######## block 1 ########
==> block_1/m1.png <==
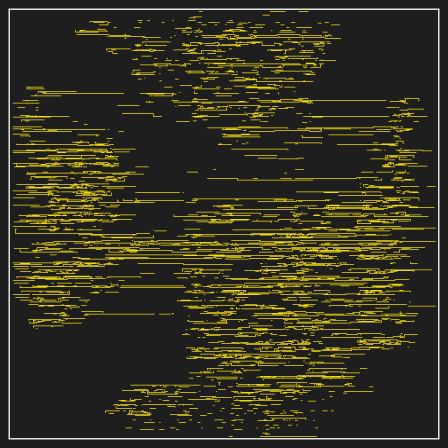

[config.mk]
export PLATFORM = sky130hd
export DESIGN_NAME = instr_fetch
export DESIGN_NICKNAME = d
export VERILOG_FILES = /design/src/rtl/instr_fetch_pkg.sv /design/src/rtl/instr_fetch.sv
export SDC_FILE = /design/constraint.sdc
export NUM_CORES = 1
export LEC_CHECK = 0
export CAP_MARGIN = 40
export CORE_MARGIN = 2
export CORE_UTILIZATION = 25
export DETAILED_ROUTE_END_ITERATION = 8
export SYNTH_ARGS = -nofsm -noshare
export SYNTH_HDL_FRONTEND = slang
export SYNTH_SLANG_ARGS = --single-unit
[constraint.sdc]
create_clock -name clk -period 2.7 [get_ports clk]
set_input_delay 0.81 -clock clk [delete_from_list [all_inputs] [get_ports clk]]
set_output_delay 0.81 -clock clk [all_outputs]
set_load 0.02 [all_outputs]
[src/rtl/instr_fetch_pkg.sv]
// Shared definitions for the fetch front end: ROM window constants, the
// fetch FSM encoding and the ROM-window range check (also used by load/store).
package instr_fetch_pkg;

    localparam logic [31:0] ROM_BASE_DEF = 32'hBFC0_0000;
    localparam logic [31:0] RESET_PC_DEF = 32'hBFC0_0000;

    typedef enum logic {
        RUN  = 1'b0,
        HALT = 1'b1
    } fetch_state_t;

    // True when a byte address is misaligned or lies outside the populated ROM words.
    function automatic logic pc_out_of_window(input logic [31:0] pc,
                                              input logic [31:0] base,
                                              input logic [31:0] depth);
        logic [31:0] offset;
        offset = pc - base;
        return (pc[1:0] != 2'b00) || (pc < base) || ((offset >> 2) >= depth);
    endfunction

endpackage

[src/rtl/instr_fetch.sv]
// Instruction-fetch front end: PC register, ROM address generation, IF/ID
// output register with valid/ready, redirect handling and bad-PC fault halt.
module instr_fetch
    import instr_fetch_pkg::*;
#(
    parameter int          ROM_AW    = 5,
    parameter int          ROM_DEPTH = 24,
    parameter logic [31:0] ROM_BASE  = ROM_BASE_DEF,
    parameter logic [31:0] RESET_PC  = RESET_PC_DEF
) (
    input  logic              clk,
    input  logic              reset,
    output logic [ROM_AW-1:0] rom_addr,
    input  logic [31:0]       rom_instr,
    output logic              if_valid,
    output logic [31:0]       if_instr,
    output logic [31:0]       if_pc,
    input  logic              id_ready,
    input  logic              redirect_valid,
    input  logic [31:0]       redirect_pc,
    output logic              fetch_fault,
    output logic [31:0]       fault_pc,
    output logic [31:0]       fetch_count
);

    fetch_state_t state, state_next;
    logic [31:0]  pc;
    logic         fetch_slot;
    logic         pc_bad;

    assign rom_addr   = pc[ROM_AW+1:2];
    assign fetch_slot = (state == RUN) && (!if_valid || id_ready);
    assign pc_bad     = pc_out_of_window(pc, ROM_BASE, 32'(ROM_DEPTH));

    // Next FSM state: a redirect always restarts fetching; a bad PC in a fetch slot halts.
    always_comb begin
        state_next = state;
        if (redirect_valid)
            state_next = RUN;
        else if (fetch_slot && pc_bad)
            state_next = HALT;
    end

    // FSM state register.
    always_ff @(posedge clk) begin
        if (reset)
            state <= RUN;
        else
            state <= state_next;
    end

    // PC, IF/ID register and fault capture; redirect beats fault beats fetch.
    always_ff @(posedge clk) begin
        if (reset) begin
            pc          <= RESET_PC;
            if_valid    <= 1'b0;
            if_instr    <= 32'h0;
            if_pc       <= 32'h0;
            fetch_fault <= 1'b0;
            fault_pc    <= 32'h0;
        end else if (redirect_valid) begin
            // Held instruction is dropped; target is fetched on the following edge.
            pc          <= redirect_pc;
            if_valid    <= 1'b0;
            fetch_fault <= 1'b0;
        end else if (fetch_slot) begin
            if (pc_bad) begin
                // ROM data is undefined here, so it is never latched.
                fetch_fault <= 1'b1;
                fault_pc    <= pc;
                if_valid    <= 1'b0;
            end else begin
                if_instr <= rom_instr;
                if_pc    <= pc;
                if_valid <= 1'b1;
                pc       <= pc + 32'd4;
            end
        end
    end

    // Accepted-instruction counter; counts the handshake even on a redirect edge.
    always_ff @(posedge clk) begin
        if (reset)
            fetch_count <= 32'h0;
        else if (if_valid && id_ready)
            fetch_count <= fetch_count + 32'd1;
    end

endmodule

######## block 2 ########
File: config.mk
export PLATFORM = sky130hd
export DESIGN_NAME = piso_shift_tx
export DESIGN_NICKNAME = d
export VERILOG_FILES = /design/src/rtl/piso_pkg.sv /design/src/rtl/piso_bit_counter.sv /design/src/rtl/piso_shift_tx.sv
export SDC_FILE = /design/constraint.sdc
export NUM_CORES = 1
export LEC_CHECK = 0
export ABC_AREA = 1
export CORE_AREA = 5 5 42 44
export DETAILED_ROUTE_END_ITERATION = 8
export DIE_AREA = 0 0 47 49
export PLACE_DENSITY = 0.56
export SETUP_SLACK_MARGIN = 0.4
export SYNTH_ARGS = -nofsm -noshare
export SYNTH_HDL_FRONTEND = slang
export SYNTH_SLANG_ARGS = --single-unit
File: constraint.sdc
create_clock -name clk -period 1.25 [get_ports clk]
set_clock_uncertainty 0.05 [all_clocks]
set_input_delay 0.3125 -clock clk [delete_from_list [all_inputs] [get_ports clk]]
set_output_delay 0.3125 -clock clk [all_outputs]
set_load 0.01 [all_outputs]
File: src/rtl/piso_pkg.sv
// Shared definitions for the PISO transmit shifter: FSM state encodings and
// the bit-counter width helper.
package piso_pkg;

    // Transmitter FSM states; ST_PARITY is only entered when PARITY_TX_EN is defined.
    typedef enum logic [1:0] {
        ST_IDLE   = 2'd0,
        ST_SHIFT  = 2'd1,
        ST_PARITY = 2'd2
    } piso_state_e;

    // Bits needed to hold a count running 0..width inclusive.
    function automatic int unsigned cnt_width(input int unsigned width);
        return $clog2(width + 1);
    endfunction

endpackage

File: src/rtl/piso_bit_counter.sv
// Bit-position counter for the PISO shifter: tracks which bit of the current
// word is on sout (1..WIDTH), 0 when idle. Flags the final data bit.
module piso_bit_counter
    import piso_pkg::*;
#(
    parameter int unsigned WIDTH = 4
) (
    input  logic clk,
    input  logic rst,
    input  logic clear,
    input  logic load_one,
    input  logic incr,
    output logic last_bit_c
);

    localparam int unsigned CNT_W = cnt_width(WIDTH);

    logic [CNT_W-1:0] count;

    // Clear wins over load, load wins over increment.
    always_ff @(posedge clk) begin
        if (!rst) begin
            count <= '0;
        end else if (clear) begin
            count <= '0;
        end else if (load_one) begin
            count <= CNT_W'(1);
        end else if (incr) begin
            count <= count + CNT_W'(1);
        end
    end

    // The bit shown while count equals WIDTH is the last data bit of the word.
    assign last_bit_c = (count == CNT_W'(WIDTH));

endmodule

File: src/rtl/piso_shift_tx.sv
// Parallel-in/serial-out transmit shifter. Accepts a WIDTH-bit word on a
// valid/ready handshake and emits it one bit per clock on sout, with gapless
// back-to-back words accepted during the final bit cycle.
// Optional feature macro: PARITY_TX_EN appends one even-parity bit per word.
module piso_shift_tx
    import piso_pkg::*;
#(
    parameter int unsigned WIDTH     = 4,
    parameter bit          LSB_FIRST = 1'b1
) (
    input  logic             clk,
    input  logic             rst,
    input  logic [WIDTH-1:0] data_in,
    input  logic             load_valid,
    output logic             load_ready,
    output logic             sout,
    output logic             sout_valid,
    output logic             busy,
    output logic             done
);

    piso_state_e      state;
    logic [WIDTH-1:0] shreg;
    logic             last_bit_c;
    logic             accept_c;
    logic             cnt_clear_c;
    logic             cnt_load_c;
    logic             cnt_incr_c;
    logic             first_bit_c;
    logic             next_bit_c;
    logic [WIDTH-1:0] load_shift_c;
    logic [WIDTH-1:0] step_shift_c;
`ifdef PARITY_TX_EN
    logic             parity;
`endif

    // Word-end cycle (last data bit, or parity bit) drives done and reopens the handshake.
    always_comb begin
        done       = 1'b0;
        load_ready = 1'b0;
`ifdef PARITY_TX_EN
        done       = (state == ST_PARITY);
`else
        done       = (state == ST_SHIFT) && last_bit_c;
`endif
        load_ready = rst && ((state == ST_IDLE) || done);
    end

    assign accept_c = load_valid && load_ready;
    assign busy     = sout_valid;

    // Shift direction: pick the outgoing bit and the shifted remainder.
    always_comb begin
        first_bit_c  = 1'b0;
        next_bit_c   = 1'b0;
        load_shift_c = '0;
        step_shift_c = '0;
        if (LSB_FIRST) begin
            first_bit_c  = data_in[0];
            load_shift_c = data_in >> 1;
            next_bit_c   = shreg[0];
            step_shift_c = shreg >> 1;
        end else begin
            first_bit_c  = data_in[WIDTH-1];
            load_shift_c = data_in << 1;
            next_bit_c   = shreg[WIDTH-1];
            step_shift_c = shreg << 1;
        end
    end

    // Bit counter controls: restart on accept, advance mid-word, clear on return to idle.
    always_comb begin
        cnt_clear_c = 1'b0;
        cnt_load_c  = 1'b0;
        cnt_incr_c  = 1'b0;
        if (accept_c) begin
            cnt_load_c = 1'b1;
        end else begin
            case (state)
                ST_SHIFT: begin
                    if (!last_bit_c) begin
                        cnt_incr_c = 1'b1;
                    end else begin
`ifdef PARITY_TX_EN
                        cnt_clear_c = 1'b0;
`else
                        cnt_clear_c = 1'b1;
`endif
                    end
                end
`ifdef PARITY_TX_EN
                ST_PARITY: cnt_clear_c = 1'b1;
`endif
                default: cnt_clear_c = 1'b0;
            endcase
        end
    end

    piso_bit_counter #(
        .WIDTH (WIDTH)
    ) u_bit_counter (
        .clk        (clk),
        .rst        (rst),
        .clear      (cnt_clear_c),
        .load_one   (cnt_load_c),
        .incr       (cnt_incr_c),
        .last_bit_c (last_bit_c)
    );

    // FSM, shift register and registered serial outputs.
    always_ff @(posedge clk) begin
        if (!rst) begin
            state      <= ST_IDLE;
            shreg      <= '0;
            sout       <= 1'b0;
            sout_valid <= 1'b0;
`ifdef PARITY_TX_EN
            parity     <= 1'b0;
`endif
        end else if (accept_c) begin
            state      <= ST_SHIFT;
            shreg      <= load_shift_c;
            sout       <= first_bit_c;
            sout_valid <= 1'b1;
`ifdef PARITY_TX_EN
            parity     <= ^data_in;
`endif
        end else begin
            case (state)
                ST_SHIFT: begin
                    if (!last_bit_c) begin
                        shreg <= step_shift_c;
                        sout  <= next_bit_c;
                    end else begin
`ifdef PARITY_TX_EN
                        state      <= ST_PARITY;
                        sout       <= parity;
                        sout_valid <= 1'b1;
`else
                        state      <= ST_IDLE;
                        sout       <= 1'b0;
                        sout_valid <= 1'b0;
`endif
                    end
                end
                default: begin
                    state      <= ST_IDLE;
                    sout       <= 1'b0;
                    sout_valid <= 1'b0;
                end
            endcase
        end
    end

endmodule
######## block 3 ########
$ cat src/rtl/stack_op_sequencer.sv
`default_nettype none
// ============================================================================
//  stack_op_sequencer: expands Forth stack words into T/N write-port steps.
//  Revision: 1.0
// ============================================================================
module stack_op_sequencer #(
    parameter int WIDTH   = 16,
    parameter int DEPTH   = 256,
    parameter int DEPTH_W = 9
) (
    input  logic               Clk,
    input  logic               Rst,
    input  logic               ReqValid_i,
    output logic               ReqReady_o,
    input  logic [2:0]         ReqOp_i,
    input  logic [WIDTH-1:0]   ReqData_i,
    input  logic               Clr_i,
    input  logic [WIDTH-1:0]   StkT_i,
    input  logic [WIDTH-1:0]   StkN_i,
    output logic               StkTWrite_o,
    output logic               StkNWrite_o,
    output logic [WIDTH-1:0]   StkWData_o,
    output logic [1:0]         StkOffset_o,
    output logic               StkRst_o,
    output logic               Done_o,
    output logic               Err_o,
    output logic               ErrUf_o,
    output logic               ErrOf_o,
    output logic [DEPTH_W-1:0] Depth_o
);

    localparam logic [2:0] S_IDLE  = 3'd0;
    localparam logic [2:0] S_1     = 3'd1;
    localparam logic [2:0] S_2     = 3'd2;
    localparam logic [2:0] S_3     = 3'd3;
    localparam logic [2:0] S_4     = 3'd4;
    localparam logic [2:0] S_CLEAR = 3'd5;

    localparam logic [2:0] OP_NOP  = 3'd0;
    localparam logic [2:0] OP_DUP  = 3'd1;
    localparam logic [2:0] OP_DROP = 3'd2;
    localparam logic [2:0] OP_SWAP = 3'd3;
    localparam logic [2:0] OP_OVER = 3'd4;
    localparam logic [2:0] OP_NIP  = 3'd5;
    localparam logic [2:0] OP_TUCK = 3'd6;
    localparam logic [2:0] OP_PUSH = 3'd7;

    localparam logic [1:0] OFF_NONE = 2'b00;
    localparam logic [1:0] OFF_INC  = 2'b01;
    localparam logic [1:0] OFF_DEC  = 2'b11;

    localparam logic [DEPTH_W-1:0] DEPTH_MAX = DEPTH_W'(DEPTH);

    logic [2:0]         state_q, state_d;
    logic [2:0]         op_q;
    logic [WIDTH-1:0]   a_q, b_q, lit_q;
    logic [DEPTH_W-1:0] depth_q;
    logic               err_q, nop_done_q, uf_q, of_q;

    logic w_accept, w_need1, w_need2, w_grows, w_uf, w_of, w_legal, w_last;

    assign ReqReady_o = (state_q == S_IDLE) & ~Clr_i & ~Rst;
    assign w_accept   = ReqValid_i & ReqReady_o;

    assign w_need1 = (ReqOp_i == OP_DUP) | (ReqOp_i == OP_DROP);
    assign w_need2 = (ReqOp_i == OP_SWAP) | (ReqOp_i == OP_OVER) |
                     (ReqOp_i == OP_NIP)  | (ReqOp_i == OP_TUCK);
    assign w_grows = (ReqOp_i == OP_DUP)  | (ReqOp_i == OP_OVER) |
                     (ReqOp_i == OP_TUCK) | (ReqOp_i == OP_PUSH);
    assign w_uf    = (w_need1 & (depth_q == '0)) | (w_need2 & (depth_q < DEPTH_W'(2)));
    assign w_of    = w_grows & (depth_q == DEPTH_MAX);
    assign w_legal = ~w_uf & ~w_of;

    // SWAP ends in S2, TUCK in S4; every other op is a single step
    assign w_last = ((state_q == S_1) & (op_q != OP_SWAP) & (op_q != OP_TUCK)) |
                    ((state_q == S_2) & (op_q == OP_SWAP)) |
                    (state_q == S_4);

    always_ff @(posedge Clk) begin
        if (Rst) state_q <= S_IDLE;
        else     state_q <= state_d;
    end

    always_comb begin
        state_d = state_q;
        if (Clr_i) begin
            state_d = S_CLEAR;
        end else begin
            case (state_q)
                S_IDLE:  if (w_accept && w_legal && (ReqOp_i != OP_NOP)) state_d = S_1;
                S_1:     state_d = w_last ? S_IDLE : S_2;
                S_2:     state_d = w_last ? S_IDLE : S_3;
                S_3:     state_d = S_4;
                default: state_d = S_IDLE;
            endcase
        end
    end

    always_comb begin
        StkOffset_o = OFF_NONE;
        StkTWrite_o = 1'b0;
        StkNWrite_o = 1'b0;
        StkWData_o  = '0;
        case (state_q)
            S_1: begin
                case (op_q)
                    OP_DUP:  begin StkOffset_o = OFF_INC; StkTWrite_o = 1'b1; StkWData_o = b_q;   end
                    OP_DROP: begin StkOffset_o = OFF_DEC; end
                    OP_OVER: begin StkOffset_o = OFF_INC; StkTWrite_o = 1'b1; StkWData_o = a_q;   end
                    OP_NIP:  begin StkOffset_o = OFF_DEC; StkTWrite_o = 1'b1; StkWData_o = b_q;   end
                    OP_PUSH: begin StkOffset_o = OFF_INC; StkTWrite_o = 1'b1; StkWData_o = lit_q; end
                    OP_SWAP: begin StkTWrite_o = 1'b1; StkWData_o = a_q; end
                    OP_TUCK: begin StkNWrite_o = 1'b1; StkWData_o = b_q; end
                    default: ;
                endcase
            end
            S_2: begin
                if (op_q == OP_SWAP) begin
                    StkNWrite_o = 1'b1; StkWData_o = b_q;
                end else if (op_q == OP_TUCK) begin
                    StkOffset_o = OFF_INC; StkTWrite_o = 1'b1; StkWData_o = a_q;
                end
            end
            S_3:     begin StkTWrite_o = 1'b1; StkWData_o = b_q; end
            S_4:     begin StkNWrite_o = 1'b1; StkWData_o = a_q; end
            default: ;
        endcase
    end

    assign StkRst_o = (state_q == S_CLEAR);
    assign Done_o   = w_last | nop_done_q;
    assign Err_o    = err_q;
    assign ErrUf_o  = uf_q;
    assign ErrOf_o  = of_q;
    assign Depth_o  = depth_q;

    always_ff @(posedge Clk) begin
        if (Rst) begin
            op_q       <= OP_NOP;
            a_q        <= '0;
            b_q        <= '0;
            lit_q      <= '0;
            depth_q    <= '0;
            err_q      <= 1'b0;
            nop_done_q <= 1'b0;
            uf_q       <= 1'b0;
            of_q       <= 1'b0;
        end else begin
            err_q      <= 1'b0;
            nop_done_q <= 1'b0;
            if (w_accept) begin
                op_q  <= ReqOp_i;
                a_q   <= StkN_i;
                b_q   <= StkT_i;
                lit_q <= ReqData_i;
                if (w_uf) begin
                    err_q <= 1'b1;
                    uf_q  <= 1'b1;
                end else if (w_of) begin
                    err_q <= 1'b1;
                    of_q  <= 1'b1;
                end else if (ReqOp_i == OP_NOP) begin
                    nop_done_q <= 1'b1;
                end
            end
            // Depth is already zero during the CLEAR cycle itself
            if (Clr_i || (state_q == S_CLEAR))
                depth_q <= '0;
            else if ((StkOffset_o == OFF_INC) && (depth_q != DEPTH_MAX))
                depth_q <= depth_q + DEPTH_W'(1);
            else if ((StkOffset_o == OFF_DEC) && (depth_q != '0))
                depth_q <= depth_q - DEPTH_W'(1);
        end
    end

endmodule
`default_nettype wire

$ cat config.mk
export PLATFORM = sky130hd
export DESIGN_NAME = stack_op_sequencer
export DESIGN_NICKNAME = d
export VERILOG_FILES = /design/src/rtl/stack_op_sequencer.sv
export SDC_FILE = /design/constraint.sdc
export NUM_CORES = 1
export LEC_CHECK = 0
export ABC_AREA = 1
export CAP_MARGIN = 5
export CORE_UTILIZATION = 53
export CTS_CLUSTER_SIZE = 12
export DETAILED_ROUTE_END_ITERATION = 6
export PLACE_DENSITY = 0.86
export SYNTH_ARGS = -nofsm -noshare
export SYNTH_HDL_FRONTEND = slang
export SYNTH_SLANG_ARGS = --single-unit
$ cat constraint.sdc
create_clock -name Clk -period 3.9 [get_ports Clk]
set_clock_uncertainty 0.1 [all_clocks]
set_input_delay 1.17 -clock Clk [delete_from_list [all_inputs] [get_ports Clk]]
set_output_delay 1.17 -clock Clk [all_outputs]
set_load 0.1 [all_outputs]
######## block 4 ########
--- config.mk ---
export PLATFORM = sky130hd
export DESIGN_NAME = mem_port_arbiter
export DESIGN_NICKNAME = d
export VERILOG_FILES = /design/src/rtl/mem_port_arbiter.sv
export SDC_FILE = /design/constraint.sdc
export NUM_CORES = 1
export LEC_CHECK = 0
export ABC_AREA = 1
export CELL_PAD_IN_SITES_DETAIL_PLACEMENT = 0
export CELL_PAD_IN_SITES_GLOBAL_PLACEMENT = 1
export CORE_MARGIN = 4
export CORE_UTILIZATION = 30
export CTS_CLUSTER_DIAMETER = 120
export CTS_CLUSTER_SIZE = 30
export DETAILED_ROUTE_END_ITERATION = 8
export PLACE_DENSITY = 0.94
export REMOVE_ABC_BUFFERS = 1
export SYNTH_ARGS = -nofsm -noshare
export SYNTH_HDL_FRONTEND = slang
export SYNTH_SLANG_ARGS = --single-unit
export TNS_END_PERCENT = 10
--- constraint.sdc ---
create_clock -name clk -period 3.1 [get_ports clk]
set_input_delay 0.62 -clock clk [delete_from_list [all_inputs] [get_ports clk]]
set_output_delay 0.62 -clock clk [all_outputs]
set_load 0.1 [all_outputs]
--- src/rtl/mem_port_arbiter.sv ---
// mem_port_arbiter: shares one fixed-latency memory port between the instruction-fetch
// requester (if_*) and the load/store requester (dm_*). One transaction is outstanding
// at a time. Misaligned requests are answered with an error and never reach memory.
// Optional feature: define ARB_ROUND_ROBIN_EN to alternate the grant on a tie; when it is
// undefined the data port wins every tie.
module mem_port_arbiter #(
    parameter int XLEN        = 32,
    parameter int MEM_LATENCY = 2
) (
    input  logic            clk,
    input  logic            rst,
    input  logic            if_req_valid,
    output logic            if_req_ready,
    input  logic [XLEN-1:0] if_req_addr,
    output logic            if_rsp_valid,
    output logic [XLEN-1:0] if_rsp_data,
    output logic            if_rsp_err,
    input  logic            dm_req_valid,
    output logic            dm_req_ready,
    input  logic            dm_req_we,
    input  logic [XLEN-1:0] dm_req_addr,
    input  logic [XLEN-1:0] dm_req_wdata,
    output logic            dm_rsp_valid,
    output logic [XLEN-1:0] dm_rsp_rdata,
    output logic            dm_rsp_err,
    output logic            mem_en,
    output logic            mem_write_enable,
    output logic [XLEN-1:0] mem_address,
    output logic [XLEN-1:0] mem_write_data,
    input  logic [XLEN-1:0] mem_read_data
);

    localparam int OFF_W = $clog2(XLEN / 8);
    localparam int CNT_W = $clog2(MEM_LATENCY + 1);

    typedef enum logic [1:0] {IDLE, ACCESS, WAIT} state_t;
    typedef enum logic {PORT_IF = 1'b0, PORT_DM = 1'b1} port_t;

    state_t           state, state_next;
    logic [CNT_W-1:0] lat_cnt;
    port_t            owner;
    logic             we_q;
    logic             tie_to_dm;
    logic             handshake;
    logic             misaligned;
    logic [XLEN-1:0]  req_addr;

`ifdef ARB_ROUND_ROBIN_EN
    port_t last_grant;

    // On a tie the port that was not granted last wins.
    assign tie_to_dm = (last_grant == PORT_IF);

    // Remember which port completed the most recent handshake, error responses included.
    always_ff @(posedge clk) begin
        if (rst) begin
            last_grant <= PORT_IF;
        end else if (handshake) begin
            last_grant <= dm_req_ready ? PORT_DM : PORT_IF;
        end
    end
`else
    assign tie_to_dm = 1'b1;
`endif

    // Grant one requester, only while idle; a lone requester always wins.
    always_comb begin
        // NOTE: every output of a combinational block gets a default first so no path infers a latch.
        if_req_ready = 1'b0;
        dm_req_ready = 1'b0;
        if (state == IDLE) begin
            if (if_req_valid && dm_req_valid) begin
                if (tie_to_dm) dm_req_ready = 1'b1;
                else           if_req_ready = 1'b1;
            end else begin
                if_req_ready = if_req_valid;
                dm_req_ready = dm_req_valid;
            end
        end
    end

    assign handshake  = (if_req_valid && if_req_ready) || (dm_req_valid && dm_req_ready);
    assign req_addr   = dm_req_ready ? dm_req_addr : if_req_addr;
    assign misaligned = |req_addr[OFF_W-1:0];

    assign mem_en           = (state == ACCESS);
    assign mem_write_enable = mem_en && we_q;

    // Next-state logic: one strobe cycle, then wait out the fixed memory latency.
    always_comb begin
        state_next = state;
        unique case (state)
            IDLE:    if (handshake && !misaligned) state_next = ACCESS;
            ACCESS:  state_next = WAIT;
            WAIT:    if (lat_cnt == CNT_W'(1)) state_next = IDLE;
            default: state_next = IDLE;
        endcase
    end

    // State register and latency counter.
    always_ff @(posedge clk) begin
        // NOTE: sequential state is written with non-blocking assignments so every flop samples pre-edge values.
        if (rst) begin
            state   <= IDLE;
            lat_cnt <= '0;
        end else begin
            state <= state_next;
            if (state == ACCESS) begin
                lat_cnt <= CNT_W'(MEM_LATENCY);
            end else if (state == WAIT) begin
                lat_cnt <= lat_cnt - 1'b1;
            end
        end
    end

    // Capture the accepted request, and build the one-cycle response for its owner.
    always_ff @(posedge clk) begin
        if (rst) begin
            owner          <= PORT_IF;
            we_q           <= 1'b0;
            mem_address    <= '0;
            mem_write_data <= '0;
            if_rsp_valid   <= 1'b0;
            if_rsp_data    <= '0;
            if_rsp_err     <= 1'b0;
            dm_rsp_valid   <= 1'b0;
            dm_rsp_rdata   <= '0;
            dm_rsp_err     <= 1'b0;
        end else begin
            if_rsp_valid <= 1'b0;
            dm_rsp_valid <= 1'b0;

            if (handshake) begin
                if (misaligned) begin
                    // Answer immediately with an error; memory is never touched.
                    if (dm_req_ready) begin
                        dm_rsp_valid <= 1'b1;
                        dm_rsp_err   <= 1'b1;
                        dm_rsp_rdata <= '0;
                    end else begin
                        if_rsp_valid <= 1'b1;
                        if_rsp_err   <= 1'b1;
                        if_rsp_data  <= '0;
                    end
                end else begin
                    owner       <= dm_req_ready ? PORT_DM : PORT_IF;
                    we_q        <= dm_req_ready && dm_req_we;
                    mem_address <= req_addr;
                    if (dm_req_ready) mem_write_data <= dm_req_wdata;
                end
            end

            // Last wait cycle: read data is valid now, so hand it to the owner.
            if (state == WAIT && lat_cnt == CNT_W'(1)) begin
                if (owner == PORT_DM) begin
                    dm_rsp_valid <= 1'b1;
                    dm_rsp_err   <= 1'b0;
                    dm_rsp_rdata <= we_q ? '0 : mem_read_data;
                end else begin
                    if_rsp_valid <= 1'b1;
                    if_rsp_err   <= 1'b0;
                    if_rsp_data  <= mem_read_data;
                end
            end
        end
    end

endmodule
==> block_3/clock_wires.png <==
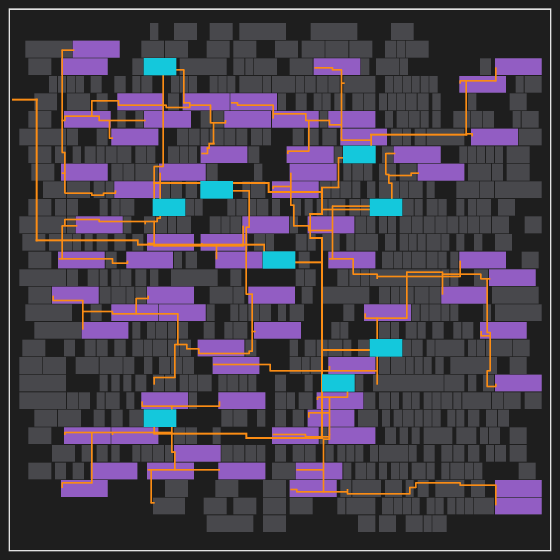
[purple] flip-flops | count: 67
[cyan] clock-net drivers | count: 9
[orange] clock wires | length: 877 um
routed clock nets: 10
flops lie: widely spread

==> results.toml, block 3 <==
# physical design summary
[placed_design]
post-place-ws_ns = 0.382

[sta]
hold-worst-slack_ns = 0.352
tns_ns = 0
worstMarginPinSlew_ns = 1.13
setup_ws_ns = 0.300

[grt]
gr-usage-met1_pct = 33.3

[worst_setup_path]
max_stage_delay_ns = 0.34
cp_cell_sequence = "inv_1 -> nand3_2 -> inv_2 -> nand2_1 -> nand2_2 -> o21ai_0 -> nand3_1 -> buf_12"

[min_path]
hold_end = "ErrOf_o"
hold_depth = 2

[cells_and_area]
fillerInstances = 491
nMultiInputCombCells = 362
layout.nets = 664
clock_area_share_pct = 4.76

[cts]
numCtsBuffers = 9
clk_pin_slew_worst_paths_ns = 0.08
htree_levels = 3

[power_and_ir_drop]
ir_worst_vdd_uv = 298
clockPowerShare_pct = 39.5

[synthesis]
ys_seq_share_pct = 38.0
synth_nets = 584
yosysTopAreaCell = "dfxtp_1"

[status]
status = "complete, no violations"
## block 3: cells in the final DEF (no fill, tap or decap), types with 16 or more instances in the layout
cell type / n
buf_12: 17
o21ai_0: 64
buf_4: 22
inv_1: 62
nor2_1: 55
clkdlybuf4s50_1: 54
nand3_1: 43
nand2_1: 86
dfxtp_1: 67
a21oi_1: 52
o22ai_1: 16
## block 3: per-layer routing
metal,wire [um],vias to the layer above
met3,740,20
met2,4830,190
li1,-,1876
met5,0,-
met1,3870,1700
met4,191,0
## block 3: registers in the layout, summed over array words and instances, names as in the netlist
| register | cells |
|---|---|
| ErrOf_o | 1 |
| lit_q | 16 |
| Err_o | 1 |
| b_q | 16 |
| Depth_o | 9 |
| ErrUf_o | 1 |
| a_q | 16 |
| nop_done_q | 1 |
| state_q | 3 |
| op_q | 3 |
## block 3: tightest hold or removal path, stage by stage, from the launching register on
cell	delay [ns]
dfxtp_1	0.31
inv_1	0.05
a21oi_1	0.05
## block 3: worst max-delay path by stage
stage               slack (ns)       endpoint
detailed placement        0.38     ReqReady_o
CTS                       0.33  StkWData_o[4]
global placement          0.42     ReqReady_o
global route              0.15  StkWData_o[4]
floorplan                 0.10       StkRst_o
finish                    0.30  StkWData_o[4]
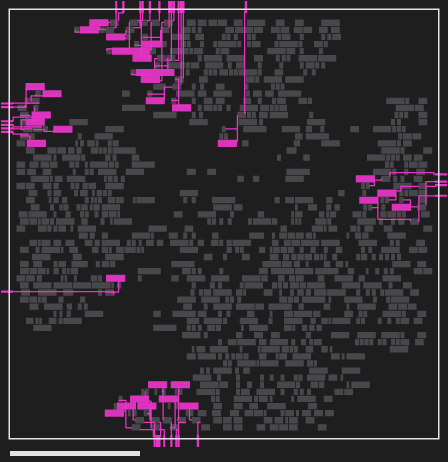
(block_1/port_trees.png)
Bar = 50 um.
[magenta] if_pc | bits: 32 | direction: output | edge: 13 north, 8 south, 7 west, 4 east | end cells: 32 | wire: 820 um
I/O Buffers: 202
I/O Pins: 203

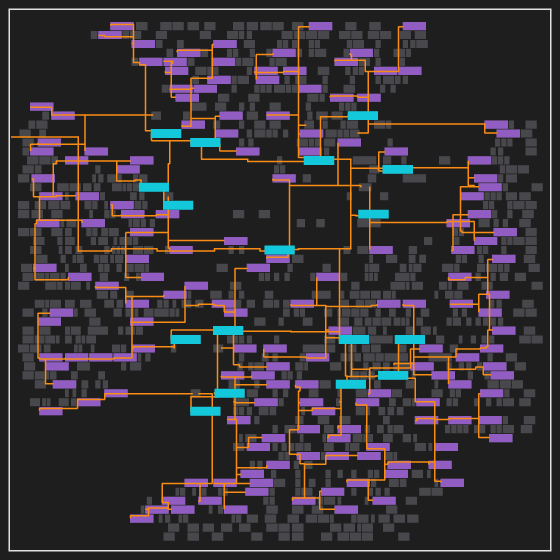
(block_1/clock_wires.png)
[purple] flip-flops | count: 162
[orange] clock wires | length: 2340 um
[cyan] clock-net drivers | count: 17
flops lie: widely spread
Power Clock: 2340 uW
later-pin clock latency in the skew report: 0.42 ns

## Picture notes: block_1/m1.png
wire length on this layer: 9890 um
share of all routed wire: 48%
nets with wire on the layer: 902
longest straight run: 46.9 um
main direction: horizontal

==> results.toml, block 1 <==
# physical design summary
[grt]
grt_pass1_vias = 5847
antenna_found_initial = 2

[die]
n_tap_cell = 330

[cts]
cts_tree = "built"

[synthesis]
synth_dominant_cell_count = "dfxtp_1"
synth-xor-area-share_pct = 2.60
yosys-stat-cells = 738
adder_share_pct = 0.587
ff_type = "dfxtp_1"
common_cells = "dfxtp_1 (162), a21oi_1 (95), o21ai_0 (82)"
edf_count = 0
top_area_share_pct = 50.7

[sta]
fin_crit_sh_pct = 90.5
worstMarginPinSlew_ns = 0.684
maxSlewViolCount = 0

[status]
status = "complete, no violations"

[cells_and_area]
comb-cell-share_pct = 29.8
seq_area_share_pct = 34.0
buf_share_pct = 25.1
largest_cell_class = "registers"
buffers_excl_clock = 244

[power_and_ir_drop]
total_power_uw = 5320

[worst_setup_path]
max_stage_delay_ns = 0.72
critPathRequiredTime_ns = 1.89

[detailed_routing]
via_per_inst = 4.79
[block 1: stage by stage]
step | std cells | setup WS [ns]
after detailed placement | 1249 | -0.103
after global routing | 1281 | 0.188
final | 1282 | 0.256
after floorplan | 738 | 0.380
after CTS | 1281 | 0.243
after global placement | 1249 | -0.0573
[block 1: per-layer routing]
metal	up-vias	share of wire [%]	track usage, %
met1	2904	48	21.3
met2	176	44	22.9
li1	3038	-	-
met5	-	0.063	0
met3	24	6.5	4.95
met4	2	1.7	4.31
[block 1: report_power, final]
group	total [uW]	internal, uW	leakage, uW	switching (uW)
Combinational	489	240	0.00170	250
Clock	2340	1270	0.000279	1070
Sequential	2490	2440	0.00132	49.7
Total	5320	3950	0.00329	1370
[block 1: final timing paths]
kind / startpoint / end / slack (ns) / cells past startpoint
min: if_pc[9] / if_pc[9] / 0.46 / 1
min reg2reg: if_pc[9] / if_pc[9] / 0.46 / 1
max: state / fetch_fault / 0.26 / 1
max reg2reg: pc[29] / if_instr[23] / 0.38 / 6
[block 1: state kept, by name, summed over array words and instances, names as in the netlist]
name,flops
if_valid,1
fetch_count,32
state,1
if_pc,32
if_instr,32
fault_pc,32
pc,32
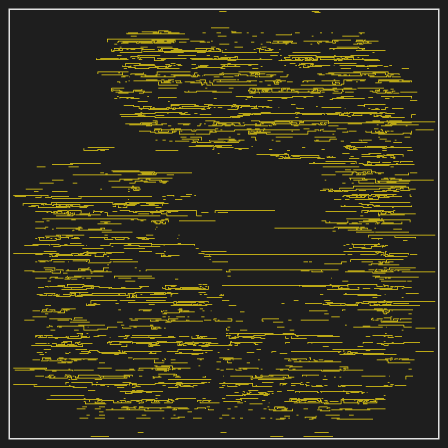
(block_4/m1.png)
wire length on this layer: 7290 um
nets with wire on the layer: 957
longest straight run: 46.5 um
main direction: horizontal
share of all routed wire: 40%

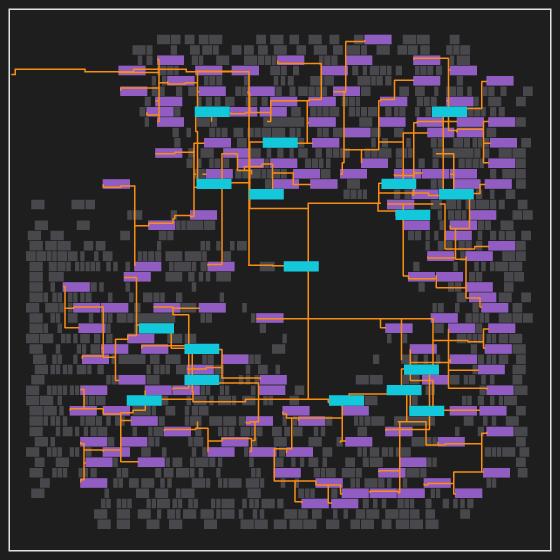
(block_4/clock_wires.png)
[purple] flip-flops | count: 138
[cyan] clock-net drivers | count: 17
[orange] clock wires | length: 1870 um
routed clock nets: 18

==> results.toml, block 4 <==
# physical design summary
[synthesis]
yosys-stat-cells = 722
ys_area_mm2 = 0.00542
adder_share_pct = 1.15
avgSynthCellArea_um2 = 7.51
synth_warnings = 0
synthCells = 722
synth.area.mux_share_pct = 0
netlist_area_mm2 = 0.00542
yosys.cell_types.count = 25
synthArstFlopShare_pct = 0

[worst_setup_path]
cp_cell_sequence = "clkdlybuf4s50_1 -> nand2_2 -> inv_4 -> nand2_4 -> nand2_4 -> inv_2 -> nor2_1 -> nor2_1"
crit_path_end_kind = "register"
critPathRequiredTime_ns = 3.40
startpoint_type = "input pin"
max_stage_delay_ns = 0.54

[power_and_ir_drop]
p_leak_uw = 0.00362
cellPowerDensity_mw_per_mm2 = 748
maxPowerGroup = "clock"

[detailed_routing]
drt_pass1_iterations = 4
via_per_inst = 4.59
via_count = 5518
drc = 0

[cells_and_area]
drive_gt1_share_pct = 19.5
layout.nets = 1101
comb-cell-share_pct = 27.3

[sta]
fin_crit_sh_pct = 73.0
finalSetupViolations = 0
hold_viol_final = 0

[cts]
clkSinkCount = 138
clock-root-buffer = "clkbuf_16"
hold_buffers = 0

[die]
ios = 269
die_y_um = 142
fp_util_pct = 31.0

[grt]
overflow = 0

[job]
drv_cap = 0

[status]
status = "complete, no violations"
==> block 4: routing by layer <==
metal | share of wire [%] | track usage (%)
met5 | 0 | 0
met4 | 2.4 | 6.50
met3 | 7.4 | 5.81
met2 | 50 | 28.3
met1 | 40 | 19.9
==> block 4: per-stage QoR <==
step	area (um2)	setup slack [ns]	total power, uW	cells	hold WS [ns]
finish	8430	0.837	6310	1201	0.442
global route	8430	0.567	6600	1201	0.467
CTS	8430	0.768	6380	1201	0.446
detailed placement	7800	0.351	4180	1169	0.436
global placement	7800	0.374	4180	1169	0.436
floorplan	5130	0.527	3540	671	0.477
==> block 4: cell usage after synthesis (2+ instances only) <==
cell type	number
nand2_4	4
ha_1	5
inv_2	5
nor2_1	129
dfxtp_1	138
a21oi_1	71
buf_4	10
inv_1	10
nand2_2	2
buf_1	3
nand3_1	67
nand2_1	168
buf_2	14
clkbuf_1	18
o21ai_0	62
buf_6	6
nor2_4	2
==> block 4: cells by family (layout without fill, tap and decap cells) <==
family                   Yosys count  after routing
AND/OR/NAND/NOR                  374            374
AND-OR/OR-AND                    137            137
flip-flops                       138            138
buffers and inverters             67            321
adder cells (fa/ha/maj)            5              5
XOR/XNOR                           1              1
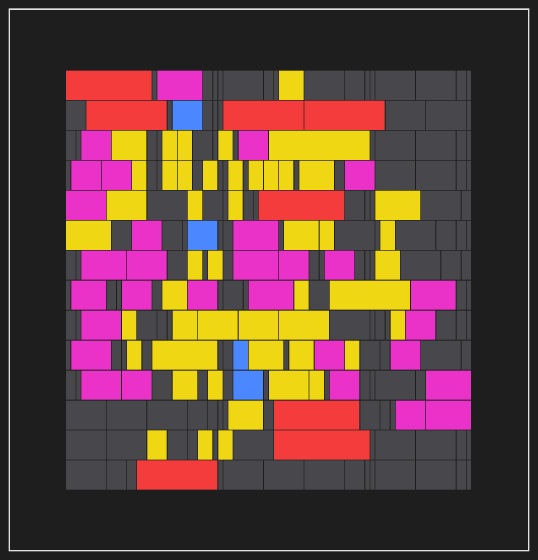
(block_2/class_map.png)
Fill, decap, tap and diode cells in gray.
[yellow] remaining logic cells | cells: 48
[blue] clock drivers and dummy loads | cells: 4
[red] registers | cells: 8
[magenta] remaining buffers and delay cells | cells: 30
sequential cell area share: 20.9%
Core Area: 0.00140 mm2
# rows: 14

==> results.toml, block 2 <==
# physical design summary
[grt]
top_usage_layer = "met2"
gr-usage-met1_pct = 11.2
overflow = 0
grt.total_usage_pct = 10.8
grt_start_max_net_pins = 8

[sta]
setup_ws_ns = -0.259
finalSetupViolations = 10
maxSlewViolCount = 0

[cells_and_area]
antennaDiodeCount = 0
mi_logic_area_um2 = 278
lay_top_count = "buf_4"
final_cell_mix = "buf_4 (16), nor2_1 (9), nand2_1 (8), buf_6 (8), inv_2 (6)"

[power_and_ir_drop]
clockPowerShare_pct = 31.2
ir_worst_vdd_uv = 689
power_frac_seq_pct = 40.9

[worst_setup_path]
r2r-end = "shreg[0]"
startpoint_type = "register"
critPathRequiredTime_ns = 0.89
crit_end = "load_ready"

[synthesis]
synth-xor-area-share_pct = 2.10
edf_count = 0
ys_area_um2 = 418
adder_share_pct = 5.99
avgSynthCellArea_um2 = 7.33
ff_type = "dfxtp_1"
synth_warnings = 0
ys_ff = 8

[cts]
clk_path_buf_depth = 2
clock-root-buffer = "clkbuf_4"
clkSinkCount = 8
htree_levels = 1
numCtsBuffers = 3

[status]
status = "finished with violations"
violations = "setup timing"

[detailed_routing]
wl_met1_um = 391
drc = 0
antenna_left = 0
top_layer = "met4"
met2_length_um = 523
drt_pass1_iterations = 4

[min_path]
min_path_type = "register to register"

[placed_design]
dp_hpwl_um = 774
post-place-ws_ns = -0.585
dp_cells = 94
gp_congestion = 0.743

[job]
warnings = 30

[die]
die_w_um = 47
ios = 12
## block 2: power groups by stage
stage	clock, uW	combinational (uW)	sequential (uW)
after floorplan	0	75.6	285
after global placement	0	153	284
after detailed placement	0	155	284
after CTS	224	182	278
after global routing	240	208	280
final	212	190	279
## block 2: what timing repair did
item                       CTS  global route
setup buffers                6             2
pin swaps                    6            10
hold buffers                 0             0
resized                     32             5
setup endpoints to repair   13            13
## block 2: sequential cells by signal, indices dropped and copies added (netlist names)
register             cells
busy                     1
sout                     1
u_bit_counter.count      3
shreg                    3
## block 2: worst min-delay path by stage
stage	depth (start not counted)	endpoint
6_report	2	sout
5_1_grt	2	sout
4_1_cts	2	sout
3_5_place_dp	2	sout
3_3_place_gp	2	sout
2_1_floorplan	2	shreg[2]
## block 2: critical path, stage by stage, from the launching register on
cell and delay, ns:
dfxtp_2 0.32, inv_2 0.07, ha_4 0.13, nand2_4 0.06, nand2_8 0.07, inv_6 0.04
nor2_4 0.08, buf_6 0.11
## block 2: final cells by class
cell class | instances | share of cell area (%)
clock buffers | 4 | 3.27
inverters | 10 | 5.30
multi-input cells | 38 | 34.6
flip-flops and latches | 8 | 20.9
well taps | 16 | 2.49
repair buffers | 30 | 33.5

######## block 5 ########
==> block_5/port_trees.png <==
Bar = 20 um.
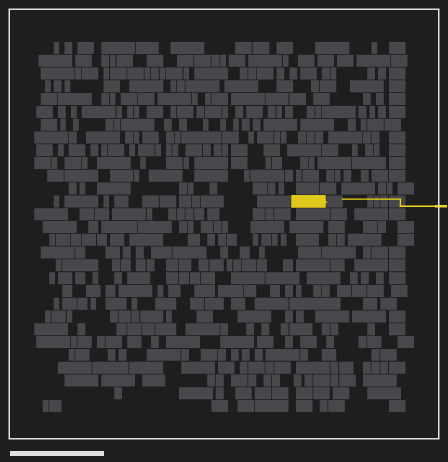

[config.mk]
export PLATFORM = sky130hd
export DESIGN_NAME = isa_io_cycle_engine
export DESIGN_NICKNAME = d
export VERILOG_FILES = /design/src/rtl/isa_io_cycle_engine.sv
export SDC_FILE = /design/constraint.sdc
export NUM_CORES = 1
export LEC_CHECK = 0
export CORE_MARGIN = 5
export CORE_UTILIZATION = 48
export DETAILED_ROUTE_END_ITERATION = 7
export GPL_TIMING_DRIVEN = 0
export PLACE_DENSITY_LB_ADDON = 0.1
export SYNTH_ARGS = -nofsm -noshare
export SYNTH_HDL_FRONTEND = slang
export SYNTH_SLANG_ARGS = --single-unit
export TNS_END_PERCENT = 50
[constraint.sdc]
create_clock -name bus_clock -period 2.6 [get_ports bus_clock]
set_input_delay 0.26 -clock bus_clock [delete_from_list [all_inputs] [get_ports bus_clock]]
set_output_delay 0.26 -clock bus_clock [all_outputs]
set_load 0.01 [all_outputs]
[src/rtl/isa_io_cycle_engine.sv]
// ---------------------------------------------------------------------------
// isa_io_cycle_engine
//
// ISA I/O bus master. Each accepted request becomes one fully timed ISA I/O
// cycle: address setup, IOR#/IOW# strobe, optional IOCHRDY wait states,
// hold, then recovery before the next request can be accepted.
//
// Optional feature macro: ISA_IOCHRDY_EN
//   defined   -> IOCHRDY wait states with a bounded READY_TIMEOUT abort
//   undefined -> iochrdy is ignored and the cycle length is fixed
//
// Handshake: a request transfers on a rising edge where req_valid and
// req_ready are both 1. req_ready is 1 only in IDLE. req_valid seen while
// req_ready is 0 is ignored, not queued. rsp_valid is a one-cycle pulse
// with no back-pressure. rsp_timeout qualifies it.
//
// Ports:
//   bus_clock, reset          clock and synchronous active-high reset
//   req_valid/req_ready       request handshake
//   req_write, req_byte       direction and 8-bit access select
//   req_address, req_data     I/O port address and write data
//   rsp_valid, rsp_data       completion pulse and read data
//   rsp_timeout               completion was an IOCHRDY timeout abort
//   bus_address, aen, sbhe_n  ISA address phase outputs
//   bus_data_out/oe/in        data pad tristate interface
//   ior_n, iow_n              active-low I/O strobes
//   iochrdy                   device ready input
//   dbg_state                 current FSM state, for debug visibility
// ---------------------------------------------------------------------------
module isa_io_cycle_engine #(
    parameter int DATA_WIDTH      = 16,
    parameter int ADDR_WIDTH      = 16,
    parameter int SETUP_CYCLES    = 2,
    parameter int STROBE_CYCLES   = 3,
    parameter int HOLD_CYCLES     = 1,
    parameter int RECOVERY_CYCLES = 2,
    parameter int READY_TIMEOUT   = 64
) (
    input  logic                  bus_clock,
    input  logic                  reset,
    input  logic                  req_valid,
    output logic                  req_ready,
    input  logic                  req_write,
    input  logic                  req_byte,
    input  logic [ADDR_WIDTH-1:0] req_address,
    input  logic [DATA_WIDTH-1:0] req_data,
    output logic                  rsp_valid,
    output logic [DATA_WIDTH-1:0] rsp_data,
    output logic                  rsp_timeout,
    output logic [ADDR_WIDTH-1:0] bus_address,
    output logic [DATA_WIDTH-1:0] bus_data_out,
    output logic                  bus_data_oe,
    input  logic [DATA_WIDTH-1:0] bus_data_in,
    output logic                  ior_n,
    output logic                  iow_n,
    output logic                  sbhe_n,
    output logic                  aen,
    input  logic                  iochrdy,
    output logic [2:0]            dbg_state
);

    typedef enum logic [2:0] {
        S_IDLE    = 3'd0,
        S_SETUP   = 3'd1,
        S_STROBE  = 3'd2,
        S_WAIT    = 3'd3,
        S_HOLD    = 3'd4,
        S_RECOVER = 3'd5
    } state_t;

    localparam logic [15:0] SETUP_LAST   = 16'(SETUP_CYCLES - 1);
    localparam logic [15:0] STROBE_LAST  = 16'(STROBE_CYCLES - 1);
    localparam logic [15:0] HOLD_LAST    = 16'(HOLD_CYCLES - 1);
    localparam logic [15:0] RECOVER_LAST = 16'(RECOVERY_CYCLES - 1);
    localparam logic [DATA_WIDTH-1:0] LOW_MASK = DATA_WIDTH'(8'hFF);
    localparam logic [DATA_WIDTH-1:0] ALL_ONES = '1;

    state_t                r_state, w_state_next;
    logic [15:0]           r_cnt, w_cnt_next;
    logic [ADDR_WIDTH-1:0] r_addr, w_addr_next;
    logic [DATA_WIDTH-1:0] r_wdata, w_wdata_next;
    logic                  r_write, w_write_next;
    logic                  r_byte, w_byte_next;

    logic                  r_ready, r_rsp_valid, r_rsp_timeout;
    logic [DATA_WIDTH-1:0] r_rsp_data;
    logic                  r_oe, r_ior_n, r_iow_n, r_sbhe_n, r_aen;

    logic                  w_req_byte;
    logic                  w_done, w_timeout;
    logic                  w_active_next, w_strobe_next;
    logic [DATA_WIDTH-1:0] w_rd_data;

`ifdef ISA_IOCHRDY_EN
    localparam int WCNT_W = $clog2(READY_TIMEOUT + 1);
    localparam logic [WCNT_W-1:0] TIMEOUT_LAST = WCNT_W'(READY_TIMEOUT - 1);
    logic [WCNT_W-1:0] r_wcnt, w_wcnt_next;
`else
    localparam int UNUSED_TIMEOUT = READY_TIMEOUT;
    logic w_unused_iochrdy;
    assign w_unused_iochrdy = iochrdy;
`endif

    // An 8-bit bus has no high byte lane, so every access is a byte access.
    assign w_req_byte = (DATA_WIDTH == 8) ? 1'b1 : req_byte;

    always_comb begin
        w_state_next = r_state;
        w_cnt_next   = r_cnt;
        w_addr_next  = r_addr;
        w_wdata_next = r_wdata;
        w_write_next = r_write;
        w_byte_next  = r_byte;
        w_done       = 1'b0;
        w_timeout    = 1'b0;
`ifdef ISA_IOCHRDY_EN
        w_wcnt_next  = r_wcnt;
`endif
        case (r_state)
            S_IDLE: begin
                w_cnt_next = '0;
                if (req_valid) begin
                    w_state_next = S_SETUP;
                    w_addr_next  = req_address;
                    w_write_next = req_write;
                    w_byte_next  = w_req_byte;
                    // Byte writes drive the unused upper lane as zero.
                    w_wdata_next = req_write ? (req_data & (w_req_byte ? LOW_MASK : ALL_ONES))
                                             : '0;
                end
            end
            S_SETUP: begin
                if (r_cnt == SETUP_LAST) begin
                    w_state_next = S_STROBE;
                    w_cnt_next   = '0;
                end else begin
                    w_cnt_next = r_cnt + 16'd1;
                end
            end
            S_STROBE: begin
                if (r_cnt == STROBE_LAST) begin
                    w_cnt_next = '0;
`ifdef ISA_IOCHRDY_EN
                    if (iochrdy) begin
                        w_state_next = S_HOLD;
                        w_done       = 1'b1;
                    end else begin
                        w_state_next = S_WAIT;
                        w_wcnt_next  = '0;
                    end
`else
                    w_state_next = S_HOLD;
                    w_done       = 1'b1;
`endif
                end else begin
                    w_cnt_next = r_cnt + 16'd1;
                end
            end
            S_WAIT: begin
`ifdef ISA_IOCHRDY_EN
                if (iochrdy) begin
                    w_state_next = S_HOLD;
                    w_done       = 1'b1;
                end else if (r_wcnt == TIMEOUT_LAST) begin
                    // READY_TIMEOUT wait cycles have elapsed with the device still busy.
                    w_state_next = S_HOLD;
                    w_done       = 1'b1;
                    w_timeout    = 1'b1;
                end else begin
                    w_wcnt_next = r_wcnt + 1'b1;
                end
`else
                // Unreachable without wait-state support; release the bus safely.
                w_state_next = S_RECOVER;
                w_cnt_next   = '0;
`endif
            end
            S_HOLD: begin
                if (r_cnt == HOLD_LAST) begin
                    w_state_next = S_RECOVER;
                    w_cnt_next   = '0;
                end else begin
                    w_cnt_next = r_cnt + 16'd1;
                end
            end
            S_RECOVER: begin
                if (r_cnt == RECOVER_LAST) begin
                    w_state_next = S_IDLE;
                    w_cnt_next   = '0;
                end else begin
                    w_cnt_next = r_cnt + 16'd1;
                end
            end
            default: begin
                w_state_next = S_IDLE;
                w_cnt_next   = '0;
            end
        endcase
    end

    // Bus pins are registered from the next state so they never glitch.
    assign w_active_next = (w_state_next == S_SETUP) || (w_state_next == S_STROBE) ||
                           (w_state_next == S_WAIT)  || (w_state_next == S_HOLD);
    assign w_strobe_next = (w_state_next == S_STROBE) || (w_state_next == S_WAIT);

    // Timed-out reads return all ones; byte reads clear the upper lane either way.
    assign w_rd_data = (w_timeout ? ALL_ONES : bus_data_in) & (r_byte ? LOW_MASK : ALL_ONES);

    always_ff @(posedge bus_clock) begin
        if (reset) begin
            r_state       <= S_IDLE;
            r_cnt         <= '0;
            r_addr        <= '0;
            r_wdata       <= '0;
            r_write       <= 1'b0;
            r_byte        <= 1'b1;
            r_ready       <= 1'b1;
            r_rsp_valid   <= 1'b0;
            r_rsp_timeout <= 1'b0;
            r_rsp_data    <= '0;
            r_oe          <= 1'b0;
            r_ior_n       <= 1'b1;
            r_iow_n       <= 1'b1;
            r_sbhe_n      <= 1'b1;
            r_aen         <= 1'b1;
`ifdef ISA_IOCHRDY_EN
            r_wcnt        <= '0;
`endif
        end else begin
            r_state       <= w_state_next;
            r_cnt         <= w_cnt_next;
            r_addr        <= w_addr_next;
            r_wdata       <= w_wdata_next;
            r_write       <= w_write_next;
            r_byte        <= w_byte_next;
            r_ready       <= (w_state_next == S_IDLE);
            r_rsp_valid   <= w_done;
            r_rsp_timeout <= w_timeout;
            if (w_done && !r_write) begin
                r_rsp_data <= w_rd_data;
            end
            r_oe          <= w_active_next && w_write_next;
            r_ior_n       <= !(w_strobe_next && !w_write_next);
            r_iow_n       <= !(w_strobe_next && w_write_next);
            r_sbhe_n      <= !(w_active_next && !w_byte_next);
            r_aen         <= !w_active_next;
`ifdef ISA_IOCHRDY_EN
            r_wcnt        <= w_wcnt_next;
`endif
        end
    end

    assign req_ready    = r_ready;
    assign rsp_valid    = r_rsp_valid;
    assign rsp_timeout  = r_rsp_timeout;
    assign rsp_data     = r_rsp_data;
    assign bus_address  = r_addr;
    assign bus_data_out = r_wdata;
    assign bus_data_oe  = r_oe;
    assign ior_n        = r_ior_n;
    assign iow_n        = r_iow_n;
    assign sbhe_n       = r_sbhe_n;
    assign aen          = r_aen;
    assign dbg_state    = r_state;

endmodule
######## block 6 ########
**src/rtl/stack_pkg.sv**
```systemverilog
// Shared encodings for the banked stack address unit: commands, fault codes,
// FSM states and the default empty-stack pointers.
package stack_pkg;

    localparam int unsigned CMD_W   = 3;
    localparam int unsigned FAULT_W = 2;
    localparam int unsigned STATE_W = 2;

    localparam logic [CMD_W-1:0] CMD_ADDR  = 3'd0;
    localparam logic [CMD_W-1:0] CMD_PUSH  = 3'd1;
    localparam logic [CMD_W-1:0] CMD_POP   = 3'd2;
    localparam logic [CMD_W-1:0] CMD_SETSP = 3'd3;

    localparam logic [FAULT_W-1:0] FAULT_NONE = 2'd0;
    localparam logic [FAULT_W-1:0] FAULT_OVF  = 2'd1;
    localparam logic [FAULT_W-1:0] FAULT_UNF  = 2'd2;
    localparam logic [FAULT_W-1:0] FAULT_BAD  = 2'd3;

    localparam logic [STATE_W-1:0] ST_IDLE  = 2'd0;
    localparam logic [STATE_W-1:0] ST_BURST = 2'd1;
    localparam logic [STATE_W-1:0] ST_DONE  = 2'd2;
    localparam logic [STATE_W-1:0] ST_FAULT = 2'd3;

    localparam int unsigned KERNEL_EMPTY_SP = 6144;
    localparam int unsigned USER_EMPTY_SP   = 8192;

    // Latched command: operation and bank it applies to.
    typedef struct packed {
        logic [CMD_W-1:0] op;
        logic             is_kernel;
    } cmd_t;

    // Encodings 4-7 are aliases of ADDR.
    function automatic logic [CMD_W-1:0] decode_cmd(input logic [CMD_W-1:0] raw);
        return (raw > CMD_SETSP) ? CMD_ADDR : raw;
    endfunction

endpackage

```
**src/rtl/stack_bounds_checker.sv**
```systemverilog
// Combinational range checks for one stack command, evaluated one bit wider
// than the address so that SP +/- n can never wrap.
module stack_bounds_checker
    import stack_pkg::*;
#(
    parameter int unsigned ADDR_WIDTH  = 32,
    parameter int unsigned DATA_WIDTH  = 32,
    parameter int unsigned COUNT_WIDTH = 4,
    parameter int unsigned MAX_BURST   = 8
) (
    input  logic [CMD_W-1:0]       cmd,
    input  logic [DATA_WIDTH-1:0]  sp,
    input  logic [COUNT_WIDTH-1:0] n,
    input  logic [DATA_WIDTH-1:0]  top,
    input  logic [DATA_WIDTH-1:0]  bottom,
    input  logic [DATA_WIDTH-1:0]  setsp_value,
    output logic                   overflow,
    output logic                   underflow,
    output logic                   bad
);

    localparam int unsigned CW = ADDR_WIDTH + 1;

    logic [CW-1:0] sp_w;
    logic [CW-1:0] n_w;
    logic [CW-1:0] top_w;
    logic [CW-1:0] limit_w;
    logic [CW-1:0] value_w;
    logic          is_push;
    logic          is_pop;
    logic          is_setsp;
    logic          burst_too_long;
    logic          setsp_out_of_range;

    assign sp_w    = CW'(sp);
    assign n_w     = CW'(n);
    assign top_w   = CW'(top);
    assign limit_w = CW'(bottom) + CW'(1);
    assign value_w = CW'(setsp_value);

    assign is_push  = (cmd == CMD_PUSH);
    assign is_pop   = (cmd == CMD_POP);
    assign is_setsp = (cmd == CMD_SETSP);

    // SP - n < TOP rewritten as SP < TOP + n to avoid an underflowing subtract.
    assign overflow  = is_push && (sp_w < top_w + n_w);
    assign underflow = is_pop && (sp_w + n_w > limit_w);

    assign burst_too_long     = (is_push || is_pop) && (32'(n) > 32'(MAX_BURST));
    assign setsp_out_of_range = is_setsp && ((value_w < top_w) || (value_w > limit_w));
    assign bad                = burst_too_long || setsp_out_of_range;

endmodule

```
**src/rtl/banked_stack_address_unit.sv**
```systemverilog
// Banked kernel/user stack pointer unit: accepts commands over valid/ready and
// emits one memory address per beat for PUSH/POP bursts and single ADDR beats.
module banked_stack_address_unit
    import stack_pkg::*;
#(
    parameter int unsigned ADDR_WIDTH          = 32,
    parameter int unsigned DATA_WIDTH          = 32,
    parameter int unsigned KERNEL_STACK_TOP    = 4096,
    parameter int unsigned KERNEL_STACK_BOTTOM = KERNEL_EMPTY_SP - 1,
    parameter int unsigned USER_STACK_TOP      = 6144,
    parameter int unsigned USER_STACK_BOTTOM   = USER_EMPTY_SP - 1,
    parameter int unsigned MAX_BURST           = 8,
    parameter int unsigned COUNT_WIDTH         = 4
) (
    input  logic                   clock,
    input  logic                   reset,
    input  logic                   cmd_valid,
    output logic                   cmd_ready,
    input  logic [CMD_W-1:0]       control,
    input  logic                   is_kernel,
    input  logic [COUNT_WIDTH-1:0] burst_count,
    input  logic [DATA_WIDTH-1:0]  input_address,
    output logic                   mem_valid,
    input  logic                   mem_ready,
    output logic [ADDR_WIDTH-1:0]  mem_address,
    output logic [DATA_WIDTH-1:0]  sp_out,
    output logic                   done,
    output logic                   fault,
    output logic [FAULT_W-1:0]     fault_code
);

    localparam logic [DATA_WIDTH-1:0] K_EMPTY  = DATA_WIDTH'(KERNEL_STACK_BOTTOM + 1);
    localparam logic [DATA_WIDTH-1:0] U_EMPTY  = DATA_WIDTH'(USER_STACK_BOTTOM + 1);
    localparam logic [DATA_WIDTH-1:0] K_TOP    = DATA_WIDTH'(KERNEL_STACK_TOP);
    localparam logic [DATA_WIDTH-1:0] K_BOTTOM = DATA_WIDTH'(KERNEL_STACK_BOTTOM);
    localparam logic [DATA_WIDTH-1:0] U_TOP    = DATA_WIDTH'(USER_STACK_TOP);
    localparam logic [DATA_WIDTH-1:0] U_BOTTOM = DATA_WIDTH'(USER_STACK_BOTTOM);

    logic [STATE_W-1:0]     state,        state_nxt;
    logic [DATA_WIDTH-1:0]  kernel_sp,    kernel_sp_nxt;
    logic [DATA_WIDTH-1:0]  user_sp,      user_sp_nxt;
    logic [DATA_WIDTH-1:0]  target_sp,    target_sp_nxt;
    cmd_t                   cmd_q,        cmd_nxt;
    logic [COUNT_WIDTH-1:0] beats_left,   beats_left_nxt;
    logic [ADDR_WIDTH-1:0]  mem_address_nxt;
    logic                   mem_valid_nxt;
    logic                   done_nxt;
    logic                   fault_nxt;
    logic [FAULT_W-1:0]     fault_code_nxt;
    logic                   cmd_ready_nxt;
    logic [DATA_WIDTH-1:0]  sp_out_nxt;
    logic                   out_bank;

    logic [CMD_W-1:0]       op;
    logic [DATA_WIDTH-1:0]  sel_sp;
    logic [DATA_WIDTH-1:0]  sel_top;
    logic [DATA_WIDTH-1:0]  sel_bottom;
    logic [DATA_WIDTH-1:0]  n_ext;
    logic                   overflow;
    logic                   underflow;
    logic                   bad;

    assign op         = decode_cmd(control);
    assign sel_sp     = is_kernel ? kernel_sp : user_sp;
    assign sel_top    = is_kernel ? K_TOP : U_TOP;
    assign sel_bottom = is_kernel ? K_BOTTOM : U_BOTTOM;
    assign n_ext      = DATA_WIDTH'(burst_count);

    stack_bounds_checker #(
        .ADDR_WIDTH  (ADDR_WIDTH),
        .DATA_WIDTH  (DATA_WIDTH),
        .COUNT_WIDTH (COUNT_WIDTH),
        .MAX_BURST   (MAX_BURST)
    ) u_bounds (
        .cmd         (op),
        .sp          (sel_sp),
        .n           (burst_count),
        .top         (sel_top),
        .bottom      (sel_bottom),
        .setsp_value (input_address),
        .overflow    (overflow),
        .underflow   (underflow),
        .bad         (bad)
    );

    // State and output registers; reset aborts any burst in flight.
    always_ff @(posedge clock or negedge reset) begin
        if (!reset) begin
            state       <= ST_IDLE;
            kernel_sp   <= K_EMPTY;
            user_sp     <= U_EMPTY;
            target_sp   <= '0;
            cmd_q       <= '0;
            beats_left  <= '0;
            mem_address <= '0;
            mem_valid   <= 1'b0;
            done        <= 1'b0;
            fault       <= 1'b0;
            fault_code  <= FAULT_NONE;
            cmd_ready   <= 1'b1;
            sp_out      <= K_EMPTY;
        end else begin
            state       <= state_nxt;
            kernel_sp   <= kernel_sp_nxt;
            user_sp     <= user_sp_nxt;
            target_sp   <= target_sp_nxt;
            cmd_q       <= cmd_nxt;
            beats_left  <= beats_left_nxt;
            mem_address <= mem_address_nxt;
            mem_valid   <= mem_valid_nxt;
            done        <= done_nxt;
            fault       <= fault_nxt;
            fault_code  <= fault_code_nxt;
            cmd_ready   <= cmd_ready_nxt;
            sp_out      <= sp_out_nxt;
        end
    end

    // Next-state and next-output logic.
    always_comb begin
        state_nxt       = state;
        kernel_sp_nxt   = kernel_sp;
        user_sp_nxt     = user_sp;
        target_sp_nxt   = target_sp;
        cmd_nxt         = cmd_q;
        beats_left_nxt  = beats_left;
        mem_address_nxt = mem_address;
        mem_valid_nxt   = 1'b0;
        done_nxt        = 1'b0;
        fault_nxt       = 1'b0;
        fault_code_nxt  = fault_code;

        case (state)
            ST_IDLE: begin
                if (cmd_valid) begin
                    cmd_nxt.op        = op;
                    cmd_nxt.is_kernel = is_kernel;
                    fault_code_nxt    = FAULT_NONE;
                    target_sp_nxt     = sel_sp;
                    if (bad || overflow || underflow) begin
                        fault_code_nxt = bad ? FAULT_BAD : (overflow ? FAULT_OVF : FAULT_UNF);
                        fault_nxt      = 1'b1;
                        state_nxt      = ST_FAULT;
                    end else begin
                        case (op)
                            CMD_PUSH, CMD_POP: begin
                                target_sp_nxt   = (op == CMD_PUSH) ? sel_sp - n_ext : sel_sp + n_ext;
                                mem_address_nxt = (op == CMD_PUSH) ? ADDR_WIDTH'(sel_sp - n_ext)
                                                                   : ADDR_WIDTH'(sel_sp);
                                beats_left_nxt  = burst_count;
                                if (burst_count == '0) begin
                                    done_nxt  = 1'b1;
                                    state_nxt = ST_DONE;
                                end else begin
                                    mem_valid_nxt = 1'b1;
                                    state_nxt     = ST_BURST;
                                end
                            end
                            CMD_SETSP: begin
                                if (is_kernel) begin
                                    kernel_sp_nxt = input_address;
                                end else begin
                                    user_sp_nxt = input_address;
                                end
                                done_nxt  = 1'b1;
                                state_nxt = ST_DONE;
                            end
                            default: begin
                                mem_address_nxt = input_address[ADDR_WIDTH-1:0];
                                beats_left_nxt  = COUNT_WIDTH'(1);
                                mem_valid_nxt   = 1'b1;
                                state_nxt       = ST_BURST;
                            end
                        endcase
                    end
                end
            end
            ST_BURST: begin
                mem_valid_nxt = 1'b1;
                if (mem_ready) begin
                    if (beats_left == COUNT_WIDTH'(1)) begin
                        mem_valid_nxt = 1'b0;
                        done_nxt      = 1'b1;
                        state_nxt     = ST_DONE;
                        // SP commits only when the whole burst has retired.
                        if (cmd_q.op == CMD_PUSH || cmd_q.op == CMD_POP) begin
                            if (cmd_q.is_kernel) begin
                                kernel_sp_nxt = target_sp;
                            end else begin
                                user_sp_nxt = target_sp;
                            end
                        end
                    end else begin
                        beats_left_nxt  = beats_left - COUNT_WIDTH'(1);
                        mem_address_nxt = mem_address + ADDR_WIDTH'(1);
                    end
                end
            end
            ST_DONE:  state_nxt = ST_IDLE;
            ST_FAULT: state_nxt = ST_IDLE;
            default:  state_nxt = ST_IDLE;
        endcase

        cmd_ready_nxt = (state_nxt == ST_IDLE);
        out_bank      = (state_nxt == ST_IDLE) ? is_kernel : cmd_nxt.is_kernel;
        sp_out_nxt    = out_bank ? kernel_sp_nxt : user_sp_nxt;
    end

endmodule
```
**config.mk**
```make
export PLATFORM = sky130hd
export DESIGN_NAME = banked_stack_address_unit
export DESIGN_NICKNAME = d
export VERILOG_FILES = /design/src/rtl/stack_pkg.sv /design/src/rtl/stack_bounds_checker.sv /design/src/rtl/banked_stack_address_unit.sv
export SDC_FILE = /design/constraint.sdc
export NUM_CORES = 1
export LEC_CHECK = 0
export CAP_MARGIN = 40
export CORE_UTILIZATION = 40
export DETAILED_ROUTE_END_ITERATION = 10
export HOLD_SLACK_MARGIN = 0.08
export SYNTH_ARGS = -nofsm -noshare
export SYNTH_HDL_FRONTEND = slang
export SYNTH_SLANG_ARGS = --single-unit
```
**constraint.sdc**
```tcl
create_clock -name clock -period 5.2 [get_ports clock]
set_input_delay 1.04 -clock clock [delete_from_list [all_inputs] [get_ports clock]]
set_output_delay 1.04 -clock clock [all_outputs]
set_load 0.02 [all_outputs]
```

==> layout pictures side by side <==
Met1 routing.
image #1
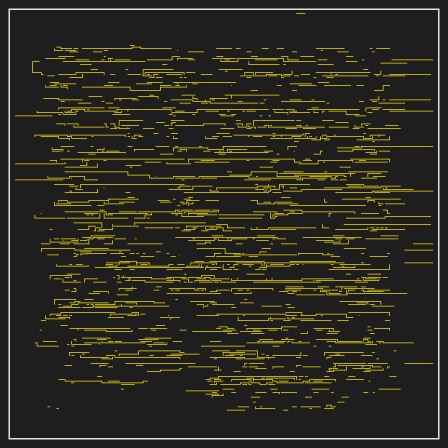
image #2
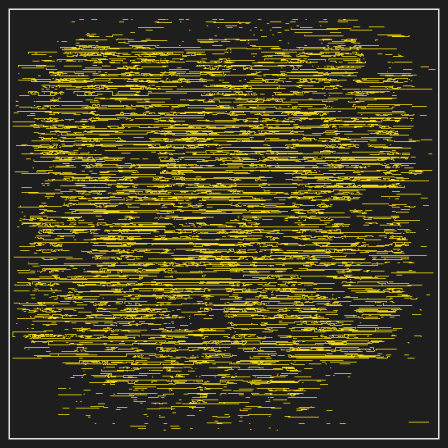
image #1: block 5
image #2: block 6

Key to image #1:
wire length on this layer: 3550 um
longest straight run: 26.2 um
nets with wire on the layer: 481
share of all routed wire: 43%

==> block_5/ff_map.png <==
Other sequential cells in the stronger gray, the rest of the logic in the fainter gray.
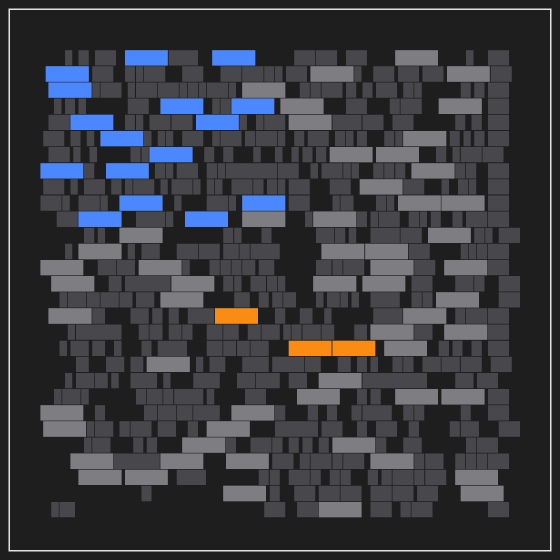
[orange] dbg_state | flops: 3
[blue] bus_address | flops: 16
not colored: 57
Storage cell area: 0.00152 mm2
sequential cell area share: 33.6%
Seq power: 1220 uW

Notes on block_5/port_trees.png above:
[yellow] bus_data_oe | bits: 1 | direction: output | edge: east | end cells: 1 | wire: 22.7 um

==> results.toml, block 5 <==
# physical design summary
[cts]
cts_resized = 0
cts_setup_buffers = 0

[synthesis]
synth_nets = 419
yosys-stat-cells = 361
ys_area_mm2 = 0.00315
yosys.cell_types.count = 43
netlist_area_mm2 = 0.00315
top_logic_kind = "simple AND/OR/NAND/NOR gates"
adder_share_pct = 1.59
synthArstFlopShare_pct = 0

[detailed_routing]
routed_wl_um = 8270
via_count = 2946

[power_and_ir_drop]
clockPowerShare_pct = 38.1

[cells_and_area]
final_cell_mix = "clkdlybuf4s50_1 (108), dfxtp_1 (76), nand2_1 (57), a21oi_1 (54), nand3_1 (32)"

[status]
status = "complete, no violations"

[die]
die_y_um = 91.0

[placed_design]
place_area_mm2 = 0.00433

[worst_setup_path]
crit_fanout = 10

[sta]
finalCriticalPeriod_ns = 1.89
maxSlewViolCount = 0

[job]
warnings = 30

[grt]
grt_start_max_net_pins = 13
block 5: Yosys cell counts, types with 5 or more instances:
cell	n	share of area, %
dfxtp_1	76	48
a21oi_1	54	8.6
nand3_1	32	5.1
xor2_1	10	2.8
nor3_1	5	0.79
nand4_1	8	1.6
nor3b_1	6	1.4
nor2_1	11	1.3
buf_2	9	1.4
nand4b_1	10	2.8
clkbuf_1	13	1.5
o21ai_0	18	2.9
nand2_1	57	6.8
block 5: per-layer routing:
metal	up-vias	part of all wire (%)	track usage, %	wire (um)
li1	1504	-	-	-
met1	1349	43	23.8	3550
met2	77	49	33.1	4050
met3	16	5.9	5.29	487
met4	0	2.1	8.68	172
met5	-	0	0	0
block 5: final timing paths:
kind	end	depth (start not counted)	slack, ns	from
max reg2reg	rsp_data[7]	7	0.71	r_cnt[0]
min reg2reg	bus_data_out[13]	2	0.45	bus_data_out[13]
max	rsp_data[7]	7	0.71	r_cnt[0]
min	bus_data_out[6]	3	0.33	req_write
block 5: final cells by class:
type                    count  area [um2]
multi-input cells         255        1480
inverters                   3        11.3
clock inverters             3        43.8
fillers                   538        1850
clock buffers              13         159
flip-flops and latches     76        1520
well taps                  77        96.3
plain buffers              27         144
repair buffers            108        1080
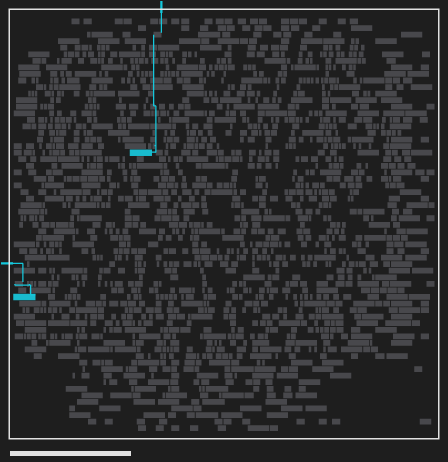
(block_6/port_trees.png)
Bar = 50 um.
[cyan] fault_code | bits: 2 | direction: output | edge: 1 west, 1 north | end cells: 2 | wire: 86.4 um

==> results.toml, block 6 <==
# physical design summary
[grt]
antenna_found_initial = 0
grt.total_usage_pct = 32.0
grt_start_max_net_pins = 105

[worst_setup_path]
path_buffers = 8
critPathTopFamily = "simple AND/OR/NAND/NOR gates"
arrival_ns = 5.51
critPathRequiredTime_ns = 5.59
cp_cell_sequence = "buf_4 -> buf_12 -> inv_1 -> ha_1 -> or4b_2 -> nor4_1 -> buf_4 -> o211a_1 -> o21ai_1 -> buf_4 -> buf_4 -> nor4_2 -> buf_4 -> a222oi_1 -> mux2i_1 -> buf_4"
rr_worst_depth = 19
crit_path_end_kind = "register"

[cts]
cts_tree = "built"
htree_levels = 4
cts_setup_buffers = 0
clkSinkCount = 176
clk_path_buf_depth = 2
clock-root-buffer = "clkbuf_16"
numCtsBuffers = 17

[synthesis]
synthCells = 1421
synth_dominant_cell_count = "dfrtp_1"
ys_ff = 176
common_cells = "dfrtp_1 (170), nand2_1 (134), nor2_1 (125)"
synth_nets = 1485
area_leaders = "dfrtp_1 (35%), a21oi_1 (4.4%), mux2i_1 (4.3%), nand2_1 (4.1%), nor2_1 (3.8%)"
yosys-stat-cells = 1421

[status]
status = "complete, no violations"

[power_and_ir_drop]
combPwrFrac_pct = 52.7
ir_worst_vdd_uv = 286
p_leak_uw = 0.00647
p_sw_uw = 3520
swShare_pct = 45.3

[detailed_routing]
wl_met1_um = 20000
routed_wl_um = 49400
antenna_left = 0
wl_met3_um = 3330

[sta]
max_slew_margin_pct = 42.3
hold_viol_final = 0
rsz0062_at_grt = "no"
finalSetupViolations = 0
worstMarginPinSlew_ns = 0.864

[cells_and_area]
nMultiInputCombCells = 1105
fillerInstances = 2904
inv_count = 45
n_clock_buffer = 21
layout.nets = 1637

[die]
n_tap_cell = 390
fp_util_pct = 41.1
die_area_mm2 = 0.0315

[job]
warnings = 35
-- block 6: per-stage QoR --
stage | setup TNS, ns | cells | utilization, % | area [um2] | hold WS [ns]
after global routing | 0 | 1976 | 50.7 | 15200 | 0.530
final | 0 | 1976 | 50.7 | 15200 | 0.503
after global placement | -0.248 | 1943 | 48.6 | 14600 | 0.486
after detailed placement | -0.512 | 1944 | 48.7 | 14600 | 0.489
after CTS | 0 | 1976 | 50.7 | 15200 | 0.507
after floorplan | -0.364 | 1421 | - | 12500 | 0.455
-- block 6: per-layer routing --
metal	GRT usage (%)	vias to the layer above
met5	0	-
met4	19.5	0
met3	4.05	147
met2	51.1	632
met1	41.3	6233
li1	-	5703
-- block 6: state kept, by name (all words and copies together), names as in the netlist, 2 cells and up --
register     cells
beats_left       4
cmd_q            4
fault_code       2
kernel_sp       32
mem_address     32
sp_out          32
state            2
target_sp       32
user_sp         32
-- block 6: cells by family after synthesis --
family	share of synthesized area, %
AND/OR/NAND/NOR	20.3
AND-OR/OR-AND	26.8
flip-flops	35.8
buffers and inverters	4.86
multiplexers	7.56
XOR/XNOR	2.49
adder cells (fa/ha/maj)	2.15

######## block 7 ########
==> block_7/ff_map.png <==
Other sequential cells in the stronger gray, the rest of the logic in the fainter gray.
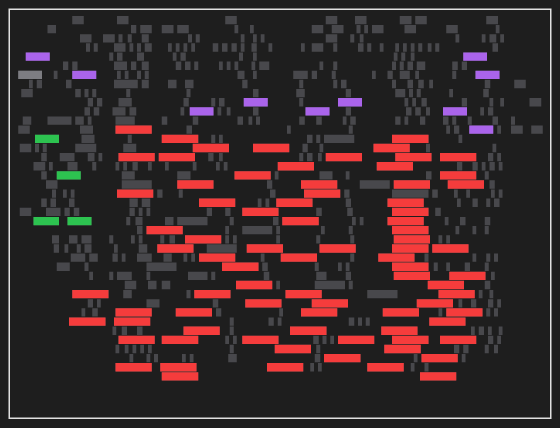

File: config.mk
export PLATFORM = sky130hd
export DESIGN_NAME = microc_pc_stack
export DESIGN_NICKNAME = d
export VERILOG_FILES = /design/src/rtl/microc_pc_stack.sv
export SDC_FILE = /design/constraint.sdc
export NUM_CORES = 1
export LEC_CHECK = 0
export ABC_AREA = 1
export CAP_MARGIN = 20
export CELL_PAD_IN_SITES_DETAIL_PLACEMENT = 1
export CELL_PAD_IN_SITES_GLOBAL_PLACEMENT = 2
export CORE_ASPECT_RATIO = 0.75
export CORE_MARGIN = 1.5
export CORE_UTILIZATION = 25
export DETAILED_ROUTE_END_ITERATION = 16
export PLACE_DENSITY_LB_ADDON = 0.1
export SYNTH_ARGS = -nofsm -noshare
export SYNTH_HDL_FRONTEND = slang
export SYNTH_SLANG_ARGS = --single-unit
File: constraint.sdc
create_clock -name clk -period 3.93 [get_ports clk]
set_input_delay 0.9825 -clock clk [delete_from_list [all_inputs] [get_ports clk]]
set_output_delay 0.9825 -clock clk [all_outputs]
set_load 0.05 [all_outputs]
File: src/rtl/microc_pc_stack.sv
// microc program counter with encoded PC ops, z-conditional jumps and CALL/RET return stack.
// Optional interrupt entry and RETI are enabled by defining MICROC_PC_IRQ_EN.
module microc_pc_stack #(
   parameter int AW      = 10,
   parameter int DEPTH   = 8,
   parameter int IRQ_VEC = 1
) (
   input  logic                     clk,
   input  logic                     reset,
   input  logic [2:0]               pc_op,
   input  logic [AW-1:0]            target,
   input  logic                     z,
   output logic [AW-1:0]            pc,
   output logic [$clog2(DEPTH):0]   sp,
   output logic                     stack_full,
   output logic                     stack_empty,
`ifdef MICROC_PC_IRQ_EN
   input  logic                     irq,
   output logic                     irq_ack,
`endif
   output logic                     err
);

   localparam int IW  = $clog2(DEPTH);
   localparam int SPW = IW + 1;
   localparam logic [SPW-1:0] FULL = SPW'(DEPTH);

   typedef enum logic [2:0] {
      OP_INC  = 3'b000,
      OP_JMP  = 3'b001,
      OP_JZ   = 3'b010,
      OP_JNZ  = 3'b011,
      OP_CALL = 3'b100,
      OP_RET  = 3'b101,
      OP_HOLD = 3'b110,
      OP_RETI = 3'b111
   } op_e;

   op_e            op;
   logic [AW-1:0]  stk [DEPTH];
   logic [AW-1:0]  inc;
   logic [AW-1:0]  flow_pc;
   logic [AW-1:0]  pc_n;
   logic [AW-1:0]  top;
   logic [SPW-1:0] sp_n;
   logic [SPW-1:0] sp_m1;
   logic           err_n;
   logic           push;
   logic           is_call;
   logic           is_ret;
`ifdef MICROC_PC_IRQ_EN
   logic           in_isr;
   logic           isr_n;
   logic           take_irq;
`endif

   assign op          = op_e'(pc_op);
   assign inc         = pc + 1'b1;
   assign sp_m1       = sp - 1'b1;
   assign top         = stk[sp_m1[IW-1:0]];
   assign stack_full  = (sp == FULL);
   assign stack_empty = (sp == '0);
   assign is_call     = (op == OP_CALL);
`ifdef MICROC_PC_IRQ_EN
   assign is_ret      = (op == OP_RET) || (op == OP_RETI);
`else
   assign is_ret      = (op == OP_RET);
`endif

   // CALL falls to the default arm, so flow_pc is also its return address
   always_comb begin
      flow_pc = inc;
      unique case (op)
         OP_JMP:  flow_pc = target;
         OP_JZ:   flow_pc = z ? target : inc;
         OP_JNZ:  flow_pc = z ? inc : target;
         OP_HOLD: flow_pc = pc;
         default: flow_pc = inc;
      endcase
   end

   always_comb begin
      pc_n  = flow_pc;
      sp_n  = sp;
      err_n = err;
      push  = 1'b0;
`ifdef MICROC_PC_IRQ_EN
      isr_n    = in_isr;
      take_irq = 1'b0;
`endif
      unique case (1'b1)
         is_call: begin
            if (stack_full) begin
               pc_n  = pc;
               err_n = 1'b1;
            end else begin
               push = 1'b1;
               pc_n = target;
               sp_n = sp + 1'b1;
            end
         end
         is_ret: begin
            if (stack_empty) begin
               pc_n  = pc;
               err_n = 1'b1;
            end else begin
               pc_n = top;
               sp_n = sp_m1;
            end
`ifdef MICROC_PC_IRQ_EN
            if (op == OP_RETI) isr_n = 1'b0;
`endif
         end
         default: begin
`ifdef MICROC_PC_IRQ_EN
            if (irq && !in_isr && !stack_full) begin
               take_irq = 1'b1;
               push     = 1'b1;
               isr_n    = 1'b1;
               pc_n     = AW'(IRQ_VEC);
               sp_n     = sp + 1'b1;
            end
`endif
         end
      endcase
   end

   always_ff @(posedge clk) begin
      if (reset) begin
         pc  <= '0;
         sp  <= '0;
         err <= 1'b0;
`ifdef MICROC_PC_IRQ_EN
         in_isr  <= 1'b0;
         irq_ack <= 1'b0;
`endif
      end else begin
         pc  <= pc_n;
         sp  <= sp_n;
         err <= err_n;
`ifdef MICROC_PC_IRQ_EN
         in_isr  <= isr_n;
         irq_ack <= take_irq;
`endif
      end
   end

   always_ff @(posedge clk) begin
      if (push && !reset) stk[sp[IW-1:0]] <= flow_pc;
   end

endmodule

######## block 8 ########
===== src/rtl/pulse_width_meter_pkg.sv =====
// pulse_width_meter_pkg: shared widths, saturation limit and channel numbering
package pulse_width_meter_pkg;
  localparam int CNT_W_DEF = 10;
  localparam int NUM_W = 5;
  localparam logic [CNT_W_DEF-1:0] CNT_MAX = '1;
  function automatic logic [NUM_W-1:0] idx_to_number(input logic [NUM_W-1:0] k);
    return k + 1'b1;
  endfunction
endpackage


===== src/rtl/pulse_width_meter_channel.sv =====
// pw_channel: one gate input; saturating high-time counter, pending result slot and sticky overwrite flag
module pw_channel
  import pulse_width_meter_pkg::*;
#(
  parameter int CNT_W = CNT_W_DEF
) (
  input  logic             CLK,
  input  logic             RESET,
  input  logic             TICK,
  input  logic             sig,
  input  logic             drain_sel,
  input  logic             OVR_CLR,
  output logic             pend_vld,
  output logic [CNT_W-1:0] pend_val,
  output logic             ovr
);
  logic             sig_d;
  logic [CNT_W-1:0] cnt;
  logic             rise, high, fall;
  assign rise = sig & ~sig_d;
  assign high = sig & sig_d;
  assign fall = ~sig & sig_d;
  always_ff @(posedge CLK) begin
    if (RESET) begin
      sig_d    <= 1'b0;
      cnt      <= '0;
      pend_val <= '0;
      pend_vld <= 1'b0;
      ovr      <= 1'b0;
    end else begin
      sig_d <= sig;
      if (rise) cnt <= {{(CNT_W-1){1'b0}}, TICK};
      else if (high && TICK && cnt != '1) cnt <= cnt + 1'b1;
      // a drain and a fresh result in the same cycle leave the new result pending
      if (fall) begin
        pend_val <= cnt;
        pend_vld <= 1'b1;
      end else if (drain_sel) pend_vld <= 1'b0;
      if (fall && pend_vld && !drain_sel) ovr <= 1'b1;
      else if (OVR_CLR) ovr <= 1'b0;
    end
  end
endmodule


===== src/rtl/pulse_width_meter.sv =====
// pulse_width_meter: per-channel pulse meters drained round-robin into one (T, NUMBER, EN) strobe
module pulse_width_meter
  import pulse_width_meter_pkg::*;
#(
  parameter int WIDTH = 19,
  parameter int CNT_W = CNT_W_DEF
) (
  input  logic             CLK,
  input  logic             RESET,
  input  logic             TICK,
  input  logic [WIDTH:0]   SIG,
  input  logic             OVR_CLR,
  output logic [CNT_W-1:0] T,
  output logic [NUM_W-1:0] NUMBER,
  output logic             EN,
  output logic [WIDTH:0]   OVR
);
  localparam logic [NUM_W:0] LAST = (NUM_W+1)'(WIDTH);
  localparam logic [WIDTH:0] ONE = (WIDTH+1)'(1);
  logic [WIDTH:0]            pend_vld, drain_sel;
  logic [WIDTH:0][CNT_W-1:0] pend_val;
  logic [NUM_W-1:0]          ptr, k;
  logic [NUM_W:0]            s;
  logic                      hit;
  for (genvar i = 0; i <= WIDTH; i++) begin : g_ch
    pw_channel #(.CNT_W(CNT_W)) u_ch (
      .CLK      (CLK),
      .RESET    (RESET),
      .TICK     (TICK),
      .sig      (SIG[i]),
      .drain_sel(drain_sel[i]),
      .OVR_CLR  (OVR_CLR),
      .pend_vld (pend_vld[i]),
      .pend_val (pend_val[i]),
      .ovr      (OVR[i])
    );
  end
  // first pending channel at or above ptr, wrapping past the last channel
  always_comb begin
    hit = 1'b0;
    k   = '0;
    s   = '0;
    for (int j = 0; j <= WIDTH; j++) begin
      s = {1'b0, ptr} + (NUM_W+1)'(j);
      s = s > LAST ? s - LAST - 1'b1 : s;
      if (!hit && pend_vld[s[NUM_W-1:0]]) begin
        hit = 1'b1;
        k   = s[NUM_W-1:0];
      end
    end
    drain_sel = hit ? ONE << k : '0;
  end
  always_ff @(posedge CLK) begin
    if (RESET) begin
      ptr    <= '0;
      T      <= '0;
      NUMBER <= '0;
      EN     <= 1'b0;
    end else begin
      EN     <= hit;
      T      <= hit ? pend_val[k] : '0;
      NUMBER <= hit ? idx_to_number(k) : '0;
      if (hit) ptr <= k == LAST[NUM_W-1:0] ? '0 : k + 1'b1;
    end
  end
endmodule


===== config.mk =====
export PLATFORM = sky130hd
export DESIGN_NAME = pulse_width_meter
export DESIGN_NICKNAME = d
export VERILOG_FILES = /design/src/rtl/pulse_width_meter_pkg.sv /design/src/rtl/pulse_width_meter_channel.sv /design/src/rtl/pulse_width_meter.sv
export SDC_FILE = /design/constraint.sdc
export NUM_CORES = 1
export LEC_CHECK = 0
export ABC_AREA = 1
export CAP_MARGIN = 10
export CORE_MARGIN = 3
export CORE_UTILIZATION = 40
export CTS_CLUSTER_DIAMETER = 30
export DETAILED_ROUTE_END_ITERATION = 7
export PLACE_DENSITY_LB_ADDON = 0.25
export SLEW_MARGIN = 20
export SYNTH_ARGS = -nofsm -noshare
export SYNTH_HDL_FRONTEND = slang
export SYNTH_SLANG_ARGS = --single-unit

===== constraint.sdc =====
create_clock -name CLK -period 6.8 [get_ports CLK]
set_input_delay 0.68 -clock CLK [delete_from_list [all_inputs] [get_ports CLK]]
set_output_delay 0.68 -clock CLK [all_outputs]
set_load 0.02 [all_outputs]

==> block_7/port_trees.png <==
Bar = 50 um.
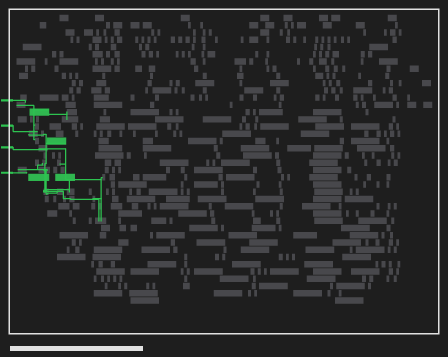
[green] sp | bits: 4 | direction: output | edge: west | end cells: 4 | wire: 246 um

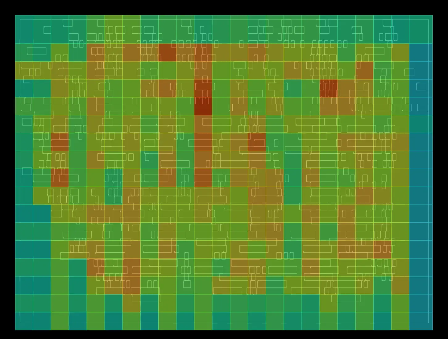
(block_7/congestion_map.png)
met3 Usage GRT: 2.63%
GR Util met2: 21.9%
grt met1 use: 22.2%

## Picture notes: block_7/ff_map.png
[green] sp | flops: 4 | where: west
[purple] pc | flops: 10
[red] stk | flops: 80
Seq power: 1160 uW
sequential cell area share: 48.3%
Storage cell area: 0.00270 mm2

==> results.toml, block 7 <==
# physical design summary
[status]
status = "complete, no violations"

[detailed_routing]
post_drt_wl_per_cell_um = 17.3
via_per_inst = 4.46
routed_wl_um = 13700
drt_pass1_iterations = 4

[power_and_ir_drop]
powerComb_uw = 428

[worst_setup_path]
crit_end = "stack_full"
r2r-end = "stk[6][7]"
rr_worst_depth = 11

[synthesis]
synth_warnings = 0
adder_share_pct = 0.805
yosys.cell_types.count = 35
synth_dominant_cell_count = "nor2_1"
synth.area.mux_share_pct = 0
avgSynthCellArea_um2 = 9.28

[cts]
clk_pin_slew_worst_paths_ns = 0.08
clk-insertion-delay-late_ns = 0.35
cts_resized = 0
clkSinkCount = 95
htree_levels = 3

[job]
warnings = 27

[cells_and_area]
largest_cell_class = "registers"
lay_top_count = "nor2_1"
comb-cell-share_pct = 30.4

[sta]
rsz0062_at_grt = "no"
tns_ns = 0
[block 7: stage by stage]
step                      setup WS [ns]  utilization, %  area [um2]  power (uW)
final                             0.879            30.4        5600        2530
after global routing              0.727            30.4        5600        2640
after CTS                         0.817            30.4        5600        2570
after detailed placement          0.703            28.7        5270        1620
after global placement            0.755            28.7        5270        1620
after floorplan                   0.692               -        4670        1460
[block 7: worst min-delay path by stage]
| stage | from | end | slack (ns) | depth (start not counted) |
|---|---|---|---|---|
| finish | sp[0] | sp[0] | 0.48 | 1 |
| global route | sp[0] | sp[0] | 0.52 | 1 |
| CTS | sp[0] | sp[0] | 0.49 | 1 |
| detailed placement | err | err | 0.47 | 2 |
| global placement | err | err | 0.46 | 2 |
| floorplan | stk[4][0] | pc[0] | 0.65 | 6 |
[block 7: per-layer routing]
metal | global-route usage, % | up-vias
met4 | 2.78 | 0
met5 | 0 | -
li1 | - | 1766
met3 | 2.63 | 8
met2 | 21.9 | 46
met1 | 22.2 | 1713
[block 7: sequential cells by signal (all words and copies together), names as in the netlist]
name and flops:
stk 80, pc 10, err 1, sp 4
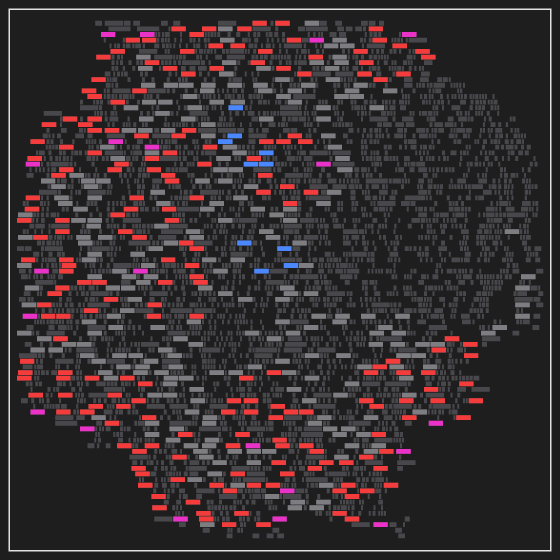
(block_8/ff_map.png)
Other sequential cells in the stronger gray, the rest of the logic in the fainter gray.
[blue] T | flops: 10
[red] g_ch.u_ch.cnt | flops: 200
[magenta] g_ch.u_ch.sig_d | flops: 20 | where: widely spread
Storage cell area: 0.00963 mm2
Seq power: 3110 uW

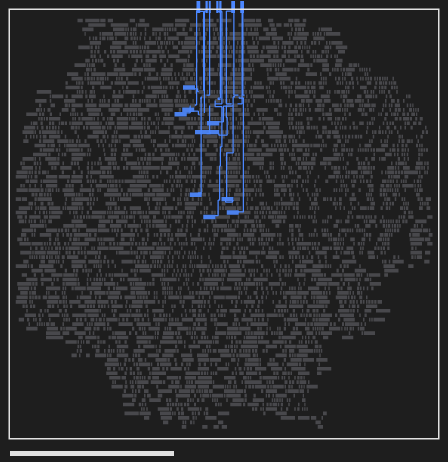
(block_8/port_trees.png)
Bar = 100 um.
[blue] T | bits: 10 | direction: output | edge: north | end cells: 10 | wire: 954 um
I/O Buffers: 59
I/O Pins: 60

==> results.toml, block 8 <==
# physical design summary
[cts]
hold_buffers = 0
htree_levels = 3

[grt]
grt_pass1_vias = 23178
grt_start_max_net_pins = 207
top_usage_layer = "met2"

[min_path]
min_path_type = "register to register"

[cells_and_area]
fillerInstances = 6396
mi_logic_area_mm2 = 0.0137
nMultiInputCombCells = 2792
area_growth_pct = 19.9

[sta]
fmax_ghz = 0.161
max_slew_margin_pct = 28.5
rsz0062_at_grt = "no"
worstMarginPinSlew_ns = 1.07
hold-worst-slack_ns = 0.463

[power_and_ir_drop]
p_sw_uw = 8720
powerComb_uw = 9330

[worst_setup_path]
rr_worst_depth = 34
critPathRequiredTime_ns = 7.39
startpoint_type = "register"
critPathKind = "register to register"
crit_end = "T[4]"
regToRegSetupSlack_ns = 0.60

[detailed_routing]
drc = 0

[synthesis]
yosys-stat-cells = 3887
netlist_area_mm2 = 0.0260
area_leaders = "dfxtp_1 (37%), nand2_1 (13%), inv_1 (6.4%), o21ai_0 (6.1%), a21oi_1 (6.1%)"
synth_dominant_cell_count = "nand2_1"

[die]
die_area_mm2 = 0.0680

[status]
status = "complete, no violations"
block 8: kinds of logic (layout without fill, tap and decap cells):
group                      count (synthesis)  in the layout  share of synthesized area [%]
and+or+nand+nor                         1903           1903                           31.8
AOI/OAI and AO/OA                        746            746                           15.2
buffers and inverters                    614            783                           9.98
DFF                                      481            481                           37.1
xor gates and xnor gates                  76             76                           2.72
adders and majority gates                 66             66                           3.21
muxes                                      1              1                         0.0434
block 8: routing by layer:
layer / vias up / part of all wire, %
met3: 186 / 5.7
met1: 11509 / 45
met5: - / 0
met2: 705 / 45
li1: 12909 / -
met4: 0 / 3.9
block 8: worst max-delay path, delay by kind of cell, from the launching register on:
| family | cells | cell delay, ns |
|---|---|---|
| simple gates | 24 | 3.11 |
| flops | 1 | 0.74 |
| xor+xnor | 1 | 0.33 |
| compound gates | 2 | 0.31 |
| fa+ha+maj | 2 | 0.44 |
| buf+inv | 5 | 1.15 |
block 8: metrics by stage:
step	util (%)	cell area [um2]	instances	setup slack [ns]
finish	48.9	31100	4902	0.603
global route	48.9	31100	4902	0.0586
CTS	48.9	31100	4901	0.598
detailed placement	42.8	27200	4703	0.599
global placement	42.8	27200	4703	0.675
floorplan	-	26000	3887	1.71

==> gallery <==
Clock wires, drivers and flops.
panel A
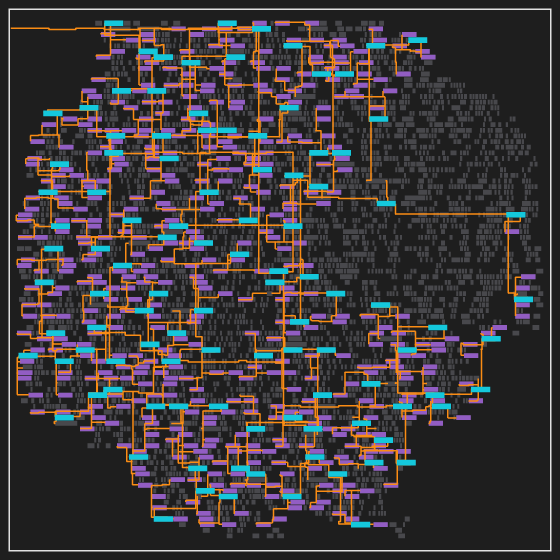
panel B
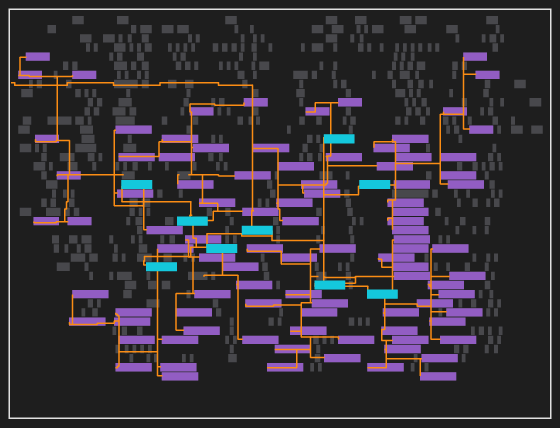
- most sequential cells: panel A
For block 8, see panel A.
For block 7, see panel B.


######## block 9 ########
==> block_9/ff_map.png <==
Other sequential cells in the stronger gray, the rest of the logic in the fainter gray.
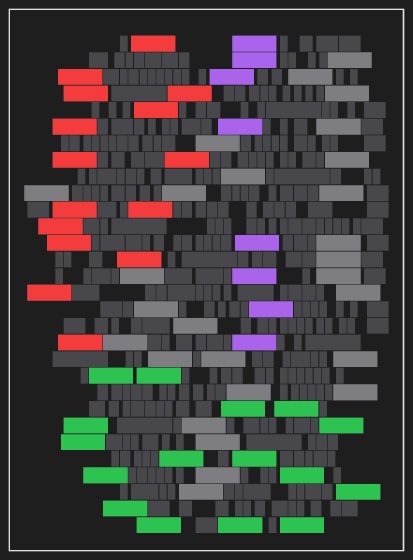

===== src/rtl/serial_frame_receiver.sv =====
// serial_frame_receiver: synchronised, debounced serial-clock frame receiver with parity, overrun and timeout detection
module serial_frame_receiver #(
    parameter int DATA_BITS       = 8,
    parameter int PARITY_MODE     = 1,
    parameter int DEBOUNCE_CYCLES = 4,
    parameter int TIMEOUT_CYCLES  = 20000
) (
    input  logic                 clk,
    input  logic                 rst,
    input  logic                 serial_clk_in,
    input  logic                 serial_data_in,
    input  logic                 data_ready,
    output logic                 data_valid,
    output logic [DATA_BITS-1:0] data_out,
    output logic                 parity_error,
    output logic                 framing_error,
    output logic                 overrun,
    output logic                 frame_timeout
);
    localparam int BW = $clog2(DATA_BITS + 1);
    localparam int TW = $clog2(TIMEOUT_CYCLES + 1);
    typedef enum logic [1:0] {IDLE, DATA, PARITY, STOP} state_t;
    logic [1:0] sync1_q, sync2_q, db_q, db_d;
    logic [7:0] cnt_q [2];
    logic [7:0] cnt_d [2];
    logic clk_prev_q, fall, sdat, par_bad, good;
    state_t state_q, state_d;
    logic [BW-1:0] bit_q, bit_d;
    logic [TW-1:0] to_q, to_d;
    logic [DATA_BITS-1:0] shift_q, shift_d, dout_q, dout_d;
    logic par_q, par_d, dv_q, dv_d;
    logic pe_q, pe_d, fe_q, fe_d, ov_q, ov_d, tp_q, tp_d;
    always_comb begin
        for (int i = 0; i < 2; i++) begin
            db_d[i]  = db_q[i];
            cnt_d[i] = '0;
            if (sync2_q[i] != db_q[i]) begin
                if (cnt_q[i] == 8'(DEBOUNCE_CYCLES - 1)) db_d[i] = sync2_q[i];
                else cnt_d[i] = cnt_q[i] + 8'd1;
            end
        end
    end
    assign fall    = clk_prev_q & ~db_q[0];
    assign sdat    = db_q[1];
    assign par_bad = (PARITY_MODE == 1) ? ~^{shift_q, par_q} : ^{shift_q, par_q};
    always_comb begin
        state_d = state_q;
        bit_d   = bit_q;
        shift_d = shift_q;
        par_d   = par_q;
        pe_d    = 1'b0;
        fe_d    = 1'b0;
        tp_d    = 1'b0;
        good    = 1'b0;
        to_d    = (state_q == IDLE || fall) ? '0 : to_q + TW'(1);
        if (fall) begin
            unique case (state_q)
                IDLE: begin
                    if (!sdat) begin
                        state_d = DATA;
                        bit_d   = '0;
                    end else fe_d = 1'b1;
                end
                DATA: begin
                    shift_d = {sdat, shift_q[DATA_BITS-1:1]};
                    bit_d   = bit_q + BW'(1);
                    if (bit_q == BW'(DATA_BITS - 1)) state_d = (PARITY_MODE == 0) ? STOP : PARITY;
                end
                PARITY: begin
                    par_d   = sdat;
                    state_d = STOP;
                end
                STOP: begin
                    state_d = IDLE;
                    fe_d    = ~sdat;
                    pe_d    = (PARITY_MODE != 0) && par_bad;
                    good    = sdat && !pe_d;
                end
            endcase
        end else if (state_q != IDLE && to_q == TW'(TIMEOUT_CYCLES - 1)) begin
            state_d = IDLE;
            tp_d    = 1'b1;
            to_d    = '0;
        end
    end
    always_comb begin
        dv_d   = dv_q & ~data_ready;
        dout_d = dout_q;
        ov_d   = 1'b0;
        if (good) begin
            if (dv_q && !data_ready) ov_d = 1'b1;
            else begin
                dv_d   = 1'b1;
                dout_d = shift_q;
            end
        end
    end
    always_ff @(posedge clk) begin
        if (rst) begin
            sync1_q    <= 2'b11;
            sync2_q    <= 2'b11;
            db_q       <= 2'b11;
            cnt_q[0]   <= '0;
            cnt_q[1]   <= '0;
            clk_prev_q <= 1'b1;
            state_q    <= IDLE;
            bit_q      <= '0;
            to_q       <= '0;
            shift_q    <= '0;
            par_q      <= 1'b0;
            dout_q     <= '0;
            dv_q       <= 1'b0;
            pe_q       <= 1'b0;
            fe_q       <= 1'b0;
            ov_q       <= 1'b0;
            tp_q       <= 1'b0;
        end else begin
            sync1_q    <= {serial_data_in, serial_clk_in};
            sync2_q    <= sync1_q;
            db_q       <= db_d;
            cnt_q[0]   <= cnt_d[0];
            cnt_q[1]   <= cnt_d[1];
            clk_prev_q <= db_q[0];
            state_q    <= state_d;
            bit_q      <= bit_d;
            to_q       <= to_d;
            shift_q    <= shift_d;
            par_q      <= par_d;
            dout_q     <= dout_d;
            dv_q       <= dv_d;
            pe_q       <= pe_d;
            fe_q       <= fe_d;
            ov_q       <= ov_d;
            tp_q       <= tp_d;
        end
    end
    assign data_valid    = dv_q;
    assign data_out      = dout_q;
    assign parity_error  = pe_q;
    assign framing_error = fe_q;
    assign overrun       = ov_q;
    assign frame_timeout = tp_q;
endmodule


===== config.mk =====
export PLATFORM = sky130hd
export DESIGN_NAME = serial_frame_receiver
export DESIGN_NICKNAME = d
export VERILOG_FILES = /design/src/rtl/serial_frame_receiver.sv
export SDC_FILE = /design/constraint.sdc
export NUM_CORES = 1
export LEC_CHECK = 0
export ABC_AREA = 1
export CAP_MARGIN = 30
export CORE_ASPECT_RATIO = 1.4
export CORE_MARGIN = 2
export CORE_UTILIZATION = 58
export CTS_BUF_LIST = sky130_fd_sc_hd__clkbuf_16
export DETAILED_ROUTE_END_ITERATION = 10
export GPL_TIMING_DRIVEN = 1
export MAX_ROUTING_LAYER = met4
export PLACE_DENSITY = 0.9
export RECOVER_POWER = 25
export SYNTH_ARGS = -nofsm -noshare
export SYNTH_HDL_FRONTEND = slang
export SYNTH_SLANG_ARGS = --single-unit

===== constraint.sdc =====
create_clock -name clk -period 2 [get_ports clk]
set_input_delay 0.4 -clock clk [delete_from_list [all_inputs] [get_ports clk]]
set_output_delay 0.4 -clock clk [all_outputs]
set_load 0.02 [all_outputs]

######## block 10 ########
[src/rtl/rx_frame_pkg.sv]
// Shared types and constants for the 802.15.4 receive-frame sequencer.
package rx_frame_pkg;

  typedef enum logic [2:0] {
    IDLE,
    HUNT,
    SFD,
    PHR,
    PAYLOAD,
    DONE,
    ERR
  } rx_state_e;

  localparam logic [7:0]  SFD_BYTE     = 8'hA7;
  localparam logic [15:0] CRC_POLY_REF = 16'h8408;
  localparam int          LEN_W        = 7;

  // One LSB-first step of the reflected CRC-16/CCITT.
  function automatic logic [15:0] crc16_step(input logic [15:0] crc, input logic b);
    return {1'b0, crc[15:1]} ^ ((crc[0] ^ b) ? CRC_POLY_REF : 16'h0000);
  endfunction

endpackage

[src/rtl/rx_fcs_crc16.sv]
// Bit-serial reflected CRC-16 over PSDU bits; only built when RX_FRAME_CTRL_FCS_EN is defined.
module rx_fcs_crc16
  import rx_frame_pkg::*;
(
  input  logic        clk,
  input  logic        rst,
  input  logic        clr,
  input  logic        en,
  input  logic        din,
  output logic [15:0] crc
);

  logic [15:0] crc_reg;

  always_ff @(posedge clk) begin
    if (rst || clr) begin
      crc_reg <= '0;
    end else if (en) begin
      crc_reg <= crc16_step(crc_reg, din);
    end
  end

  assign crc = crc_reg;

endmodule

[src/rtl/rx_frame_ctrl.sv]
// Receive-frame sequencer: preamble/SFD hunt, PHR length, LSB-first payload bytes, bit watchdog.
// Optional FCS check enabled by defining RX_FRAME_CTRL_FCS_EN.
module rx_frame_ctrl
  import rx_frame_pkg::*;
#(
  parameter int PRE_MIN     = 24,
  parameter int MIN_LEN     = 5,
  parameter int TIMEOUT_CYC = 512
) (
  input  logic             clk,
  input  logic             rst,
  input  logic             rx_en_i,
  input  logic             ph_valid_i,
  output logic             cdr_ph_valid_o,
  output logic             cdr_flush_o,
  input  logic             data_en_i,
  input  logic             data_i,
  output logic [7:0]       byte_o,
  output logic             byte_valid_o,
  output logic             sfd_det_o,
  output logic [LEN_W-1:0] frame_len_o,
  output logic             frame_done_o,
  output logic             frame_err_o,
  output logic             fcs_ok_o,
  output logic             busy_o
);

  localparam int WD_W = $clog2(TIMEOUT_CYC + 1);

  rx_state_e        state_reg, state_next;
  logic [5:0]       zero_cnt_reg;
  logic [7:0]       shift_reg;
  logic [2:0]       bit_cnt_reg;
  logic [LEN_W-1:0] bytes_left_reg;
  logic [WD_W-1:0]  wd_cnt_reg;
  logic [7:0]       byte_reg;
  logic [LEN_W-1:0] frame_len_reg;
  logic             byte_valid_reg, sfd_det_reg, frame_done_reg, frame_err_reg, flush_reg;

  logic       bit_take, byte_full, wd_expire;
  logic [7:0] byte_next;
  logic       sfd_next, byte_valid_next, done_next, err_next, flush_next, len_load;

  assign bit_take  = data_en_i && (state_reg inside {HUNT, SFD, PHR, PAYLOAD});
  assign byte_next = {data_i, shift_reg[7:1]};
  assign byte_full = bit_take && (state_reg != HUNT) && (bit_cnt_reg == 3'd7);
  // Any bit strobe beats an expiring watchdog on the same cycle.
  assign wd_expire = (state_reg inside {SFD, PHR, PAYLOAD}) && !data_en_i &&
                     (wd_cnt_reg == WD_W'(TIMEOUT_CYC - 1));

  always_ff @(posedge clk) begin
    if (rst) state_reg <= IDLE;
    else     state_reg <= state_next;
  end

  always_comb begin
    state_next = state_reg;
    if (!rx_en_i) begin
      state_next = IDLE;
    end else begin
      case (state_reg)
        IDLE: state_next = HUNT;
        HUNT: if (bit_take && data_i && (zero_cnt_reg >= 6'(PRE_MIN))) state_next = SFD;
        SFD: begin
          if (byte_full)      state_next = (byte_next == SFD_BYTE) ? PHR : HUNT;
          else if (wd_expire) state_next = ERR;
        end
        PHR: begin
          if (byte_full)      state_next = (byte_next[LEN_W-1:0] < LEN_W'(MIN_LEN)) ? ERR : PAYLOAD;
          else if (wd_expire) state_next = ERR;
        end
        PAYLOAD: begin
          if (byte_full && (bytes_left_reg == LEN_W'(1))) state_next = DONE;
          else if (wd_expire)                             state_next = ERR;
        end
        DONE, ERR: state_next = HUNT;
        default:   state_next = IDLE;
      endcase
    end
  end

  always_comb begin
    busy_o          = state_reg inside {SFD, PHR, PAYLOAD};
    cdr_ph_valid_o  = ph_valid_i && (state_reg != IDLE);
    sfd_next        = (state_reg == SFD) && (state_next == PHR);
    byte_valid_next = (state_reg == PAYLOAD) && byte_full && rx_en_i;
    done_next       = (state_reg == DONE) && (state_next == HUNT);
    err_next        = (state_next == ERR);
    flush_next      = (state_next != state_reg) &&
                      ((state_next inside {IDLE, ERR}) || (state_reg inside {IDLE, DONE}));
    len_load        = (state_reg == PHR) && (state_next == PAYLOAD);
  end

  always_ff @(posedge clk) begin
    if (rst) begin
      zero_cnt_reg   <= '0;
      shift_reg      <= '0;
      bit_cnt_reg    <= '0;
      bytes_left_reg <= '0;
      wd_cnt_reg     <= '0;
      byte_reg       <= '0;
      frame_len_reg  <= '0;
      byte_valid_reg <= 1'b0;
      sfd_det_reg    <= 1'b0;
      frame_done_reg <= 1'b0;
      frame_err_reg  <= 1'b0;
      flush_reg      <= 1'b0;
    end else begin
      byte_valid_reg <= byte_valid_next;
      sfd_det_reg    <= sfd_next;
      frame_done_reg <= done_next;
      frame_err_reg  <= err_next;
      flush_reg      <= flush_next;

      if (state_reg != HUNT)  zero_cnt_reg <= '0;
      else if (bit_take)      zero_cnt_reg <= data_i ? 6'd0 :
                                              (zero_cnt_reg == 6'h3F) ? zero_cnt_reg : zero_cnt_reg + 6'd1;

      if (bit_take) shift_reg <= byte_next;

      // The preamble-ending 1 is SFD bit 0, so the SFD byte starts one bit in.
      if (state_reg == HUNT) bit_cnt_reg <= 3'd1;
      else if (bit_take)     bit_cnt_reg <= bit_cnt_reg + 3'd1;

      if (len_load) begin
        frame_len_reg  <= byte_next[LEN_W-1:0];
        bytes_left_reg <= byte_next[LEN_W-1:0];
      end else if (byte_valid_next) begin
        bytes_left_reg <= bytes_left_reg - LEN_W'(1);
      end

      if (byte_valid_next) byte_reg <= byte_next;

      if ((state_reg inside {IDLE, HUNT}) || data_en_i) wd_cnt_reg <= '0;
      else                                              wd_cnt_reg <= wd_cnt_reg + WD_W'(1);
    end
  end

  assign byte_o       = byte_reg;
  assign byte_valid_o = byte_valid_reg;
  assign sfd_det_o    = sfd_det_reg;
  assign frame_len_o  = frame_len_reg;
  assign frame_done_o = frame_done_reg;
  assign frame_err_o  = frame_err_reg;
  assign cdr_flush_o  = flush_reg;

`ifdef RX_FRAME_CTRL_FCS_EN
  logic [15:0] crc;
  logic        fcs_ok_reg;

  rx_fcs_crc16 u_fcs (
    .clk (clk),
    .rst (rst),
    .clr (sfd_next),
    .en  (bit_take && (state_reg == PAYLOAD)),
    .din (data_i),
    .crc (crc)
  );

  // Sampled in DONE so the residue already includes the final FCS bit.
  always_ff @(posedge clk) begin
    if (rst)                    fcs_ok_reg <= 1'b0;
    else if (state_reg == DONE) fcs_ok_reg <= (crc == 16'h0000);
  end

  assign fcs_ok_o = fcs_ok_reg;
`else
  assign fcs_ok_o = 1'b0;
`endif

endmodule

[config.mk]
export PLATFORM = sky130hd
export DESIGN_NAME = rx_frame_ctrl
export DESIGN_NICKNAME = d
export VERILOG_FILES = /design/src/rtl/rx_frame_pkg.sv /design/src/rtl/rx_fcs_crc16.sv /design/src/rtl/rx_frame_ctrl.sv
export SDC_FILE = /design/constraint.sdc
export NUM_CORES = 1
export LEC_CHECK = 0
export ABC_CLOCK_PERIOD_IN_PS = 2100
export CELL_PAD_IN_SITES_DETAIL_PLACEMENT = 0
export CELL_PAD_IN_SITES_GLOBAL_PLACEMENT = 1
export CORE_AREA = 2 2 116 73
export CTS_CLUSTER_SIZE = 10
export DETAILED_ROUTE_END_ITERATION = 16
export DIE_AREA = 0 0 118 75
export PLACE_DENSITY_LB_ADDON = 0.1
export SKIP_CTS_REPAIR_TIMING = 1
export SLEW_MARGIN = 40
export SYNTH_ARGS = -nofsm -noshare
export SYNTH_HDL_FRONTEND = slang
export SYNTH_HIERARCHICAL = 1
export SYNTH_SLANG_ARGS = --single-unit
[constraint.sdc]
create_clock -name clk -period 2.1 [get_ports clk]
set_input_delay 0.42 -clock clk [delete_from_list [all_inputs] [get_ports clk]]
set_output_delay 0.42 -clock clk [all_outputs]
set_load 0.02 [all_outputs]
######## block 11 ########
### src/rtl/shift_pkg.sv
// Shared encodings for the sequential right-shift unit.
package shift_pkg;

    typedef enum logic [1:0] {
        S_IDLE  = 2'd0,
        S_SHIFT = 2'd1,
        S_DONE  = 2'd2
    } state_e;

    localparam logic SH_SRL = 1'b0;
    localparam logic SH_SRA = 1'b1;

endpackage

### src/rtl/down_counter.sv
// Loadable down-counter holding the remaining shift amount.
module down_counter #(
    parameter int size = 5
) (
    input  logic            clk,
    input  logic            rst_n,
    input  logic            load,
    input  logic [size-1:0] load_val,
    input  logic            en,
    input  logic [size-1:0] dec,
    output logic [size-1:0] count,
    output logic            zero
);

    logic [size-1:0] count_q;
    logic [size-1:0] count_d;

    always_comb begin
        count_d = count_q;
        if (load) begin
            count_d = load_val;
        end else if (en) begin
            count_d = count_q - dec;
        end
    end

    always_ff @(posedge clk or negedge rst_n) begin
        if (!rst_n) begin
            count_q <= '0;
        end else begin
            count_q <= count_d;
        end
    end

    assign count = count_q;
    assign zero  = (count_q == '0);

endmodule

### src/rtl/seq_right_shifter.sv
// Multi-cycle SRL/SRA unit: shifts STEP bits per cycle under a down-counter.
module seq_right_shifter
    import shift_pkg::*;
#(
    parameter int WIDTH   = 32,
    parameter int SHAMT_W = 5,
    parameter int STEP    = 1
) (
    input  logic               clk,
    input  logic               rst_n,
    input  logic               clr,
    input  logic               in_valid,
    output logic               in_ready,
    input  logic [WIDTH-1:0]   x,
    input  logic [SHAMT_W-1:0] shamt,
    input  logic               arith,
    output logic               out_valid,
    input  logic               out_ready,
    output logic [WIDTH-1:0]   result,
    output logic               busy
);

    localparam int KW = $clog2(STEP + 1);

    state_e             state_q;
    logic [WIDTH-1:0]   data_q;
    logic [WIDTH-1:0]   result_q;
    logic               fill_q;
    logic               out_valid_q;

    logic               accept;
    logic               cnt_load;
    logic               cnt_en;
    logic [SHAMT_W-1:0] cnt_val;
    logic [SHAMT_W-1:0] rem;
    logic [SHAMT_W-1:0] dec;
    logic               rem_zero;
    logic [KW-1:0]      k;
    logic               last_step;
    logic [WIDTH-1:0]   shift_d;

    assign in_ready = (state_q == S_IDLE) && !clr;
    assign accept   = in_valid && in_ready;

    // k = min(STEP, rem); the shifter only ever moves up to STEP bits.
    assign k         = (32'(rem) < STEP) ? KW'(rem) : KW'(STEP);
    assign dec       = SHAMT_W'(k);
    assign last_step = rem_zero || (rem == dec);
    assign shift_d   = WIDTH'($signed({fill_q, data_q}) >>> k);

    assign cnt_load = clr || accept;
    assign cnt_val  = clr ? '0 : shamt;
    assign cnt_en   = (state_q == S_SHIFT);

    down_counter #(
        .size(SHAMT_W)
    ) u_rem (
        .clk     (clk),
        .rst_n   (rst_n),
        .load    (cnt_load),
        .load_val(cnt_val),
        .en      (cnt_en),
        .dec     (dec),
        .count   (rem),
        .zero    (rem_zero)
    );

    always_ff @(posedge clk or negedge rst_n) begin
        if (!rst_n) begin
            state_q     <= S_IDLE;
            data_q      <= '0;
            fill_q      <= 1'b0;
            out_valid_q <= 1'b0;
            result_q    <= '0;
        end else if (clr) begin
            state_q     <= S_IDLE;
            out_valid_q <= 1'b0;
            result_q    <= '0;
        end else begin
            unique case (state_q)
                S_IDLE: begin
                    if (accept) begin
                        data_q <= x;
                        fill_q <= (arith == SH_SRA) & x[WIDTH-1];
                        if (shamt == '0) begin
                            state_q     <= S_DONE;
                            out_valid_q <= 1'b1;
                            result_q    <= x;
                        end else begin
                            state_q <= S_SHIFT;
                        end
                    end
                end
                S_SHIFT: begin
                    data_q <= shift_d;
                    if (last_step) begin
                        state_q     <= S_DONE;
                        out_valid_q <= 1'b1;
                        result_q    <= shift_d;
                    end
                end
                S_DONE: begin
                    if (out_ready) begin
                        state_q     <= S_IDLE;
                        out_valid_q <= 1'b0;
                    end
                end
                default: begin
                    state_q     <= S_IDLE;
                    out_valid_q <= 1'b0;
                end
            endcase
        end
    end

    assign out_valid = out_valid_q;
    assign result    = result_q;
    assign busy      = (state_q != S_IDLE);

endmodule

### config.mk
export PLATFORM = sky130hd
export DESIGN_NAME = seq_right_shifter
export DESIGN_NICKNAME = d
export VERILOG_FILES = /design/src/rtl/shift_pkg.sv /design/src/rtl/down_counter.sv /design/src/rtl/seq_right_shifter.sv
export SDC_FILE = /design/constraint.sdc
export NUM_CORES = 1
export LEC_CHECK = 0
export ABC_AREA = 0
export CORE_ASPECT_RATIO = 1.25
export CORE_MARGIN = 2
export CORE_UTILIZATION = 55
export DETAILED_ROUTE_END_ITERATION = 16
export GPL_ROUTABILITY_DRIVEN = 1
export HOLD_SLACK_MARGIN = 0.02
export PLACE_DENSITY = 0.91
export SYNTH_ARGS = -nofsm -noshare
export SYNTH_HDL_FRONTEND = slang
export SYNTH_SLANG_ARGS = --single-unit
### constraint.sdc
create_clock -name clk -period 4 [get_ports clk]
set_clock_uncertainty 0.1 [all_clocks]
set_input_delay 0.8 -clock clk [delete_from_list [all_inputs] [get_ports clk]]
set_output_delay 0.8 -clock clk [all_outputs]
set_load 0.005 [all_outputs]
==> block_10/clock_wires.png <==
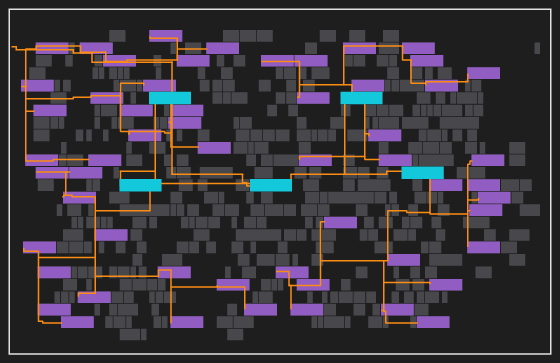
[orange] clock wires | length: 756 um
[cyan] clock-net drivers | count: 5
[purple] flip-flops | count: 56
flops lie: widely spread
later-pin clock latency in the skew report: 0.30 ns
final clock skew: 0.00627 ns

==> results.toml, block 10 <==
# physical design summary
[sta]
finalSetupViolations = 0
hold_viol_final = 0
hold-worst-slack_ns = 0.460
finalCriticalPeriod_ns = 2.03
setup_ws_ns = 0.0702

[synthesis]
ys_seq_share_pct = 39.2
netlist_area_mm2 = 0.00286
synth_nets = 356
synth.area.mux_share_pct = 1.75
avgSynthCellArea_um2 = 8.34

[worst_setup_path]
critPathKind = "register to register"
critPathRequiredTime_ns = 2.31
max_stage_delay_ns = 0.44
startpoint_type = "register"
timing.rr.start = "state_reg[2]"
r2r-end = "bytes_left_reg[3]"
cp_cell_sequence = "or3b_4 -> a2111oi_4 -> buf_4 -> o221a_4 -> o31ai_2 -> a221oi_2"
arrival_ns = 2.24

[detailed_routing]
post_drt_wl_per_cell_um = 16.1
wl_met1_um = 4510
drt_pass1_iterations = 4
via_per_inst = 5.31
drc = 0

[min_path]
min_path_type = "register to register"
min_from = "byte_o[4]"
hold_depth = 2

[cells_and_area]
fillerInstances = 744
drive_gt1_share_pct = 20.7

[power_and_ir_drop]
p_leak_uw = 0.00140
ir_worst_vdd_uv = 322
total_power_uw = 2140
clockPowerShare_pct = 44.8
p_seq_uw = 1070
p_int_uw = 1680

[grt]
antenna_found_initial = 0
grt_pass1_vias = 2464

[status]
status = "complete, no violations"

[cts]
clkSinkCount = 56

[placed_design]
gp_congestion = 0.852

[die]
fp_util_pct = 37.0
==> block 10: area by class of cell <==
type | instances | area (um2) | area share, %
Timing Repair Buffer | 75 | 669 | 17.3
Tap cell | 108 | 135 | 3.49
Sequential cell | 56 | 1120 | 29.0
Clock buffer | 5 | 125 | 3.23
Multi-Input combinational cell | 259 | 1750 | 45.1
Inverter | 8 | 30.0 | 0.776
Clock inverter | 3 | 42.5 | 1.10
==> block 10: metal layers <==
layer  vias to the layer above  track usage (%)
met5                         -                0
met4                         0             4.02
met3                         7             4.47
met2                        54             26.0
met1                      1297             28.3
li1                       1369                -
==> block 10: critical path: cells and delay by family, from the launching register on <==
kind	cells	cell delay (ns)
AND-OR/OR-AND	4	1.02
buffers and inverters	1	0.18
flip-flops	1	0.33
AND/OR/NAND/NOR	1	0.42
==> block 10: through the flow <==
| step | TNS [ns] | utilization [%] |
|---|---|---|
| after global placement | -4.90 | 45.7 |
| after CTS | -0.542 | 47.9 |
| after detailed placement | -6.24 | 45.7 |
| final | 0 | 50.1 |
| after global routing | -0.104 | 50.1 |
| after floorplan | 0 | - |
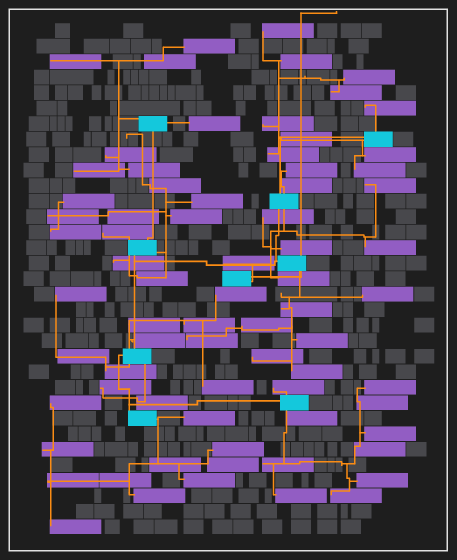
(block_11/clock_wires.png)
[purple] flip-flops | count: 73
[cyan] clock-net drivers | count: 9
[orange] clock wires | length: 849 um
flops lie: widely spread

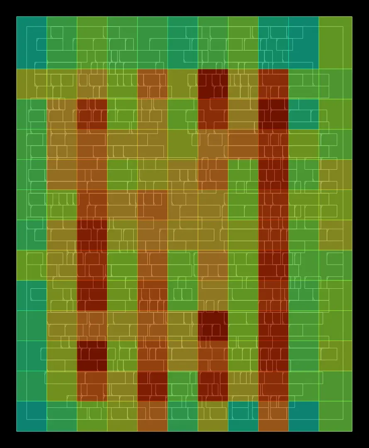
(block_11/congestion_map.png)
GR Util met2: 40.1%
met3 Usage GRT: 6.21%
GRT Max-Usage Layer: met2
grt met1 use: 30.9%

==> results.toml, block 11 <==
# physical design summary
[grt]
antenna_found_initial = 0

[cts]
numCtsBuffers = 9
clk_pin_slew_worst_paths_ns = 0.07

[power_and_ir_drop]
ir_worst_vdd_uv = 267
total_power_uw = 2370

[die]
row_count = 33

[synthesis]
synth_nets = 399
ys_ff = 73
yosysTopAreaCell = "dfrtp_1"
ys_sh_aoi_pct = 20.8
yosys.cell_types.count = 36

[cells_and_area]
clock_area_share_pct = 4.41
final_cell_mix = "clkdlybuf4s50_1 (76), dfrtp_1 (73), nor2_1 (37), o21ai_0 (37), nand3_1 (34)"
largest_cell_class = "registers"

[status]
status = "complete, no violations"

[detailed_routing]
top_layer = "met4"
routed_wl_um = 8510

[sta]
hold_viol_final = 0
finalCriticalPeriod_ns = 3.15

[min_path]
hold_depth = 1

[job]
drv_cap = 0

[worst_setup_path]
arrival_ns = 2.25
regToRegSetupSlack_ns = 1.15
-- block 11: through the flow --
step,std cells,hold WS [ns],setup WS [ns],instance area (um2)
3_3_place_gp,491,0.370,0.926,4420
5_1_grt,507,0.427,0.752,4620
2_1_floorplan,354,0.373,1.42,3620
3_5_place_dp,491,0.391,0.862,4420
6_report,507,0.406,0.855,4620
4_1_cts,507,0.410,0.844,4620
-- block 11: report_power, final --
| part | leakage, uW | switching (uW) | internal [uW] |
|---|---|---|---|
| clock network | 0.000102 | 255 | 352 |
| logic | 0.000892 | 387 | 353 |
| registers | 0.000928 | 122 | 901 |
-- block 11: path summary, 6_finish.rpt --
check	start	endpoint
setup / recovery	clr	in_ready
max in group asynchronous	rst_n	state_q[0]
hold / removal	result[10]	result[10]
hold reg to reg	result[10]	result[10]
min in group asynchronous	rst_n	result[28]
setup reg to reg	u_rem.count[2]	result[28]
-- block 11: critical path: stages --
cell and delay, ns:
clkdlybuf4s50_1 0.59, nor3_1 0.30, clkdlybuf4s50_1 0.55
-- block 11: registers in the layout (all words and copies together), names as in the netlist --
| name | count |
|---|---|
| data_q | 32 |
| result | 32 |
| out_valid | 1 |
| fill_q | 1 |
| state_q | 2 |
| u_rem.count | 5 |
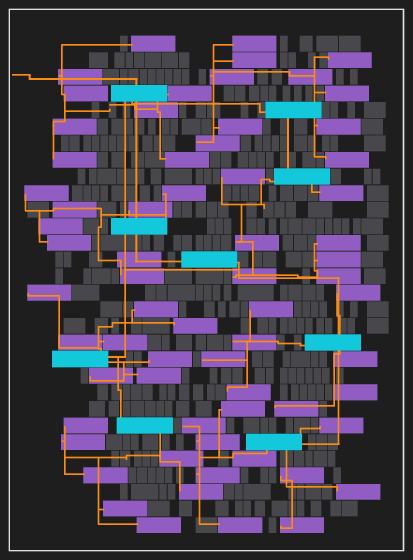
(block_9/clock_wires.png)
[purple] flip-flops | count: 66
[orange] clock wires | length: 794 um
[cyan] clock-net drivers | count: 9
flops lie: widely spread

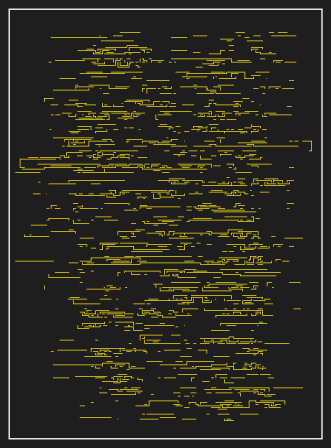
(block_9/m1.png)
main direction: horizontal
wire length on this layer: 2260 um
share of all routed wire: 39%
final WL: 5780 um
vias post-DR: 2628
grt met1 use: 22.5%

Notes on block_9/ff_map.png above:
[green] cnt_q | flops: 16
[purple] shift_q | flops: 8
[red] to_q | flops: 15
Storage cell area: 0.00132 mm2
Layout Utilization: 70.9%
Seq power: 1320 uW

==> results.toml, block 9 <==
# physical design summary
[cts]
clk_pin_slew_worst_paths_ns = 0.05
cts_setup_buffers = 0

[cells_and_area]
nMultiInputCombCells = 275
lay_top_count = "nand2_1"

[synthesis]
ys_ff = 66
top_area_share_pct = 44.7
adder_share_pct = 3.39
ys_area_mm2 = 0.00296
edf_count = 0
yosysTopAreaCell = "dfxtp_1"
ff_type = "dfxtp_1"

[placed_design]
gp_congestion = 0.903

[power_and_ir_drop]
powerComb_uw = 41.9
powerClk_uw = 1330

[detailed_routing]
post_drt_wl_per_cell_um = 11.6
wl_met3_um = 203

[sta]
finalCriticalPeriod_ns = 1.73
skew_ns = 0.00481
worstMarginPinSlew_ns = 0.625

[grt]
top_usage_layer = "met2"

[status]
status = "complete, no violations"
block 9: path summary, 6_finish.rpt:
path	from	end	slack (ns)	cells past startpoint
max	state_q[0]	state_q[0]	0.27	9
min	sync1_q[1]	sync2_q[1]	0.40	1
max reg2reg	state_q[0]	state_q[0]	0.27	9
min reg2reg	sync1_q[1]	sync2_q[1]	0.40	1
block 9: sequential cells by signal (all words and copies together), names as in the netlist:
register and count:
cnt_q 16, to_q 15, data_out 8, shift_q 8
bit_q 4, db_q 2, state_q 2, sync1_q 2
sync2_q 2, clk_prev_q 1, data_valid 1, frame_timeout 1
framing_error 1, overrun 1, par_q 1, parity_error 1
block 9: stage by stage:
| stage | total power, uW | utilization (%) | cells | hold WS [ns] | worst slack (ns) |
|---|---|---|---|---|---|
| floorplan | 1370 | - | 404 | 0.389 | 0.505 |
| global placement | 1390 | 65.9 | 484 | 0.394 | 0.155 |
| detailed placement | 1390 | 65.9 | 484 | 0.393 | 0.110 |
| CTS | 2700 | 71.0 | 499 | 0.405 | 0.177 |
| global route | 2760 | 70.9 | 499 | 0.421 | 0.0129 |
| finish | 2690 | 70.9 | 499 | 0.404 | 0.271 |


==> notes/layouts.md <==
Pictures saved along the way, in no particular order.

Nets reached from selected ports.
picture 1
Bar = 20 um.
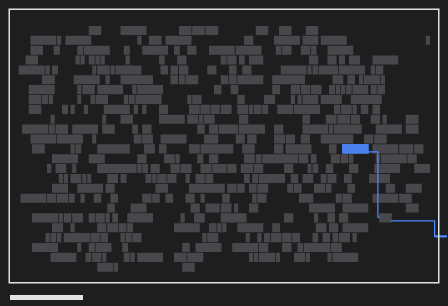
picture 2
Bar = 20 um.
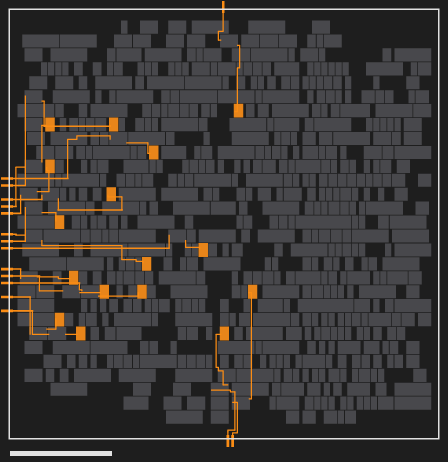
picture 3
Bar = 20 um.
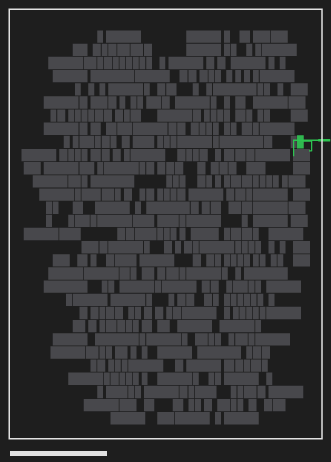
picture 4
Bar = 20 um.
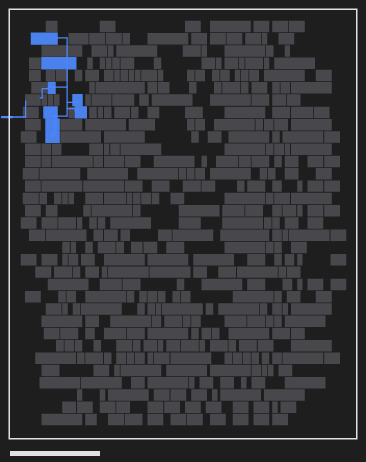
picture 5
Bar = 10 um.
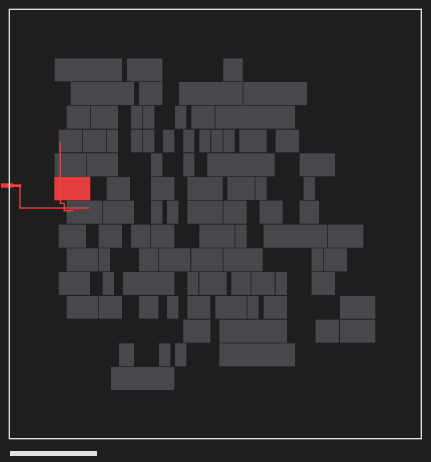
picture 6
Bar = 50 um.
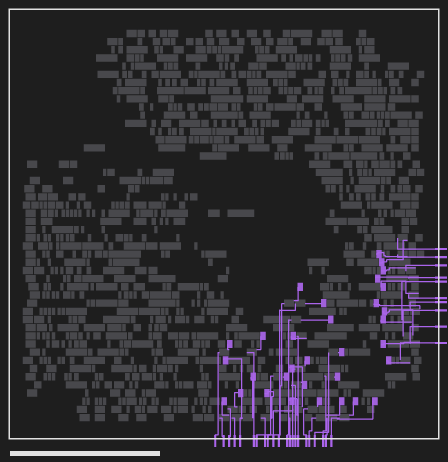
Of these, fewest cells: picture 5
For block 4, see picture 6.
For block 3, see picture 2.
For block 2, see picture 5.
For block 11, see picture 4.
For block 9, see picture 3.
For block 10, see picture 1.


==> layout pictures side by side <==
Congestion heat map.
shot_01.png
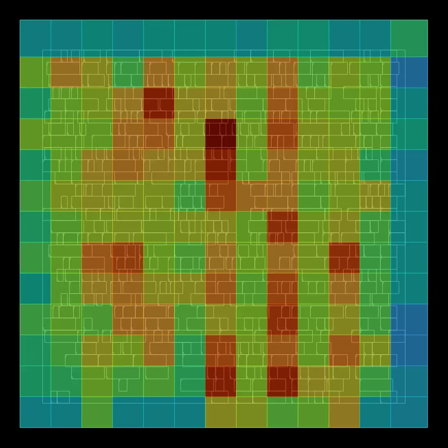
shot_02.png
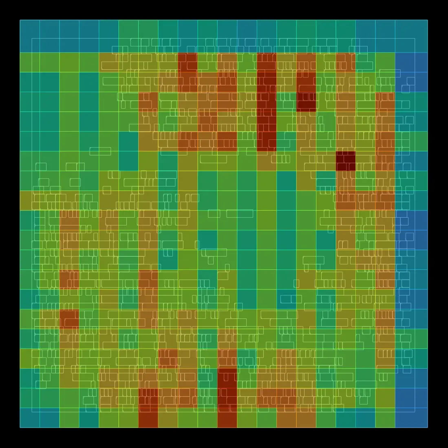
shot_03.png
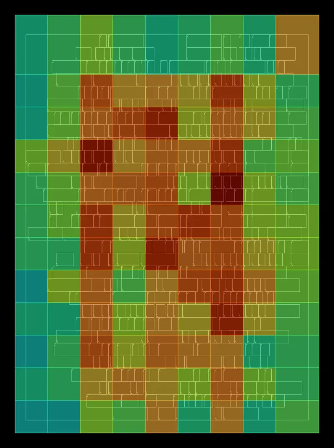
shot_04.png
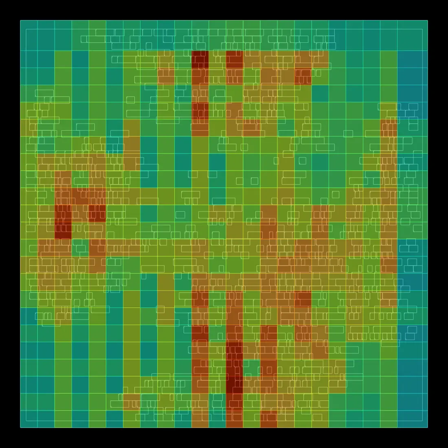
shot_05.png
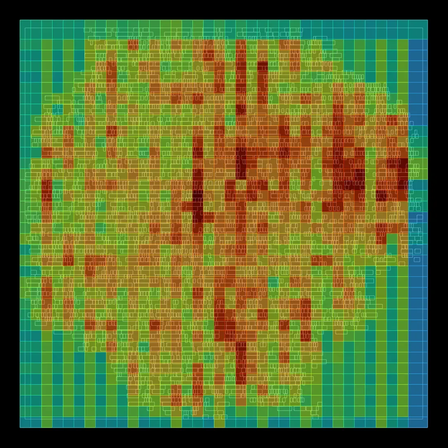
shot_06.png
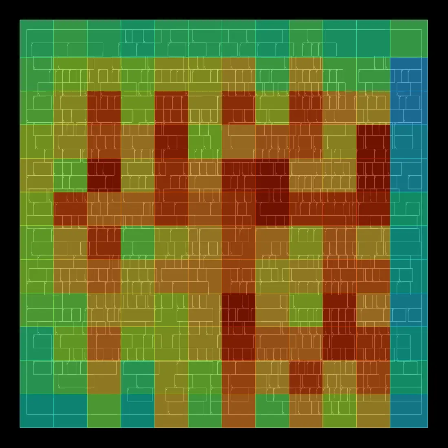
shot_02.png comes from block 4.
shot_04.png comes from block 1.
shot_06.png comes from block 3.
shot_03.png comes from block 9.
shot_01.png comes from block 5.
shot_05.png comes from block 8.

Power figures rest on the tool's default switching activity, not on a simulated workload.
